=== block 1 ===
Block 1, signal wires on met2:
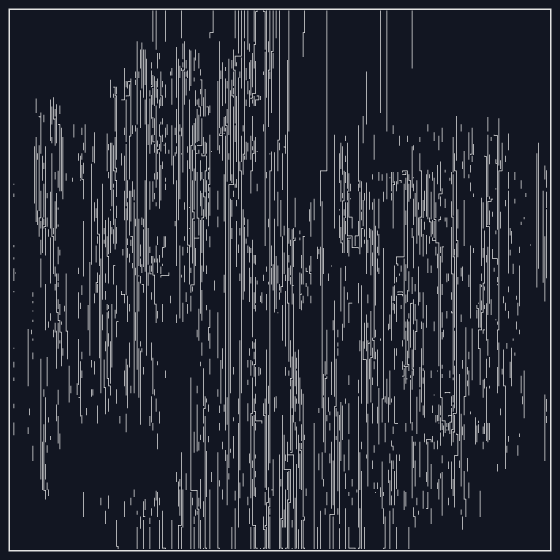

**config.mk**
```make
export PLATFORM = sky130hd
export DESIGN_NAME = av2_mv_decode_sched
export DESIGN_NICKNAME = d
export VERILOG_FILES = /design/src/rtl/av2_mv_decode_sched.sv
export SDC_FILE = /design/constraint.sdc
export NUM_CORES = 1
export LEC_CHECK = 0
export CAP_MARGIN = 40
export CELL_PAD_IN_SITES_DETAIL_PLACEMENT = 0
export CELL_PAD_IN_SITES_GLOBAL_PLACEMENT = 2
export CORE_MARGIN = 5
export CORE_UTILIZATION = 32
export CTS_BUF_LIST = sky130_fd_sc_hd__clkbuf_4 sky130_fd_sc_hd__clkbuf_8
export DETAILED_ROUTE_END_ITERATION = 6
export PLACE_DENSITY = 0.93
export SKIP_CTS_REPAIR_TIMING = 1
export SYNTH_ARGS = -nofsm -noshare
export SYNTH_HDL_FRONTEND = slang
export SYNTH_SLANG_ARGS = --single-unit
```
**constraint.sdc**
```tcl
create_clock -name clk -period 10.1 [get_ports clk]
set_input_delay 2.02 -clock clk [delete_from_list [all_inputs] [get_ports clk]]
set_output_delay 2.02 -clock clk [all_outputs]
set_load 0.02 [all_outputs]
```
**src/rtl/av2_mv_decode_sched.sv**
```systemverilog
// Motion-vector decode scheduler: issues decoder starts per MV of a block, adds
// the decoded delta to the selected predictor with clamping, and substitutes the predictor on decoder timeout.
module av2_mv_decode_sched #(
    parameter int TIMEOUT = 255,
    parameter int MV_MAX  = 16383
) (
    input  logic               clk,
    input  logic               rst,
    input  logic               blk_valid,
    output logic               blk_ready,
    input  logic [7:0]         blk_id,
    input  logic [1:0]         blk_num_mv,
    input  logic signed [15:0] pred0_x,
    input  logic signed [15:0] pred0_y,
    input  logic signed [15:0] pred1_x,
    input  logic signed [15:0] pred1_y,
    output logic               dec_start,
    input  logic signed [15:0] dec_mv_x,
    input  logic signed [15:0] dec_mv_y,
    input  logic               dec_mv_valid,
    output logic               dec_mv_ready,
    output logic               out_valid,
    input  logic               out_ready,
    output logic signed [15:0] out_mv_x,
    output logic signed [15:0] out_mv_y,
    output logic [7:0]         out_blk_id,
    output logic               out_ref_idx,
    output logic               out_last,
    output logic               out_err,
    output logic               busy,
    output logic [7:0]         err_cnt
);

    localparam int TW = $clog2(TIMEOUT + 1);
    localparam logic signed [16:0] LP_HI = 17'(MV_MAX);
    localparam logic signed [16:0] LP_LO = 17'(-MV_MAX - 1);

    typedef enum logic [1:0] {IDLE, START, WAIT_MV, OUT} state_t;

    state_t             r_state, w_next;
    logic [TW-1:0]      r_tcnt;
    logic               r_idx, r_last_idx, r_err;
    logic [7:0]         r_blk_id, r_err_cnt;
    logic signed [15:0] r_p0x, r_p0y, r_p1x, r_p1y, r_out_x, r_out_y;
    logic signed [15:0] w_sel_x, w_sel_y;
    logic signed [16:0] w_sum_x, w_sum_y;
    logic               w_tmo;

    function automatic logic signed [15:0] f_clamp(input logic signed [16:0] s);
        if (s > LP_HI) return LP_HI[15:0];
        if (s < LP_LO) return LP_LO[15:0];
        return s[15:0];
    endfunction

    assign w_sel_x = r_idx ? r_p1x : r_p0x;
    assign w_sel_y = r_idx ? r_p1y : r_p0y;
    assign w_sum_x = {w_sel_x[15], w_sel_x} + {dec_mv_x[15], dec_mv_x};
    assign w_sum_y = {w_sel_y[15], w_sel_y} + {dec_mv_y[15], dec_mv_y};
    // Fires on the TIMEOUT-th silent WAIT_MV cycle; a delta on that same cycle still wins.
    assign w_tmo   = (r_tcnt == TW'(TIMEOUT - 1));

    always_ff @(posedge clk) begin
        if (rst) r_state <= IDLE;
        else     r_state <= w_next;
    end

    always_comb begin
        w_next       = r_state;
        blk_ready    = 1'b0;
        dec_start    = 1'b0;
        dec_mv_ready = 1'b0;
        out_valid    = 1'b0;
        case (r_state)
            IDLE: begin
                blk_ready = 1'b1;
                if (blk_valid) w_next = START;
            end
            START: begin
                dec_start = 1'b1;
                w_next    = WAIT_MV;
            end
            WAIT_MV: begin
                dec_mv_ready = 1'b1;
                if (dec_mv_valid || w_tmo) w_next = OUT;
            end
            OUT: begin
                out_valid = 1'b1;
                if (out_ready) w_next = (r_idx == r_last_idx) ? IDLE : START;
            end
            default: w_next = IDLE;
        endcase
    end

    always_ff @(posedge clk) begin
        if (rst) begin
            r_tcnt     <= '0;
            r_idx      <= 1'b0;
            r_last_idx <= 1'b0;
            r_err      <= 1'b0;
            r_blk_id   <= '0;
            r_err_cnt  <= '0;
            r_p0x      <= '0;
            r_p0y      <= '0;
            r_p1x      <= '0;
            r_p1y      <= '0;
            r_out_x    <= '0;
            r_out_y    <= '0;
        end else begin
            case (r_state)
                IDLE: if (blk_valid) begin
                    r_blk_id   <= blk_id;
                    r_p0x      <= pred0_x;
                    r_p0y      <= pred0_y;
                    r_p1x      <= pred1_x;
                    r_p1y      <= pred1_y;
                    r_idx      <= 1'b0;
                    r_last_idx <= (blk_num_mv == 2'd2);
                end
                START: r_tcnt <= '0;
                WAIT_MV: begin
                    if (dec_mv_valid) begin
                        r_out_x <= f_clamp(w_sum_x);
                        r_out_y <= f_clamp(w_sum_y);
                        r_err   <= 1'b0;
                    end else if (w_tmo) begin
                        r_out_x <= w_sel_x;
                        r_out_y <= w_sel_y;
                        r_err   <= 1'b1;
                        if (r_err_cnt != 8'hFF) r_err_cnt <= r_err_cnt + 8'd1;
                    end else begin
                        r_tcnt <= r_tcnt + TW'(1);
                    end
                end
                OUT: if (out_ready && (r_idx != r_last_idx)) r_idx <= 1'b1;
                default: ;
            endcase
        end
    end

    assign busy        = (r_state != IDLE);
    assign out_last    = out_valid && (r_idx == r_last_idx);
    assign out_mv_x    = r_out_x;
    assign out_mv_y    = r_out_y;
    assign out_blk_id  = r_blk_id;
    assign out_ref_idx = r_idx;
    assign out_err     = r_err;
    assign err_cnt     = r_err_cnt;

endmodule

```
=== block 2 ===
### config.mk
export PLATFORM = sky130hd
export DESIGN_NAME = jit_couple_seq
export DESIGN_NICKNAME = d
export VERILOG_FILES = /design/src/rtl/jit_couple_seq.sv
export SDC_FILE = /design/constraint.sdc
export NUM_CORES = 1
export LEC_CHECK = 0
export ABC_AREA = 1
export CAP_MARGIN = 10
export CORE_MARGIN = 2
export CORE_UTILIZATION = 60
export CTS_BUF_LIST = sky130_fd_sc_hd__clkbuf_16
export DETAILED_ROUTE_END_ITERATION = 8
export MAX_ROUTING_LAYER = met4
export PLACE_DENSITY = 0.81
export SLEW_MARGIN = 20
export SYNTH_ARGS = -nofsm -noshare
export SYNTH_HDL_FRONTEND = slang
export SYNTH_SLANG_ARGS = --single-unit
### constraint.sdc
create_clock -name ACLK -period 5.9 [get_ports ACLK]
set_clock_uncertainty 0.2 [all_clocks]
set_input_delay 1.18 -clock ACLK [delete_from_list [all_inputs] [get_ports ACLK]]
set_output_delay 1.18 -clock ACLK [all_outputs]
set_load 0.01 [all_outputs]
### src/rtl/jit_couple_seq.sv
// Job sequencer: latches one command, settles CONF for a cycle, then gates A/B/C until N result beats (or abort).
// Latency N+2 cycles accept-to-done when streams flow freely; stalls only stretch RUN, commands wait while busy.
module jit_couple_seq #(
    parameter int LEN_W = 24
) (
    input  logic        ACLK,
    input  logic        ARESETN,
    input  logic        sCmd_tvalid,
    output logic        sCmd_tready,
    input  logic [31:0] sCmd_tdata,
    output logic [5:0]  CONF,
    output logic        gateA,
    output logic        gateB,
    output logic        gateC,
    input  logic        mA_tvalid,
    input  logic        mA_tready,
    input  logic        mB_tvalid,
    input  logic        mB_tready,
    input  logic        sC_tvalid,
    input  logic        sC_tready,
    input  logic        abort,
    output logic        busy,
    output logic        done,
    output logic        err
);

    typedef enum logic [1:0] {
        ST_IDLE,
        ST_SETUP,
        ST_RUN,
        ST_DONE
    } state_t;

    state_t             r_state;
    logic               r_cmd_rdy;
    logic [5:0]         r_conf;
    logic               r_gate_a;
    logic               r_gate_b;
    logic               r_gate_c;
    logic               r_busy;
    logic               r_done;
    logic               r_err;
    logic [LEN_W-1:0]   r_len;
    logic [LEN_W-1:0]   r_cnt_a;
    logic [LEN_W-1:0]   r_cnt_b;
    logic [LEN_W-1:0]   r_cnt_c;

    logic               w_beat_a;
    logic               w_beat_b;
    logic               w_beat_c;
    logic [LEN_W-1:0]   w_len;
    logic [LEN_W-1:0]   w_cnt_a_nx;
    logic [LEN_W-1:0]   w_cnt_b_nx;
    logic [LEN_W-1:0]   w_cnt_c_nx;
    logic               w_c_last;
    logic               w_unused_dat;

    // Handshakes only count while the stream is gated on; this is what prevents overrun past N.
    assign w_beat_a   = mA_tvalid & mA_tready & r_gate_a;
    assign w_beat_b   = mB_tvalid & mB_tready & r_gate_b;
    assign w_beat_c   = sC_tvalid & sC_tready & r_gate_c;
    assign w_cnt_a_nx = r_cnt_a + LEN_W'(w_beat_a);
    assign w_cnt_b_nx = r_cnt_b + LEN_W'(w_beat_b);
    assign w_cnt_c_nx = r_cnt_c + LEN_W'(w_beat_c);
    assign w_c_last   = (w_cnt_c_nx == r_len);

    assign w_len        = sCmd_tdata[8 +: LEN_W];
    assign w_unused_dat = ^sCmd_tdata;

    assign sCmd_tready = r_cmd_rdy;
    assign CONF        = r_conf;
    assign gateA       = r_gate_a;
    assign gateB       = r_gate_b;
    assign gateC       = r_gate_c;
    assign busy        = r_busy;
    assign done        = r_done;
    assign err         = r_err;

    always_ff @(posedge ACLK or negedge ARESETN) begin
        if (!ARESETN) begin
            r_state   <= ST_IDLE;
            r_cmd_rdy <= 1'b0;
            r_conf    <= 6'b0;
            r_gate_a  <= 1'b0;
            r_gate_b  <= 1'b0;
            r_gate_c  <= 1'b0;
            r_busy    <= 1'b0;
            r_done    <= 1'b0;
            r_err     <= 1'b0;
            r_len     <= '0;
            r_cnt_a   <= '0;
            r_cnt_b   <= '0;
            r_cnt_c   <= '0;
        end else begin
            case (r_state)
                ST_IDLE: begin
                    r_done   <= 1'b0;
                    r_gate_a <= 1'b0;
                    r_gate_b <= 1'b0;
                    r_gate_c <= 1'b0;
                    if (sCmd_tvalid && r_cmd_rdy) begin
                        r_cmd_rdy <= 1'b0;
                        r_err     <= 1'b0;
                        r_len     <= w_len;
                        r_cnt_a   <= '0;
                        r_cnt_b   <= '0;
                        r_cnt_c   <= '0;
                        if (w_len == '0) begin
                            // Empty job: report completion without touching the routing.
                            r_state <= ST_DONE;
                            r_done  <= 1'b1;
                        end else begin
                            r_state <= ST_SETUP;
                            r_conf  <= sCmd_tdata[5:0];
                            r_busy  <= 1'b1;
                        end
                    end else begin
                        r_cmd_rdy <= 1'b1;
                    end
                end
                ST_SETUP: begin
                    if (abort) begin
                        r_state <= ST_DONE;
                        r_done  <= 1'b1;
                        r_busy  <= 1'b0;
                        r_err   <= 1'b1;
                    end else begin
                        r_state  <= ST_RUN;
                        r_gate_a <= 1'b1;
                        r_gate_b <= 1'b1;
                        r_gate_c <= 1'b1;
                    end
                end
                ST_RUN: begin
                    r_cnt_a <= w_cnt_a_nx;
                    r_cnt_b <= w_cnt_b_nx;
                    r_cnt_c <= w_cnt_c_nx;
                    if (abort || w_c_last) begin
                        r_state  <= ST_DONE;
                        r_done   <= 1'b1;
                        r_busy   <= 1'b0;
                        r_err    <= abort;
                        r_gate_a <= 1'b0;
                        r_gate_b <= 1'b0;
                        r_gate_c <= 1'b0;
                    end else begin
                        r_gate_a <= (w_cnt_a_nx != r_len);
                        r_gate_b <= (w_cnt_b_nx != r_len);
                        r_gate_c <= (w_cnt_c_nx != r_len);
                    end
                end
                ST_DONE: begin
                    r_state   <= ST_IDLE;
                    r_done    <= 1'b0;
                    r_cmd_rdy <= 1'b1;
                end
                default: begin
                    r_state <= ST_IDLE;
                end
            endcase
        end
    end

endmodule
=== block 3 ===
**src/rtl/ahb_apb_pkg.sv**
```systemverilog
// Shared types and encodings for the AHB-Lite to APB4 bridge:
// FSM states, HTRANS/HRESP codes and HSIZE values.
package ahb_apb_pkg;

    typedef enum logic [2:0] {
        ST_IDLE,
        ST_SETUP,
        ST_ACCESS,
        ST_DONE,
        ST_ERR1,
        ST_ERR2
    } state_t;

    localparam logic [1:0] HTRANS_IDLE   = 2'b00;
    localparam logic [1:0] HTRANS_BUSY   = 2'b01;
    localparam logic [1:0] HTRANS_NONSEQ = 2'b10;
    localparam logic [1:0] HTRANS_SEQ    = 2'b11;

    localparam logic HRESP_OKAY  = 1'b0;
    localparam logic HRESP_ERROR = 1'b1;

    localparam logic [2:0] HSIZE_BYTE = 3'd0;
    localparam logic [2:0] HSIZE_HALF = 3'd1;
    localparam logic [2:0] HSIZE_WORD = 3'd2;

endpackage

```
**src/rtl/ahb2apb_strb_gen.sv**
```systemverilog
// Byte-lane write strobe for a 32-bit APB4 bus from the
// transfer direction, size and low address bits.
module ahb2apb_strb_gen
    import ahb_apb_pkg::*;
(
    input  logic       write,
    input  logic [2:0] size,
    input  logic [1:0] addr_lo,
    output logic [3:0] strb
);

    always_comb begin
        strb = 4'b0000;
        if (write) begin
            case (size)
                HSIZE_BYTE: strb = 4'b0001 << addr_lo;
                HSIZE_HALF: strb = 4'b0011 << {addr_lo[1], 1'b0};
                HSIZE_WORD: strb = 4'b1111;
                default:    strb = 4'b1111;
            endcase
        end
    end

endmodule

```
**src/rtl/ahb2apb_bridge.sv**
```systemverilog
// AHB-Lite to APB4 bridge: one APB access per AHB beat,
// with a two-cycle AHB ERROR response on PSLVERR.
module ahb2apb_bridge
    import ahb_apb_pkg::*;
#(
    parameter int ADDR_WIDTH = 32,
    parameter int DATA_WIDTH = 32
) (
    input  logic                  HCLK,
    input  logic                  HRESETn,
    input  logic                  HSEL,
    input  logic [ADDR_WIDTH-1:0] HADDR,
    input  logic                  HWRITE,
    input  logic [2:0]            HSIZE,
    input  logic [2:0]            HBURST,
    input  logic [3:0]            HPROT,
    input  logic [1:0]            HTRANS,
    input  logic                  HMASTERLOCK,
    input  logic                  HREADYIN,
    input  logic [DATA_WIDTH-1:0] HWDATA,
    output logic [DATA_WIDTH-1:0] HRDATA,
    output logic                  HREADYOUT,
    output logic                  HRESP,
    output logic [ADDR_WIDTH-1:0] PADDR,
    output logic                  PSEL,
    output logic                  PENABLE,
    output logic                  PWRITE,
    output logic [DATA_WIDTH-1:0] PWDATA,
    output logic [3:0]            PSTRB,
    output logic [2:0]            PPROT,
    input  logic [DATA_WIDTH-1:0] PRDATA,
    input  logic                  PREADY,
    input  logic                  PSLVERR
);

    state_t                  state_q;
    state_t                  state_d;
    logic [ADDR_WIDTH-1:0]   addr_q;
    logic                    write_q;
    logic [2:0]              size_q;
    logic [2:0]              pprot_q;
    logic [DATA_WIDTH-1:0]   hrdata_q;
    logic                    can_accept;
    logic                    accept;
    logic                    complete;
    logic                    unused;

    // Burst and lock carry no meaning on APB; each beat stands alone.
    assign unused = ^{HBURST, HMASTERLOCK, HPROT[3:2], HTRANS[0]};

    assign can_accept = (state_q == ST_IDLE) ||
                        (state_q == ST_DONE) ||
                        (state_q == ST_ERR2);
    assign accept     = can_accept && HSEL && HREADYIN && HTRANS[1];
    assign complete   = (state_q == ST_ACCESS) && PREADY;

    always_ff @(posedge HCLK) begin
        if (!HRESETn) begin
            state_q <= ST_IDLE;
        end else begin
            state_q <= state_d;
        end
    end

    always_comb begin
        state_d = state_q;
        unique case (state_q)
            ST_IDLE, ST_DONE, ST_ERR2: begin
                state_d = accept ? ST_SETUP : ST_IDLE;
            end
            ST_SETUP: begin
                state_d = ST_ACCESS;
            end
            ST_ACCESS: begin
                if (PREADY) begin
                    state_d = PSLVERR ? ST_ERR1 : ST_DONE;
                end
            end
            ST_ERR1: begin
                state_d = ST_ERR2;
            end
            default: begin
                state_d = ST_IDLE;
            end
        endcase
    end

    always_comb begin
        PSEL      = 1'b0;
        PENABLE   = 1'b0;
        HREADYOUT = 1'b1;
        HRESP     = HRESP_OKAY;
        unique case (state_q)
            ST_SETUP: begin
                PSEL      = 1'b1;
                HREADYOUT = 1'b0;
            end
            ST_ACCESS: begin
                PSEL      = 1'b1;
                PENABLE   = 1'b1;
                HREADYOUT = 1'b0;
            end
            ST_ERR1: begin
                HREADYOUT = 1'b0;
                HRESP     = HRESP_ERROR;
            end
            ST_ERR2: begin
                HRESP     = HRESP_ERROR;
            end
            default: begin
            end
        endcase
    end

    // PPROT is stored already mapped so that reset yields all zeros.
    always_ff @(posedge HCLK) begin
        if (!HRESETn) begin
            addr_q   <= '0;
            write_q  <= 1'b0;
            size_q   <= 3'd0;
            pprot_q  <= 3'd0;
            hrdata_q <= '0;
        end else begin
            if (accept) begin
                addr_q  <= HADDR;
                write_q <= HWRITE;
                size_q  <= HSIZE;
                pprot_q <= {~HPROT[0], 1'b0, HPROT[1]};
            end
            if (complete && !write_q) begin
                hrdata_q <= PRDATA;
            end
        end
    end

    ahb2apb_strb_gen u_strb_gen (
        .write   (write_q),
        .size    (size_q),
        .addr_lo (addr_q[1:0]),
        .strb    (PSTRB)
    );

    // HWDATA is held by the master while HREADYOUT is low.
    assign PWDATA = PSEL ? HWDATA : '0;
    assign PADDR  = addr_q;
    assign PWRITE = write_q;
    assign PPROT  = pprot_q;
    assign HRDATA = hrdata_q;

endmodule
```
**config.mk**
```make
export PLATFORM = sky130hd
export DESIGN_NAME = ahb2apb_bridge
export DESIGN_NICKNAME = d
export VERILOG_FILES = /design/src/rtl/ahb_apb_pkg.sv /design/src/rtl/ahb2apb_strb_gen.sv /design/src/rtl/ahb2apb_bridge.sv
export SDC_FILE = /design/constraint.sdc
export NUM_CORES = 1
export LEC_CHECK = 0
export ABC_AREA = 0
export CAP_MARGIN = 5
export CELL_PAD_IN_SITES_DETAIL_PLACEMENT = 0
export CELL_PAD_IN_SITES_GLOBAL_PLACEMENT = 2
export CORE_MARGIN = 2
export CORE_UTILIZATION = 34
export CTS_CLUSTER_DIAMETER = 80
export DETAILED_ROUTE_END_ITERATION = 8
export DONT_BUFFER_PORTS = 1
export PLACE_DENSITY_LB_ADDON = 0.1
export SLEW_MARGIN = 20
export SYNTH_ARGS = -nofsm -noshare
export SYNTH_HDL_FRONTEND = slang
export SYNTH_SLANG_ARGS = --single-unit
```
**constraint.sdc**
```tcl
create_clock -name HCLK -period 3.1 [get_ports HCLK]
set_input_delay 0.31 -clock HCLK [delete_from_list [all_inputs] [get_ports HCLK]]
set_output_delay 0.31 -clock HCLK [all_outputs]
set_load 0.01 [all_outputs]
```
Block 1, routing congestion map:
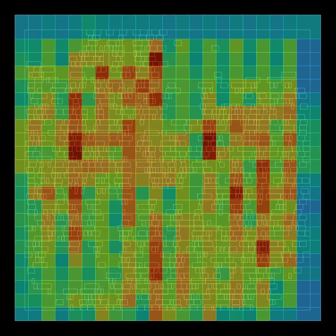
met1 Use GR: 0.212
met3 Track Usage GR: 0.0476
Tot GR Track Use: 0.173
met2 global-route usage: 0.295
fin util: 0.437

Notes on 'signal wires on met2' of block 1 above:
- nets with wire on the layer: 917
- share of all routed wire: 48%
- longest straight run: 86.4 um
DR vias: 6544
WL final: 21.7 mm

==> impl_metrics.env, block 1 <==
# flow metrics
export IMPL_antenna_cells=0
export IMPL_outcome="completed"
export IMPL_num_nonclk_buffers=176
export IMPL_design_seq_count=125
export IMPL_skew_ns=0.0143
export IMPL_dp_hpwl_mm=16.2
export IMPL_fill_cells=2159
export IMPL_clock_fmax_mhz=198
export IMPL_power_leakage_uw=0.00355
export IMPL_cts_root_buf="clkbuf_8"
export IMPL_gp_congestion=0.846
export IMPL_powerDensity_nw_per_um2=198
export IMPL_synthMuxAreaShare=0.0565
export IMPL_largestClassByArea="multi-input combinational cells"
export IMPL_tool_warnings=30
export IMPL_ys_sh_simple=0.186
export IMPL_yosys_area_top_type_share=0.361
export IMPL_internal_power_uw=1110
export IMPL_clock_sinks=125
export IMPL_final_cell_mix="nand2_1 (191), clkdlybuf4s50_1 (165), dfxtp_1 (124)"
export IMPL_ff_latch_area_um2=2500
export IMPL_max_cap_violations=0
export IMPL_mostFrequentLayoutCell="nand2_1"
export IMPL_core_area_um2=21200
==> block 1: layer usage <==
layer | routed length, um | GRT usage | vias to the layer above
met5 | 0 | 0 | -
met4 | 313 | 0.0557 | 0
met3 | 1400 | 0.0476 | 23
met2 | 10500 | 0.295 | 157
met1 | 9540 | 0.212 | 3023
li1 | - | - | 3341
==> block 1: path summary, 6_finish.rpt <==
| check | to | slack [ns] | cells after the start |
|---|---|---|---|
| worst min register to register | out_mv_y[15]$_SDFFE_PP0P_ | 0.45 | 2 |
| worst min-delay path | out_mv_y[15]$_SDFFE_PP0P_ | 0.45 | 2 |
| worst max register to register | out_mv_y[1]$_SDFFE_PP0P_ | 5.93 | 11 |
| worst max-delay path | out_mv_y[1]$_SDFFE_PP0P_ | 5.04 | 11 |
==> block 1: metrics by stage <==
| stage | instances | instance area [um2] | worst slack, ns |
|---|---|---|---|
| 4_1_cts | 1289 | 9250 | 5.07 |
| 6_report | 1289 | 9250 | 5.04 |
| 3_5_place_dp | 1257 | 8880 | 4.60 |
| 3_3_place_gp | 1252 | 8790 | 4.46 |
| 2_1_floorplan | 854 | 6940 | 5.46 |
| 5_1_grt | 1289 | 9250 | 4.83 |
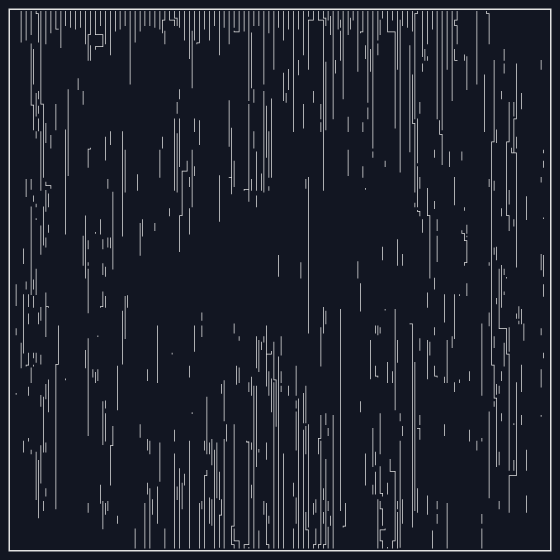
Block 3: signal wires on met2
- longest straight run: 41.5 um
- nets with wire on the layer: 380
WL final: 7.59 mm
DR vias: 2321
met2 global-route usage: 0.194

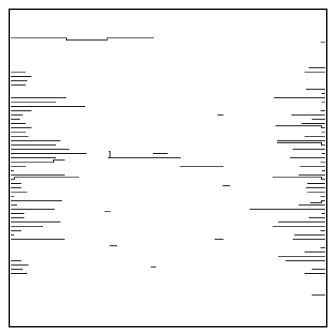
Block 3: the metal 3 layer
- wire length on this layer: 793 um
- longest straight run: 23.7 um
- nets with wire on the layer: 90
- share of all routed wire: 10%
- main direction: horizontal
met3 Track Usage GR: 0.0634

==> impl_metrics.env, block 3 <==
# flow metrics
export IMPL_reg2reg_slack_ns=1.32
export IMPL_dp_slack_ns=1.32
export IMPL_power_leakage_uw=0.00120
export IMPL_design_area_um2=3380
export IMPL_stdcell_count=481
export IMPL_outcome="completed"
export IMPL_syn_to_final_growth_pct=7.18
export IMPL_fp_util=0.346
export IMPL_total_power_uw=1790
export IMPL_ys_cells=379
export IMPL_place_area_um2=3210
export IMPL_syn_area_um2=3150
export IMPL_cts_resized_gates=0
export IMPL_powerDensity_nw_per_um2=529
export IMPL_worst_ir_drop_vdd_mv=0.205
export IMPL_antenna_cells=0
export IMPL_setup_viol=0
export IMPL_async_reset_ff_frac=0
export IMPL_criticalPathCategory="register to primary output"
==> block 3: cells in the final DEF, fill, tap and decap left out, types with 2 or more instances in the layout <==
master,Yosys,final
nand2_1,142,142
a21boi_0,16,16
nor2b_1,5,5
mux2i_1,38,38
clkbuf_8,0,11
clkinv_2,0,2
nor2_1,7,7
a21boi_1,18,18
dfxtp_1,73,73
o21ai_0,4,4
and2_1,33,33
buf_4,3,3
inv_1,2,2
a21oi_1,3,3
==> block 3: cell type report <==
class                   count  area (um2)
repair buffers              4        42.5
fillers                   959        5730
clock inverters             3        17.5
inverters                   2        7.51
multi-input cells         277        1560
clock buffers              11         151
well taps                 111         139
flip-flops and latches     73        1460
==> block 3: registers in the layout, summed over array words and instances, names as in the netlist <==
register  count
HRDATA       32
PADDR        32
size_q        3
state_q       3
PPROT         2
PWRITE        1
==> block 3: worst paths after layout <==
path                             end                     from
max                       PWDATA[17]  state_q[0]$_SDFFE_PN0P_
min          HRDATA[11]$_SDFFE_PN0P_               PRDATA[11]
max reg2reg    PADDR[0]$_SDFFE_PN0P_  state_q[0]$_SDFFE_PN0P_
min reg2reg   size_q[2]$_SDFFE_PN0P_   size_q[2]$_SDFFE_PN0P_
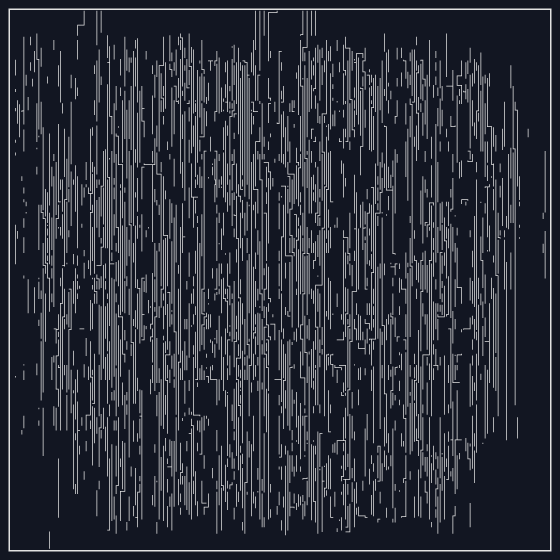
Block 2: signal wires on met2
- wire length on this layer: 9650 um
- main direction: vertical
- longest straight run: 54.9 um
WL final: 20.3 mm
met2 global-route usage: 0.534
DR vias: 7103

==> impl_metrics.env, block 2 <==
# flow metrics
export IMPL_drt_first_pass_iters=5
export IMPL_cp_startpoint="mA_tvalid"
export IMPL_hold_depth=2
export IMPL_sw_frac_of_total=0.425
export IMPL_max_cap_violations=0
export IMPL_ctsLongestPathBuffers=2
export IMPL_grt_antenna_before_repair=0
export IMPL_fin_util=0.702
export IMPL_layout_setup_ws_ns=1.64
export IMPL_r2r_end="r_cnt_c[14]$_DFFE_PN0P_"
export IMPL_clk_power_uw=634
export IMPL_powerDensity_nw_per_um2=339
export IMPL_synthMuxAreaShare=0.00901
export IMPL_worst_ir_drop_vdd_mv=0.294
export IMPL_cts_clk_slew_worst_paths_ns=0.07
export IMPL_hp_class="register to register"
export IMPL_drv_slew=0
export IMPL_syn_to_final_growth_pct=13.3
export IMPL_rr_startpoint="r_state[0]$_DFFE_PN0P_"
export IMPL_cts_tree="yes"
export IMPL_top_cells_by_count="nand2_1 (297), inv_1 (145), dfrtp_1 (111)"
export IMPL_grt_met3_usage=0.0596
export IMPL_core_area_um2=12100
export IMPL_ys_top_logic_family="simple AND/OR/NAND/NOR gates"
export IMPL_syn_inst=1043
export IMPL_rows=40
export IMPL_tool_warnings=35
export IMPL_dp_hpwl_mm=14.7
export IMPL_hold_path_endpoint="busy$_DFFE_PN0P_"
export IMPL_outcome="completed"
export IMPL_post_cts_repair_setup_buffers=0
export IMPL_cts_buffers=9
## block 2: layer usage
metal | up-vias | part of all wire | routed length [um]
li1 | 3478 | - | -
met1 | 3297 | 0.42 | 8600
met2 | 274 | 0.48 | 9650
met3 | 54 | 0.067 | 1350
met4 | 0 | 0.033 | 662
met5 | - | 0 | 0
## block 2: final cells by class
cell class	count	area [um2]	share of cell area
inverters	147	552	0.0649
clock inverters	7	70.1	0.00824
clock buffers	9	225	0.0265
repair buffers	57	556	0.0654
well taps	168	210	0.0247
multi-input cells	764	4110	0.483
flip-flops and latches	111	2780	0.327
## block 2: worst max-delay path, cell delays in order
cell	delay, ns
clkdlybuf4s50_1	0.46
and3_1	0.19
ha_1	0.19
ha_1	0.19
nand3_1	0.13
nor3_1	0.54
nand2_1	0.19
nor2_1	0.22
xor2_1	0.27
inv_1	0.07
nand2_1	0.06
nand3_1	0.07
nor2_1	0.08
nand2_1	0.11
nor2_1	0.13
nand2_1	0.11
nand3_1	0.08
nand2_1	0.05
## block 2: state kept, by name (all words and copies together), names as in the netlist
signal,count
busy,1
CONF,6
err,1
sCmd_tready,1
r_len,24
done,1
gateC,1
r_cnt_b,24
r_cnt_a,24
gateB,1
r_cnt_c,24
r_state,2
gateA,1

=== block 4 ===
Block 4, signal wires on met2:
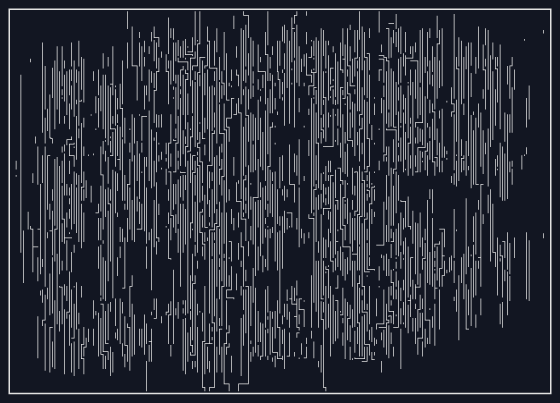

## config.mk

```make
export PLATFORM = sky130hd
export DESIGN_NAME = calendar_date_counter
export DESIGN_NICKNAME = d
export VERILOG_FILES = /design/src/rtl/calendar_pkg.sv /design/src/rtl/month_last_day.sv /design/src/rtl/calendar_date_counter.sv
export SDC_FILE = /design/constraint.sdc
export NUM_CORES = 1
export LEC_CHECK = 0
export CORE_ASPECT_RATIO = 0.7
export CORE_MARGIN = 1.5
export CORE_UTILIZATION = 60
export CTS_CLUSTER_DIAMETER = 60
export CTS_CLUSTER_SIZE = 10
export DETAILED_ROUTE_END_ITERATION = 16
export DONT_BUFFER_PORTS = 1
export GPL_TIMING_DRIVEN = 0
export PLACE_DENSITY = 0.79
export SLEW_MARGIN = 5
export SYNTH_ARGS = -nofsm -noshare
export SYNTH_HDL_FRONTEND = slang
export SYNTH_SLANG_ARGS = --single-unit
```

## constraint.sdc

```tcl
create_clock -name clk -period 6.1 [get_ports clk]
set_input_delay 0.61 -clock clk [delete_from_list [all_inputs] [get_ports clk]]
set_output_delay 0.61 -clock clk [all_outputs]
set_load 0.03 [all_outputs]
```

## src/rtl/calendar_pkg.sv

```systemverilog
// rtl/calendar_pkg.sv - shared widths, month constants and Gregorian leap-year rule
package calendar_pkg;

  localparam int DAY_W = 5;
  localparam int MON_W = 4;

  localparam logic [MON_W-1:0] JAN = 4'd1;
  localparam logic [MON_W-1:0] FEB = 4'd2;
  localparam logic [MON_W-1:0] MAR = 4'd3;
  localparam logic [MON_W-1:0] APR = 4'd4;
  localparam logic [MON_W-1:0] MAY = 4'd5;
  localparam logic [MON_W-1:0] JUN = 4'd6;
  localparam logic [MON_W-1:0] JUL = 4'd7;
  localparam logic [MON_W-1:0] AUG = 4'd8;
  localparam logic [MON_W-1:0] SEP = 4'd9;
  localparam logic [MON_W-1:0] OCT = 4'd10;
  localparam logic [MON_W-1:0] NOV = 4'd11;
  localparam logic [MON_W-1:0] DEC = 4'd12;

  function automatic logic is_leap(input logic [31:0] year);
    return ((year % 32'd4) == 32'd0) &&
           (((year % 32'd100) != 32'd0) || ((year % 32'd400) == 32'd0));
  endfunction

endpackage

```

## src/rtl/month_last_day.sv

```systemverilog
// rtl/month_last_day.sv - number of days in a given month/year
// Out-of-range months report 31; callers that care validate the month themselves.
module month_last_day
  import calendar_pkg::*;
#(
  parameter int YEAR_W = 12
) (
  input  logic [MON_W-1:0]  mon_i,
  input  logic [YEAR_W-1:0] year_i,
  output logic [DAY_W-1:0]  last_day_o
);

  always_comb begin
    last_day_o = 5'd31;
    case (mon_i)
      APR, JUN, SEP, NOV: last_day_o = 5'd30;
      FEB:                last_day_o = is_leap(32'(year_i)) ? 5'd29 : 5'd28;
      default:            last_day_o = 5'd31;
    endcase
  end

endmodule

```

## src/rtl/calendar_date_counter.sv

```systemverilog
// rtl/calendar_date_counter.sv - registered day/month/year counter with prescaler, load and rollover strobes
module calendar_date_counter
  import calendar_pkg::*;
#(
  parameter int YEAR_W        = 12,
  parameter int TICKS_PER_DAY = 1,
  parameter int RESET_YEAR    = 2000
) (
  input  logic              clk,
  input  logic              rst_n,
  input  logic              tick_in,
  input  logic              load,
  input  logic [DAY_W-1:0]  set_day,
  input  logic [MON_W-1:0]  set_mon,
  input  logic [YEAR_W-1:0] set_year,
  output logic [DAY_W-1:0]  day,
  output logic [MON_W-1:0]  mon,
  output logic [YEAR_W-1:0] year,
  output logic [DAY_W-1:0]  last_day,
  output logic              day_adv,
  output logic              new_month,
  output logic              new_year,
  output logic              load_err
);

  localparam int PW = (TICKS_PER_DAY > 1) ? $clog2(TICKS_PER_DAY) : 1;
  localparam logic [PW-1:0] PRESC_MAX = PW'(TICKS_PER_DAY - 1);

  logic [DAY_W-1:0]  day_q, day_d;
  logic [MON_W-1:0]  mon_q, mon_d;
  logic [YEAR_W-1:0] year_q, year_d;
  logic [PW-1:0]     presc_q, presc_d;
  logic              day_adv_q, day_adv_d;
  logic              new_month_q, new_month_d;
  logic              new_year_q, new_year_d;
  logic              load_err_q, load_err_d;

  logic [DAY_W-1:0]  cur_last_day;
  logic [DAY_W-1:0]  set_last_day;
  logic              set_valid;
  logic              advance;

  month_last_day #(.YEAR_W(YEAR_W)) u_cur_last_day (
    .mon_i      (mon_q),
    .year_i     (year_q),
    .last_day_o (cur_last_day)
  );

  // Separate instance so a load is judged against its own month/year, not today's.
  month_last_day #(.YEAR_W(YEAR_W)) u_set_last_day (
    .mon_i      (set_mon),
    .year_i     (set_year),
    .last_day_o (set_last_day)
  );

  assign set_valid = (set_mon >= JAN) && (set_mon <= DEC) &&
                     (set_day != '0) && (set_day <= set_last_day);
  assign advance   = tick_in && (presc_q == PRESC_MAX);

  always_comb begin
    day_d       = day_q;
    mon_d       = mon_q;
    year_d      = year_q;
    presc_d     = presc_q;
    day_adv_d   = 1'b0;
    new_month_d = 1'b0;
    new_year_d  = 1'b0;
    load_err_d  = 1'b0;
    if (load) begin
      // A load swallows any coincident tick; a rejected load leaves the prescaler alone.
      if (set_valid) begin
        day_d   = set_day;
        mon_d   = set_mon;
        year_d  = set_year;
        presc_d = '0;
      end else begin
        load_err_d = 1'b1;
      end
    end else if (tick_in) begin
      if (advance) begin
        presc_d   = '0;
        day_adv_d = 1'b1;
        if (day_q < cur_last_day) begin
          day_d = day_q + DAY_W'(1);
        end else begin
          day_d       = DAY_W'(1);
          new_month_d = 1'b1;
          if (mon_q < DEC) begin
            mon_d = mon_q + MON_W'(1);
          end else begin
            mon_d      = JAN;
            year_d     = year_q + YEAR_W'(1);
            new_year_d = 1'b1;
          end
        end
      end else begin
        presc_d = presc_q + PW'(1);
      end
    end
  end

  always_ff @(posedge clk) begin
    if (!rst_n) begin
      day_q       <= DAY_W'(1);
      mon_q       <= JAN;
      year_q      <= YEAR_W'(RESET_YEAR);
      presc_q     <= '0;
      day_adv_q   <= 1'b0;
      new_month_q <= 1'b0;
      new_year_q  <= 1'b0;
      load_err_q  <= 1'b0;
    end else begin
      day_q       <= day_d;
      mon_q       <= mon_d;
      year_q      <= year_d;
      presc_q     <= presc_d;
      day_adv_q   <= day_adv_d;
      new_month_q <= new_month_d;
      new_year_q  <= new_year_d;
      load_err_q  <= load_err_d;
    end
  end

  assign day       = day_q;
  assign mon       = mon_q;
  assign year      = year_q;
  assign last_day  = cur_last_day;
  assign day_adv   = day_adv_q;
  assign new_month = new_month_q;
  assign new_year  = new_year_q;
  assign load_err  = load_err_q;

endmodule
```

=== block 5 ===
===== src/rtl/jpeg_carry_chain_pipe.sv =====
// jpeg_carry_chain_pipe: pipelined adder / subtractor / comparator for the JPEG
// datapath. The WIDTH-bit carry chain is cut into STAGES equal segments, one
// register stage per segment, with valid/ready elastic flow control.
//
// Ports:
//   clk, rst_n          clock (rising edge), asynchronous active-low reset
//   in_valid/in_ready   input beat handshake
//   in_a, in_b          two's complement operands
//   in_mode             00 add, 01 sub (A-B), 10 compare, 11 treated as add
//   in_cin              carry-in, add mode only
//   out_valid/out_ready output beat handshake
//   out_sum             A+B+cin or A-B (A-B in compare mode)
//   out_cout, out_ovf   carry out of MSB, signed overflow
//   out_lt, out_eq      signed A<B and A==B, valid in every mode
module jpeg_carry_chain_pipe #(
  parameter int WIDTH  = 16,
  parameter int STAGES = 2
) (
  input  logic             clk,
  input  logic             rst_n,
  input  logic             in_valid,
  output logic             in_ready,
  input  logic [WIDTH-1:0] in_a,
  input  logic [WIDTH-1:0] in_b,
  input  logic [1:0]       in_mode,
  input  logic             in_cin,
  output logic             out_valid,
  input  logic             out_ready,
  output logic [WIDTH-1:0] out_sum,
  output logic             out_cout,
  output logic             out_ovf,
  output logic             out_lt,
  output logic             out_eq
);

  localparam int SEG = WIDTH / STAGES;

  typedef enum logic [1:0] {
    MODE_ADD = 2'b00,
    MODE_SUB = 2'b01,
    MODE_CMP = 2'b10,
    MODE_RSV = 2'b11
  } mode_e;

  mode_e mode;
  logic  is_sub;

  // Stage registers; index k is the output of stage k.
  logic             r_v   [STAGES];
  logic [WIDTH-1:0] r_a   [STAGES];
  logic [WIDTH-1:0] r_bc  [STAGES];
  logic [WIDTH-1:0] r_bn  [STAGES];
  logic [WIDTH-1:0] r_sum [STAGES];
  logic             r_c   [STAGES];
  logic             r_cd  [STAGES];
  logic             r_eq  [STAGES];
  logic             r_ovf;
  logic             r_lt;

  // Stage inputs; index k feeds stage k.
  logic             s_v   [STAGES];
  logic [WIDTH-1:0] s_a   [STAGES];
  logic [WIDTH-1:0] s_bc  [STAGES];
  logic [WIDTH-1:0] s_bn  [STAGES];
  logic [WIDTH-1:0] s_sum [STAGES];
  logic             s_c   [STAGES];
  logic             s_cd  [STAGES];
  logic             s_eq  [STAGES];

  // Per-stage resolved results.
  logic [WIDTH-1:0] n_sum [STAGES];
  logic             n_c   [STAGES];
  logic             n_cd  [STAGES];
  logic             n_eq  [STAGES];
  logic             msb_c;
  logic             msb_dc;
  logic             msb_ds;
  logic             ovf_n;
  logic             lt_n;

  logic             ready [STAGES];

  assign mode   = mode_e'(in_mode);
  assign is_sub = (mode == MODE_SUB) || (mode == MODE_CMP);

  // Stage 0 takes conditioned operands; later stages take the previous register.
  // bc is the operand for the main chain, bn (~B) feeds the parallel A-B chain.
  always_comb begin
    s_v[0]   = in_valid;
    s_a[0]   = in_a;
    s_bc[0]  = is_sub ? ~in_b : in_b;
    s_bn[0]  = ~in_b;
    s_sum[0] = '0;
    s_c[0]   = is_sub ? 1'b1 : in_cin;
    s_cd[0]  = 1'b1;
    s_eq[0]  = 1'b1;
    for (int unsigned k = 1; k < STAGES; k++) begin
      s_v[k]   = r_v[k-1];
      s_a[k]   = r_a[k-1];
      s_bc[k]  = r_bc[k-1];
      s_bn[k]  = r_bn[k-1];
      s_sum[k] = r_sum[k-1];
      s_c[k]   = r_c[k-1];
      s_cd[k]  = r_cd[k-1];
      s_eq[k]  = r_eq[k-1];
    end
  end

  // Segment carry resolution with generate/propagate, for both chains.
  always_comb begin
    logic [WIDTH-1:0] sum_t;
    logic             c_t;
    logic             cd_t;
    logic             eq_t;
    logic             g;
    logic             p;
    logic             pd;
    int unsigned      i;
    msb_c  = 1'b0;
    msb_dc = 1'b0;
    msb_ds = 1'b0;
    sum_t  = '0;
    c_t    = 1'b0;
    cd_t   = 1'b0;
    eq_t   = 1'b0;
    g      = 1'b0;
    p      = 1'b0;
    pd     = 1'b0;
    i      = 0;
    for (int unsigned k = 0; k < STAGES; k++) begin
      sum_t = s_sum[k];
      c_t   = s_c[k];
      cd_t  = s_cd[k];
      eq_t  = s_eq[k];
      for (int unsigned j = 0; j < SEG; j++) begin
        i  = k * SEG + j;
        g  = s_a[k][i] & s_bc[k][i];
        p  = s_a[k][i] ^ s_bc[k][i];
        pd = s_a[k][i] ^ s_bn[k][i];
        if (i == WIDTH - 1) begin
          msb_c  = c_t;
          msb_dc = cd_t;
          msb_ds = pd ^ cd_t;
        end
        sum_t[i] = p ^ c_t;
        c_t      = g | (p & c_t);
        cd_t     = (s_a[k][i] & s_bn[k][i]) | (pd & cd_t);
        // a ^ ~b is the XNOR of a and b
        eq_t     = eq_t & pd;
      end
      n_sum[k] = sum_t;
      n_c[k]   = c_t;
      n_cd[k]  = cd_t;
      n_eq[k]  = eq_t;
    end
  end

  assign ovf_n = msb_c ^ n_c[STAGES-1];
  assign lt_n  = msb_ds ^ (msb_dc ^ n_cd[STAGES-1]);

  // Ready ripples back from the output through a running variable so the
  // array itself is never read inside this block.
  always_comb begin
    logic        rdy;
    int unsigned idx;
    rdy = out_ready;
    idx = 0;
    for (int unsigned j = 0; j < STAGES; j++) begin
      idx        = STAGES - 1 - j;
      rdy        = !r_v[idx] || rdy;
      ready[idx] = rdy;
    end
  end

  always_ff @(posedge clk or negedge rst_n) begin
    if (!rst_n) begin
      for (int unsigned k = 0; k < STAGES; k++) begin
        r_v[k]   <= 1'b0;
        r_a[k]   <= '0;
        r_bc[k]  <= '0;
        r_bn[k]  <= '0;
        r_sum[k] <= '0;
        r_c[k]   <= 1'b0;
        r_cd[k]  <= 1'b0;
        r_eq[k]  <= 1'b0;
      end
      r_ovf <= 1'b0;
      r_lt  <= 1'b0;
    end else begin
      for (int unsigned k = 0; k < STAGES; k++) begin
        if (ready[k]) begin
          r_v[k]   <= s_v[k];
          r_a[k]   <= s_a[k];
          r_bc[k]  <= s_bc[k];
          r_bn[k]  <= s_bn[k];
          r_sum[k] <= n_sum[k];
          r_c[k]   <= n_c[k];
          r_cd[k]  <= n_cd[k];
          r_eq[k]  <= n_eq[k];
        end
      end
      if (ready[STAGES-1]) begin
        r_ovf <= ovf_n;
        r_lt  <= lt_n;
      end
    end
  end

  assign in_ready  = ready[0];
  assign out_valid = r_v[STAGES-1];
  assign out_sum   = r_sum[STAGES-1];
  assign out_cout  = r_c[STAGES-1];
  assign out_ovf   = r_ovf;
  assign out_lt    = r_lt;
  assign out_eq    = r_eq[STAGES-1];

endmodule


===== config.mk =====
export PLATFORM = sky130hd
export DESIGN_NAME = jpeg_carry_chain_pipe
export DESIGN_NICKNAME = d
export VERILOG_FILES = /design/src/rtl/jpeg_carry_chain_pipe.sv
export SDC_FILE = /design/constraint.sdc
export NUM_CORES = 1
export LEC_CHECK = 0
export ABC_AREA = 1
export CORE_MARGIN = 2
export CORE_UTILIZATION = 40
export DETAILED_ROUTE_END_ITERATION = 8
export SLEW_MARGIN = 10
export SYNTH_ARGS = -nofsm -noshare
export SYNTH_HDL_FRONTEND = slang
export SYNTH_SLANG_ARGS = --single-unit

===== constraint.sdc =====
create_clock -name clk -period 4.15 [get_ports clk]
set_input_delay 0.83 -clock clk [delete_from_list [all_inputs] [get_ports clk]]
set_output_delay 0.83 -clock clk [all_outputs]
set_load 0.01 [all_outputs]

=== block 6 ===
===== config.mk =====
export PLATFORM = sky130hd
export DESIGN_NAME = i2c_master_tx_engine
export DESIGN_NICKNAME = d
export VERILOG_FILES = /design/src/rtl/i2c_pkg.sv /design/src/rtl/i2c_scl_tick_gen.sv /design/src/rtl/i2c_master_tx_engine.sv
export SDC_FILE = /design/constraint.sdc
export NUM_CORES = 1
export LEC_CHECK = 0
export ABC_CLOCK_PERIOD_IN_PS = 2140
export CORE_AREA = 2 2 60 62
export DETAILED_ROUTE_END_ITERATION = 16
export DIE_AREA = 0 0 62 64
export PLACE_DENSITY = 0.79
export SLEW_MARGIN = 20
export SYNTH_ARGS = -nofsm -noshare
export SYNTH_HDL_FRONTEND = slang
export SYNTH_SLANG_ARGS = --single-unit

===== constraint.sdc =====
create_clock -name clock_i -period 2.14 [get_ports clock_i]
set_input_delay 0.428 -clock clock_i [delete_from_list [all_inputs] [get_ports clock_i]]
set_output_delay 0.428 -clock clock_i [all_outputs]
set_load 0.02 [all_outputs]

===== src/rtl/i2c_pkg.sv =====
// Shared types and constants for the I2C master write engine.
package i2c_pkg;

  typedef enum logic [2:0] {
    IDLE  = 3'd0,
    START = 3'd1,
    BIT   = 3'd2,
    ACK   = 3'd3,
    STOP  = 3'd4
  } state_e;

  localparam logic [1:0] PH_0 = 2'd0;
  localparam logic [1:0] PH_1 = 2'd1;
  localparam logic [1:0] PH_2 = 2'd2;
  localparam logic [1:0] PH_3 = 2'd3;

  localparam logic RW_WRITE = 1'b0;
  localparam logic RW_READ  = 1'b1;

endpackage


===== src/rtl/i2c_scl_tick_gen.sv =====
// Quarter-period divider and 2-bit phase counter for the SCL timebase.
// stall_i freezes the divider (used by the clock-stretch build).
module i2c_scl_tick_gen #(
  parameter int CLK_DIV = 4
) (
  input  logic       clock_i,
  input  logic       reset_n_i,
  input  logic       en_i,
  input  logic       stall_i,
  output logic       tick_o,
  output logic [1:0] phase_o
);

  localparam int DW = (CLK_DIV > 2) ? $clog2(CLK_DIV) : 1;

  logic [DW-1:0] div_q;
  logic [1:0]    phase_q;

  assign tick_o  = en_i && !stall_i
                && (div_q == DW'(CLK_DIV - 1));
  assign phase_o = phase_q;

  always_ff @(posedge clock_i or negedge reset_n_i) begin
    if (!reset_n_i) begin
      div_q   <= '0;
      phase_q <= '0;
    end else if (!en_i) begin
      div_q   <= '0;
      phase_q <= '0;
    end else if (!stall_i) begin
      if (tick_o) begin
        div_q   <= '0;
        phase_q <= phase_q + 2'd1;
      end else begin
        div_q <= div_q + DW'(1);
      end
    end
  end

endmodule


===== src/rtl/i2c_master_tx_engine.sv =====
// I2C master write engine draining a show-ahead byte FIFO.
// Optional: define I2C_CLOCK_STRETCH_EN to add scl_i clock stretching.
module i2c_master_tx_engine
  import i2c_pkg::*;
#(
  parameter int DATA_WIDTH = 8,
  parameter int CLK_DIV    = 4
) (
  input  logic                  clock_i,
  input  logic                  reset_n_i,
  input  logic                  start_i,
  input  logic [6:0]            addr_i,
  input  logic [DATA_WIDTH-1:0] fifo_data_i,
  input  logic                  fifo_empty_i,
  output logic                  fifo_read_inc_o,
  input  logic                  sda_i,
`ifdef I2C_CLOCK_STRETCH_EN
  input  logic                  scl_i,
`endif
  output logic                  sda_o,
  output logic                  scl_o,
  output logic                  busy_o,
  output logic                  done_o,
  output logic                  nack_o
);

  localparam int BW = (DATA_WIDTH > 2) ? $clog2(DATA_WIDTH) : 1;

  state_e                state_q;
  logic [6:0]            addr_q;
  logic [DATA_WIDTH-1:0] shift_q;
  logic [BW-1:0]         bitcnt_q;
  logic                  ack_q;
  logic                  scl_q;
  logic                  sda_q;
  logic                  busy_q;
  logic                  done_q;
  logic                  nack_q;
  logic                  pop_q;

  logic       tick;
  logic [1:0] phase;
  logic       stall;
  logic       step_end;

`ifdef I2C_CLOCK_STRETCH_EN
  assign stall = (state_q == BIT || state_q == ACK)
              && phase == PH_2 && scl_q && !scl_i;
`else
  assign stall = 1'b0;
`endif

  i2c_scl_tick_gen #(
    .CLK_DIV (CLK_DIV)
  ) u_tick (
    .clock_i   (clock_i),
    .reset_n_i (reset_n_i),
    .en_i      (state_q != IDLE),
    .stall_i   (stall),
    .tick_o    (tick),
    .phase_o   (phase)
  );

  assign step_end = tick && (phase == PH_3);

  assign scl_o           = scl_q;
  assign sda_o           = sda_q;
  assign busy_o          = busy_q;
  assign done_o          = done_q;
  assign nack_o          = nack_q;
  assign fifo_read_inc_o = pop_q;

  always_ff @(posedge clock_i or negedge reset_n_i) begin
    if (!reset_n_i) begin
      state_q  <= IDLE;
      addr_q   <= '0;
      shift_q  <= '0;
      bitcnt_q <= '0;
      ack_q    <= 1'b0;
      scl_q    <= 1'b1;
      sda_q    <= 1'b1;
      busy_q   <= 1'b0;
      done_q   <= 1'b0;
      nack_q   <= 1'b0;
      pop_q    <= 1'b0;
    end else begin
      done_q <= 1'b0;
      pop_q  <= 1'b0;
      unique case (state_q)
        IDLE: begin
          scl_q <= 1'b1;
          sda_q <= 1'b1;
          if (start_i) begin
            addr_q  <= addr_i;
            nack_q  <= 1'b0;
            busy_q  <= 1'b1;
            state_q <= START;
          end
        end
        START: begin
          scl_q <= 1'b1;
          sda_q <= !phase[1];
          if (step_end) begin
            shift_q  <= DATA_WIDTH'({addr_q, RW_WRITE})
                        << (DATA_WIDTH - 8);
            bitcnt_q <= '0;
            state_q  <= BIT;
          end
        end
        BIT: begin
          scl_q <= phase[1];
          sda_q <= shift_q[DATA_WIDTH-1];
          if (step_end) begin
            shift_q  <= shift_q << 1;
            bitcnt_q <= bitcnt_q + BW'(1);
            if (bitcnt_q == BW'(DATA_WIDTH - 1)) begin
              bitcnt_q <= '0;
              state_q  <= ACK;
            end
          end
        end
        ACK: begin
          scl_q <= phase[1];
          sda_q <= 1'b1;
          if (tick && phase == PH_2) begin
            ack_q <= sda_i;
            if (sda_i) nack_q <= 1'b1;
          end
          // FIFO emptiness is only looked at here, so late refills count
          if (step_end) begin
            if (ack_q || fifo_empty_i) begin
              state_q <= STOP;
            end else begin
              shift_q <= fifo_data_i;
              pop_q   <= 1'b1;
              state_q <= BIT;
            end
          end
        end
        STOP: begin
          scl_q <= (phase != PH_0);
          sda_q <= phase[1];
          if (step_end) begin
            busy_q  <= 1'b0;
            done_q  <= 1'b1;
            state_q <= IDLE;
          end
        end
        default: state_q <= IDLE;
      endcase
    end
  end

endmodule


=== block 7 ===
**config.mk**
```make
export PLATFORM = sky130hd
export DESIGN_NAME = tod_counter_flat
export DESIGN_NICKNAME = d
export VERILOG_FILES = /design/src/rtl/tod_pkg.sv /design/src/rtl/tod_counter_if.sv /design/src/rtl/mod_counter.sv /design/src/rtl/tod_counter.sv /design/src/flat_wrapper.sv
export SDC_FILE = /design/constraint.sdc
export NUM_CORES = 1
export LEC_CHECK = 0
export ABC_AREA = 0
export CORE_MARGIN = 2
export CORE_UTILIZATION = 41
export DETAILED_ROUTE_END_ITERATION = 10
export PLACE_DENSITY = 0.77
export SLEW_MARGIN = 20
export SYNTH_ARGS = -nofsm -noshare
export SYNTH_HDL_FRONTEND = slang
export SYNTH_SLANG_ARGS = --single-unit
```
**constraint.sdc**
```tcl
create_clock -name clk -period 1.5 [get_ports clk]
set_input_delay 0.225 -clock clk [delete_from_list [all_inputs] [get_ports clk]]
set_output_delay 0.225 -clock clk [all_outputs]
set_load 0.03 [all_outputs]
```
**src/rtl/tod_pkg.sv**
```systemverilog
// Shared constants, set-field record and 12-hour display mapping for the time-of-day counter.
package tod_pkg;

  localparam int DEF_SEC_MOD  = 60;
  localparam int DEF_MIN_MOD  = 60;
  localparam int DEF_HOUR_MOD = 24;
  localparam int DEF_CNT_W    = 6;

  typedef struct packed {
    logic [DEF_CNT_W-1:0] hour;
    logic [DEF_CNT_W-1:0] min;
    logic [DEF_CNT_W-1:0] sec;
  } set_fields_t;

  // Midnight shows as 12, afternoon hours fold back onto 1..11.
  function automatic int unsigned hours_to_12h(input int unsigned h24);
    if (h24 == 0) return 12;
    if (h24 > 12) return h24 - 12;
    return h24;
  endfunction

endpackage

```
**src/rtl/tod_counter_if.sv**
```systemverilog
// Time-set handshake bundle between the controller (master) and the time-of-day counter (slave).
interface tod_counter_if
  import tod_pkg::*;
#(
  parameter int W = DEF_CNT_W
);
  logic         set_valid;
  logic         set_ready;
  logic [W-1:0] set_sec;
  logic [W-1:0] set_min;
  logic [W-1:0] set_hour;
  logic         set_err;

  modport master (
    output set_valid, set_sec, set_min, set_hour,
    input  set_ready, set_err
  );

  modport slave (
    input  set_valid, set_sec, set_min, set_hour,
    output set_ready, set_err
  );
endinterface

```
**src/rtl/mod_counter.sv**
```systemverilog
// Modulo-MOD counter with synchronous load; wrap flags the increment that returns the count to 0.
module mod_counter
  import tod_pkg::*;
#(
  parameter int MOD = DEF_SEC_MOD,
  parameter int W   = DEF_CNT_W
) (
  input  logic         clk,
  input  logic         reset_n,
  input  logic         inc,
  input  logic         load,
  input  logic [W-1:0] load_val,
  output logic [W-1:0] q,
  output logic         wrap
);

  localparam logic [W-1:0] LAST = W'(MOD - 1);

  logic [W-1:0] cnt_q, cnt_d;

  // Wrap is combinational so the next stage carries on the same edge.
  assign wrap = inc && !load && (cnt_q == LAST);
  assign q    = cnt_q;

  always_comb begin
    cnt_d = cnt_q;
    if (load) begin
      cnt_d = load_val;
    end else if (inc) begin
      cnt_d = (cnt_q == LAST) ? '0 : cnt_q + W'(1);
    end
  end

  always_ff @(posedge clk or negedge reset_n) begin
    if (!reset_n) begin
      cnt_q <= '0;
    end else begin
      cnt_q <= cnt_d;
    end
  end

endmodule

```
**src/rtl/tod_counter.sv**
```systemverilog
// Cascaded seconds/minutes/hours counter with set handshake, hold and 12h display.
// Optional alarm comparator enabled by defining TOD_ALARM_EN.
module tod_counter
  import tod_pkg::*;
#(
  parameter int SEC_MOD  = DEF_SEC_MOD,
  parameter int MIN_MOD  = DEF_MIN_MOD,
  parameter int HOUR_MOD = DEF_HOUR_MOD,
  parameter int CNT_W    = DEF_CNT_W
) (
  input  logic             clk,
  input  logic             reset_n,
  input  logic             tc_time_base,
  input  logic             hold,
  input  logic             mode_12h,
  tod_counter_if.slave     set_if,
  output logic [CNT_W-1:0] q_seconds,
  output logic [CNT_W-1:0] q_minutes,
  output logic [CNT_W-1:0] q_hours,
  output logic [CNT_W-1:0] q_hours_disp,
  output logic             pm,
  output logic             tc_day
`ifdef TOD_ALARM_EN
  ,
  input  logic             alarm_we,
  input  logic [CNT_W-1:0] alarm_min,
  input  logic [CNT_W-1:0] alarm_hour,
  input  logic             alarm_on,
  output logic             alarm_hit
`endif
);

  localparam logic [CNT_W:0] SEC_LIM  = (CNT_W + 1)'(SEC_MOD);
  localparam logic [CNT_W:0] MIN_LIM  = (CNT_W + 1)'(MIN_MOD);
  localparam logic [CNT_W:0] HOUR_LIM = (CNT_W + 1)'(HOUR_MOD);
  localparam bit             HAS_12H  = (HOUR_MOD == 24);

  logic set_ready_q, set_ready_d;
  logic set_err_q, set_err_d;
  logic tc_day_q, tc_day_d;
  logic accept, fields_ok, load, tick_en;
  logic sec_wrap, min_wrap, hour_wrap;

  // A set in the same cycle as a tick always wins, even when it is rejected.
  assign accept    = set_if.set_valid && set_ready_q;
  assign fields_ok = ({1'b0, set_if.set_sec}  < SEC_LIM) &&
                     ({1'b0, set_if.set_min}  < MIN_LIM) &&
                     ({1'b0, set_if.set_hour} < HOUR_LIM);
  assign load      = accept && fields_ok;
  assign tick_en   = tc_time_base && !hold && !accept;

  mod_counter #(.MOD(SEC_MOD), .W(CNT_W)) u_sec (
    .clk      (clk),
    .reset_n  (reset_n),
    .inc      (tick_en),
    .load     (load),
    .load_val (set_if.set_sec),
    .q        (q_seconds),
    .wrap     (sec_wrap)
  );

  mod_counter #(.MOD(MIN_MOD), .W(CNT_W)) u_min (
    .clk      (clk),
    .reset_n  (reset_n),
    .inc      (sec_wrap),
    .load     (load),
    .load_val (set_if.set_min),
    .q        (q_minutes),
    .wrap     (min_wrap)
  );

  mod_counter #(.MOD(HOUR_MOD), .W(CNT_W)) u_hour (
    .clk      (clk),
    .reset_n  (reset_n),
    .inc      (min_wrap),
    .load     (load),
    .load_val (set_if.set_hour),
    .q        (q_hours),
    .wrap     (hour_wrap)
  );

  always_comb begin
    set_ready_d = !accept;
    set_err_d   = accept && !fields_ok;
    tc_day_d    = hour_wrap;
  end

  always_ff @(posedge clk or negedge reset_n) begin
    if (!reset_n) begin
      set_ready_q <= 1'b0;
      set_err_q   <= 1'b0;
      tc_day_q    <= 1'b0;
    end else begin
      set_ready_q <= set_ready_d;
      set_err_q   <= set_err_d;
      tc_day_q    <= tc_day_d;
    end
  end

  assign set_if.set_ready = set_ready_q;
  assign set_if.set_err   = set_err_q;
  assign tc_day           = tc_day_q;

  assign pm           = HAS_12H && (32'(q_hours) >= 32'd12);
  assign q_hours_disp = (HAS_12H && mode_12h) ? CNT_W'(hours_to_12h(32'(q_hours))) : q_hours;

`ifdef TOD_ALARM_EN
  logic [CNT_W-1:0] alarm_min_q, alarm_hour_q;
  logic             moved_q;

  // moved_q marks that the counts just changed by tick or set, so a match is a fresh arrival.
  always_ff @(posedge clk or negedge reset_n) begin
    if (!reset_n) begin
      alarm_min_q  <= '0;
      alarm_hour_q <= '0;
      moved_q      <= 1'b0;
    end else begin
      if (alarm_we) begin
        alarm_min_q  <= alarm_min;
        alarm_hour_q <= alarm_hour;
      end
      moved_q <= tick_en || load;
    end
  end

  assign alarm_hit = alarm_on && moved_q && (q_hours == alarm_hour_q) &&
                     (q_minutes == alarm_min_q) && (q_seconds == '0);
`endif

endmodule

```
**src/flat_wrapper.sv**
```systemverilog
// flat-port wrapper written by rule: the top's interface ports become plain ports
module tod_counter_flat import tod_pkg::*;
#(
  parameter int SEC_MOD  = DEF_SEC_MOD,
  parameter int MIN_MOD  = DEF_MIN_MOD,
  parameter int HOUR_MOD = DEF_HOUR_MOD,
  parameter int CNT_W    = DEF_CNT_W
)
  (clk, reset_n, tc_time_base, hold, mode_12h, q_seconds, q_minutes, q_hours, q_hours_disp, pm, tc_day, set_if_set_valid, set_if_set_sec, set_if_set_min, set_if_set_hour, set_if_set_ready, set_if_set_err);
  tod_counter_if #(.W((DEF_CNT_W))) set_if_i ();
  input  logic clk;
  input  logic reset_n;
  input  logic tc_time_base;
  input  logic hold;
  input  logic mode_12h;
  output logic [CNT_W-1:0] q_seconds;
  output logic [CNT_W-1:0] q_minutes;
  output logic [CNT_W-1:0] q_hours;
  output logic [CNT_W-1:0] q_hours_disp;
  output logic pm;
  output logic tc_day;
  input wire logic [$bits(set_if_i.set_valid)-1:0] set_if_set_valid;
  input wire logic [$bits(set_if_i.set_sec)-1:0] set_if_set_sec;
  input wire logic [$bits(set_if_i.set_min)-1:0] set_if_set_min;
  input wire logic [$bits(set_if_i.set_hour)-1:0] set_if_set_hour;
  output wire logic [$bits(set_if_i.set_ready)-1:0] set_if_set_ready;
  output wire logic [$bits(set_if_i.set_err)-1:0] set_if_set_err;
  assign set_if_i.set_valid = set_if_set_valid;
  assign set_if_i.set_sec = set_if_set_sec;
  assign set_if_i.set_min = set_if_set_min;
  assign set_if_i.set_hour = set_if_set_hour;
  assign set_if_set_ready = set_if_i.set_ready;
  assign set_if_set_err = set_if_i.set_err;
  tod_counter #(.SEC_MOD(SEC_MOD), .MIN_MOD(MIN_MOD), .HOUR_MOD(HOUR_MOD), .CNT_W(CNT_W)) u_core (.clk(clk), .reset_n(reset_n), .tc_time_base(tc_time_base), .hold(hold), .mode_12h(mode_12h), .set_if(set_if_i), .q_seconds(q_seconds), .q_minutes(q_minutes), .q_hours(q_hours), .q_hours_disp(q_hours_disp), .pm(pm), .tc_day(tc_day));
endmodule
```
Block 5, the metal 3 layer:
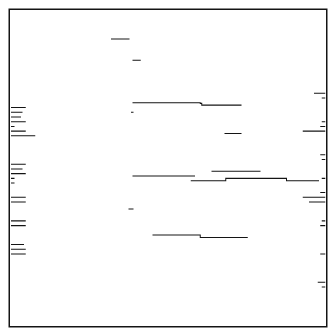
- share of all routed wire: 3.8%
- longest straight run: 19.3 um
- wire length on this layer: 237 um
- nets with wire on the layer: 38
met3 Track Usage GR: 0.0407
WL final: 6.18 mm
DR vias: 2164

==> impl_metrics.env, block 5 <==
# flow metrics
export IMPL_grt_pass1_wl_mm=10.5
export IMPL_grt_max_degree=65
export IMPL_yosys_most_used_dff="dfrtp_1"
export IMPL_finalClockPeriodUsage=1.00
export IMPL_ios=61
export IMPL_hp_class="register to register"
export IMPL_hold_viol=0
export IMPL_antenna_left=0
export IMPL_r2r_end="out_sum[15]$_DFFE_PN0P_"
export IMPL_fin_nets=442
export IMPL_fill_cells=738
export IMPL_power_leakage_uw=0.00187
export IMPL_stdcell_count=474
export IMPL_cts_resized_gates=12
export IMPL_cts_clk_slew_worst_paths_ns=0.07
export IMPL_critPathLaunchType="input port"
export IMPL_outcome="completed"
block 5: layer usage:
metal | share of wire | vias to the layer above | GRT usage | wire length, um
met1 | 0.46 | 1029 | 0.210 | 2870
met5 | 0 | - | 0 | 0
li1 | - | 1080 | - | -
met4 | 0.012 | 0 | 0.0644 | 72
met3 | 0.038 | 7 | 0.0407 | 237
met2 | 0.49 | 48 | 0.271 | 3000
block 5: report_power, final:
| part | internal [uW] | switching [uW] |
|---|---|---|
| sequential | 691 | 80.5 |
| clock | 275 | 236 |
| combinational | 302 | 269 |
block 5: layout make-up:
type,instances,share of cell area
multi-input combinational,201,0.362
sequential,57,0.361
timing repair buffer,65,0.163
inverter,36,0.0342
clock buffer,9,0.0313
tap,99,0.0313
clock inverter,7,0.0180
block 5: cells in the final DEF (no fill, tap or decap), types with 3 or more instances in the layout:
cell             count
ha_1                16
fa_1                10
clkbuf_8             9
buf_4                5
nand2_1             67
clkinvlp_4           3
nor2_1              27
inv_1               34
fa_2                 7
clkdlybuf4s50_1     54
xor2_1               8
a21oi_1             29
mux2_2               7
dfrtp_1             57
o21ai_0              8
xnor2_1              8
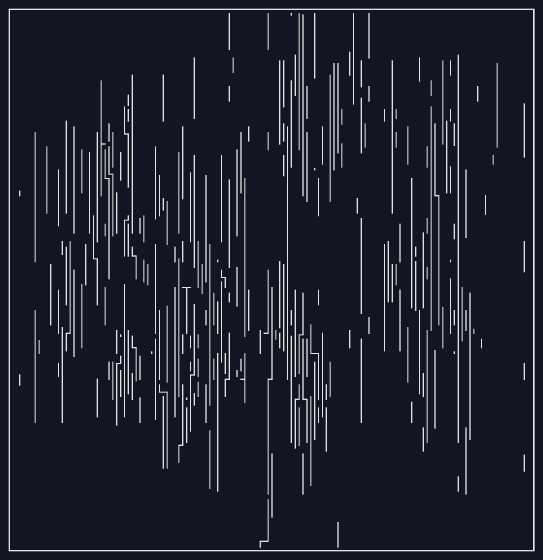
Block 6: signal wires on met2
- wire length on this layer: 1550 um
- share of all routed wire: 49%
- nets with wire on the layer: 165
WL final: 3.17 mm
met2 global-route usage: 0.293
DR vias: 1125

==> impl_metrics.env, block 6 <==
# flow metrics
export IMPL_ys_sh_simple=0.115
export IMPL_syn_area_per_cell_um2=12.3
export IMPL_cts_clk_slew_worst_paths_ns=0.09
export IMPL_powerDensity_nw_per_um2=1170
export IMPL_largest_register_ffs=8
export IMPL_syn_area_um2=1710
export IMPL_cp_max_fo=8
export IMPL_rsz0062_at_grt="false"
export IMPL_slowest_delay_ns=0.48
export IMPL_dp_hpwl_mm=2.33
export IMPL_ys_top_logic_family="multiplexers"
export IMPL_grt_antenna_before_repair=0
export IMPL_die_w_um=62
export IMPL_drc=0
export IMPL_drt_iter0_drc=38
export IMPL_placedCellCount=206
export IMPL_layout_setup_ws_ns=0.150
export IMPL_insertion_delay_ns=0.33
export IMPL_regMostFlops="shift_q"
export IMPL_htree_levels=2
export IMPL_hold_buffers=0
export IMPL_max_cap_violations=0
export IMPL_seqPwrFrac=0.434
export IMPL_core_area_um2=3280
export IMPL_ctsLongestPathBuffers=2
export IMPL_grt_pass1_wl_mm=5.34
export IMPL_stdcell_count=213
export IMPL_p_comb_uw=1030
export IMPL_synth_seq_share=0.469
export IMPL_dieArea_um2=3970
export IMPL_path_buffers=0
export IMPL_clock_sinks=32
export IMPL_enable_flop_cells=0
export IMPL_power_leakage_uw=0.000901
export IMPL_overflow=0
export IMPL_hp_class="register to register"
export IMPL_outcome="completed"
## block 6: path summary, 6_finish.rpt
path | cells after the start | start | slack (ns) | to
worst min-delay path | 1 | u_tick.div_q[0]$_DFF_PN0_ | 0.46 | u_tick.div_q[0]$_DFF_PN0_
worst max-delay path | 4 | u_tick.phase_o[1]$_DFFE_PN0P_ | 0.15 | shift_q[4]$_DFFE_PN0P_
min in group asynchronous | 2 | reset_n_i | 0.49 | addr_q[6]$_DFFE_PN0P_
worst max register to register | 4 | u_tick.phase_o[1]$_DFFE_PN0P_ | 0.15 | shift_q[4]$_DFFE_PN0P_
worst min register to register | 1 | u_tick.div_q[0]$_DFF_PN0_ | 0.46 | u_tick.div_q[0]$_DFF_PN0_
max in group asynchronous | 2 | reset_n_i | 1.32 | sda_o$_DFFE_PN1P_
## block 6: final cells by class
class	count	area (um2)
Tap cell	46	57.6
Clock inverter	1	5.00
Timing Repair Buffer	30	288
Multi-Input combinational cell	92	815
Sequential cell	32	803
Fill cell	258	1250
Clock buffer	6	41.3
Inverter	6	22.5
## block 6: per-layer routing
layer,GRT usage,wire length [um],up-vias
li1,-,-,549
met1,0.235,1400,539
met2,0.293,1550,33
met3,0.0830,179,4
met4,0.0691,44,0
met5,0,0,-
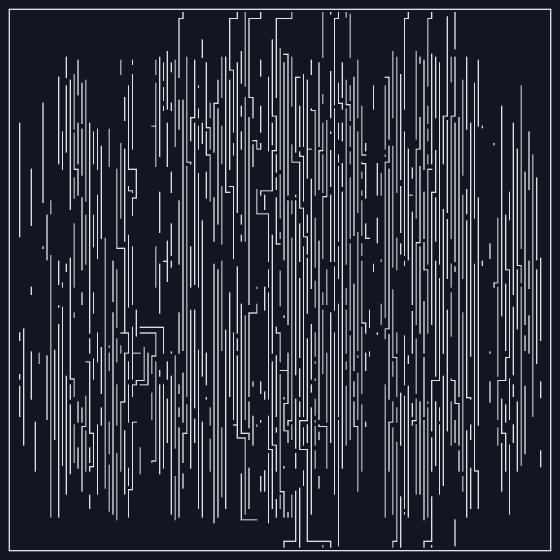
Block 7: signal wires on met2
- share of all routed wire: 51%
- main direction: vertical
- wire length on this layer: 3920 um
met2 global-route usage: 0.547
DR vias: 2075
WL final: 7.62 mm

==> impl_metrics.env, block 7 <==
# flow metrics
export IMPL_worstPathArrival_ns=1.78
export IMPL_yosys_area_top_type_share=0.357
export IMPL_avgViaCountPerCell=6.01
export IMPL_violations="negative setup slack"
export IMPL_ctsLongestPathBuffers=2
export IMPL_design_seq_count=21
export IMPL_internal_power_uw=1880
export IMPL_enable_flop_cells=0
export IMPL_outcome="finished with violations"
export IMPL_hold_buffers=0
export IMPL_setup_viol=28
export IMPL_switching_power_uw=1620
export IMPL_powerDensity_nw_per_um2=1160
export IMPL_layout_setup_ws_ns=-0.508
export IMPL_drc=0
==> block 7: per-stage QoR <==
step | util | total power [uW]
finish | 0.893 | 3500
global route | 0.893 | 3630
CTS | 0.818 | 3090
detailed placement | 0.754 | 2720
global placement | 0.754 | 2650
floorplan | - | 1840
==> block 7: sequential cells by signal, summed over array words and instances, names as in the netlist <==
register	flops
u_core.u_hour.q	6
u_core.set_if.set_ready	1
u_core.u_min.q	6
u_core.set_if.set_err	1
u_core.tc_day	1
u_core.u_sec.q	6
==> block 7: final timing paths <==
kind / from / slack (ns) / cells past startpoint / endpoint
max in group asynchronous: reset_n / 1.03 / 2 / u_core.u_sec.q[5]$_DFFE_PN0P_
min in group clk: set_if_set_min[0] / 0.43 / 3 / u_core.u_min.q[0]$_DFFE_PN0P_
setup reg to reg: u_core.u_hour.q[3]$_DFFE_PN0P_ / -0.35 / 9 / u_core.u_hour.q[3]$_DFFE_PN0P_
hold / removal: reset_n / 0.21 / 2 / u_core.set_if.set_err$_DFF_PN0_
setup / recovery: u_core.u_hour.q[2]$_DFFE_PN0P_ / -0.51 / 8 / q_hours_disp[2]
hold reg to reg: u_core.set_if.set_ready$_DFF_PN0_ / 0.67 / 2 / u_core.set_if.set_ready$_DFF_PN0_
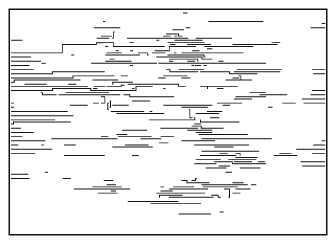
Block 4: the metal 3 layer
- main direction: horizontal
- nets with wire on the layer: 157
WL final: 14.3 mm
DR vias: 5108
met3 Track Usage GR: 0.0690

About 'signal wires on met2' of block 4:
- main direction: vertical
- longest straight run: 33.7 um
met2 global-route usage: 0.535

==> impl_metrics.env, block 4 <==
# flow metrics
export IMPL_outcome="finished with violations"
export IMPL_violations="negative setup slack"
export IMPL_design_seq_count=26
export IMPL_grt_antenna_before_repair=0
export IMPL_skew_ns=0.00447
export IMPL_fin_nets=652
export IMPL_comb_area_frac=0.743
export IMPL_pwr_share_comb=0.683
export IMPL_antenna_cells=0
export IMPL_layout_setup_ws_ns=-0.304
export IMPL_wl_met3_mm=1.68
export IMPL_cts_buffers=3
export IMPL_rr_worst_depth=19
export IMPL_synth_dominant_cell_count="nand2_1"
export IMPL_max_cap_violations=0
export IMPL_cts_root_buf="clkbuf_8"
export IMPL_hold_depth=2
export IMPL_met1_usage=0.520
export IMPL_setup_viol=21
export IMPL_die_y_um=72.7
export IMPL_grtUsageTotal=0.355
export IMPL_tap_cells=94
export IMPL_switching_power_uw=586
export IMPL_ff_latch_area_um2=520
export IMPL_criticalPathCategory="input port to register"
export IMPL_grt_max_degree=16
export IMPL_largest_area_cell="dfxtp_1"
export IMPL_cp_max_fo=5
export IMPL_drt_first_pass_iters=5
export IMPL_dieArea_um2=7470
==> block 4: worst reg2reg max path, cell delays in order (launching register included) <==
cell,delay (ns)
dfxtp_1,0.50
o31ai_1,0.47
inv_1,0.09
ha_1,0.31
o21ai_1,0.54
a311oi_2,0.24
nor2_2,0.41
a21boi_4,0.16
xnor2_4,0.24
nor3_1,0.09
o32ai_2,0.47
nor3b_1,0.12
a2111oi_0,0.50
and3_1,0.25
a211o_1,0.17
a31oi_2,0.13
o21ai_2,0.26
buf_4,0.26
o2111ai_2,0.15
a21oi_2,0.17
==> block 4: through the flow <==
step / cells / TNS (ns) / area (um2) / hold slack, ns / total power, uW
after global routing: 708 / -9.66 / 5010 / 0.459 / 1270
after detailed placement: 676 / -14.19 / 4420 / 0.460 / 938
final: 708 / -4.73 / 5010 / 0.459 / 1200
after CTS: 696 / -0.997 / 4740 / 0.454 / 1130
after global placement: 676 / -11.69 / 4420 / 0.439 / 911
after floorplan: 582 / -0.737 / 4300 / 0.432 / 808
==> block 4: flip-flops by register name (all words and copies together), names as in the netlist <==
register and flops:
day 5, day_adv 1, load_err 1, mon 4, new_month 1, new_year 1
presc_q 1, year 12

==> screenshots <==
Met1 routing.
Bar = 20 um.
picture 1
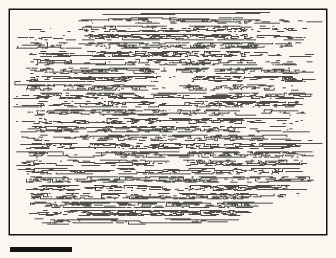
picture 2
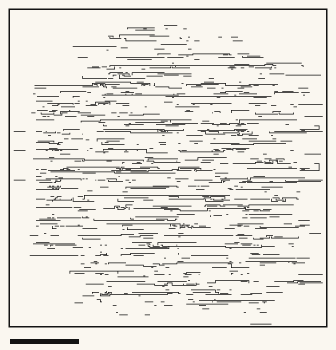
picture 3
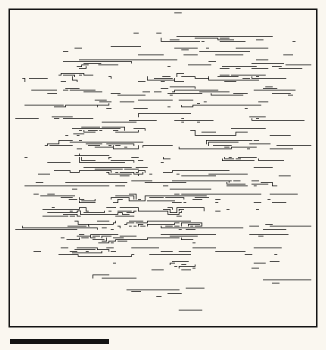
picture 4
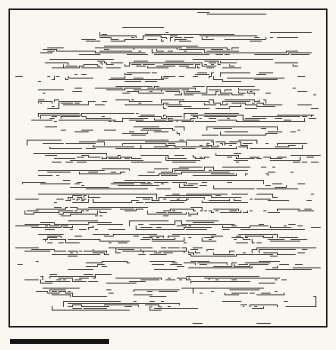
| picture | from |
|---|---|
| picture 1 | block 4 |
| picture 2 | block 5 |
| picture 4 | block 7 |
| picture 3 | block 6 |



==> layout pictures side by side <==
The metal 4 layer.
image #1
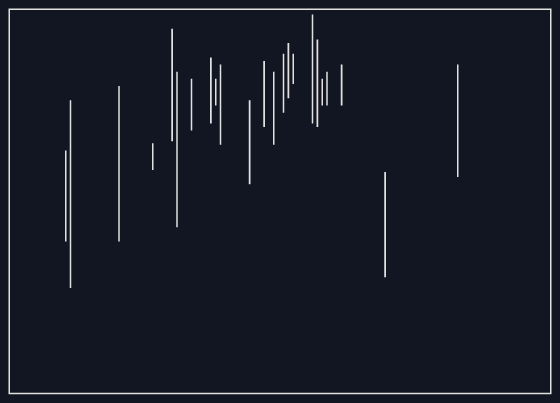
image #2
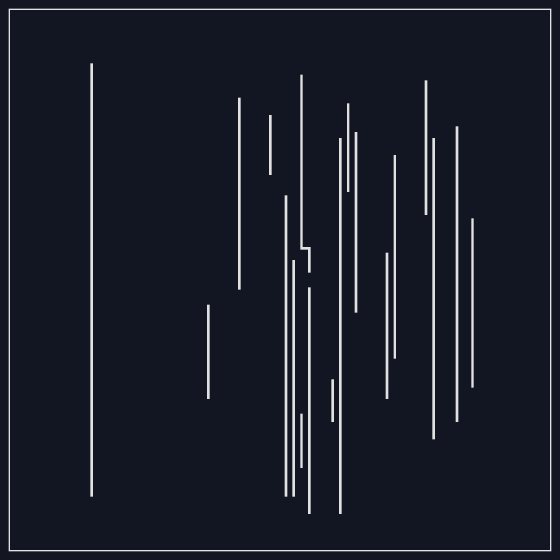
image #3
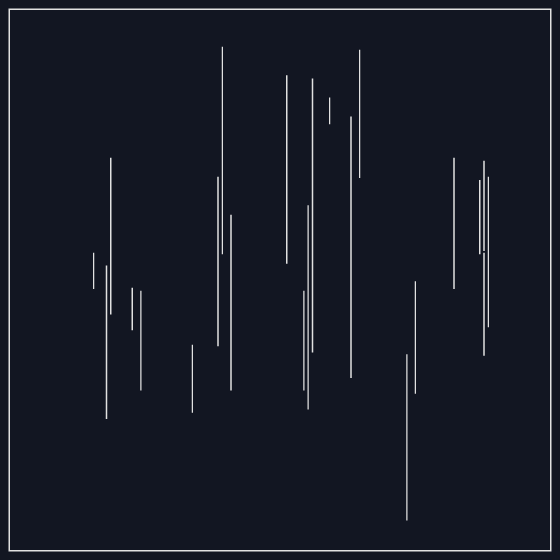
Image #3 comes from block 2.
Image #1 comes from block 4.
Image #2 comes from block 7.

Key to image #3:
- nets with wire on the layer: 18
- main direction: vertical
- longest straight run: 58.5 um
- share of all routed wire: 3.3%


==> screenshots <==
I/O nets highlighted.
Bar = 20 um.
(a)
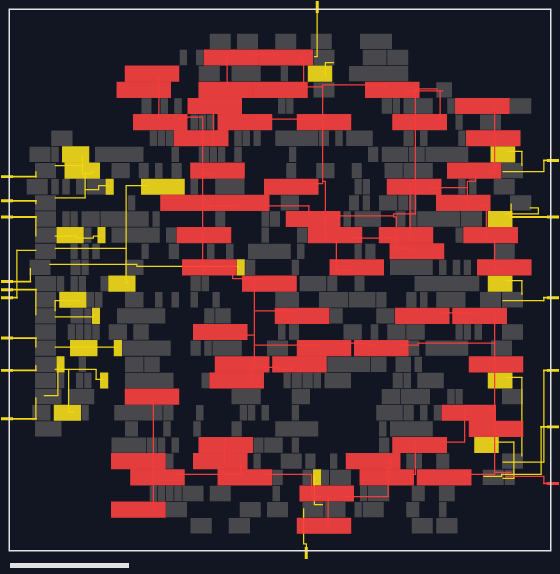
(b)
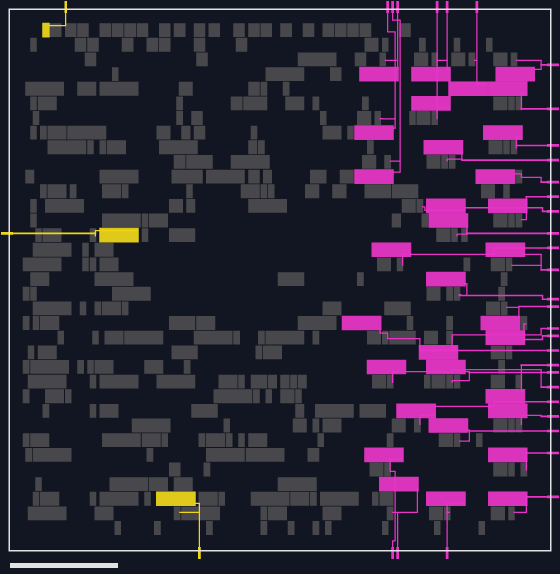
(c)
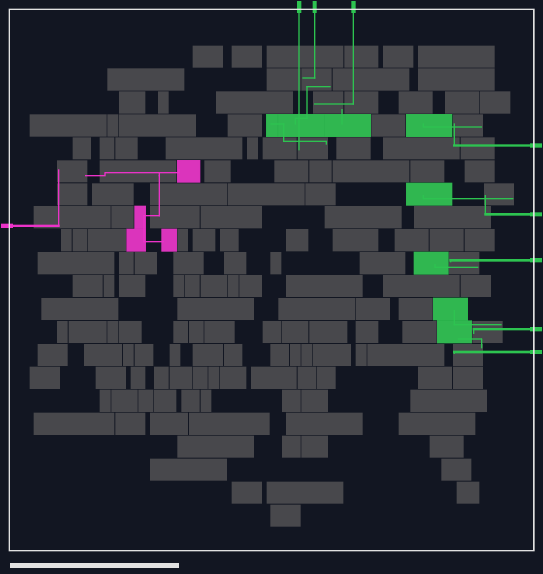
- block 3 = (b)
- block 5 = (a)
- block 6 = (c)
- largest die: (b)
- smallest die: (c)

No activity file was given, so power comes from the tool's default toggle rates.
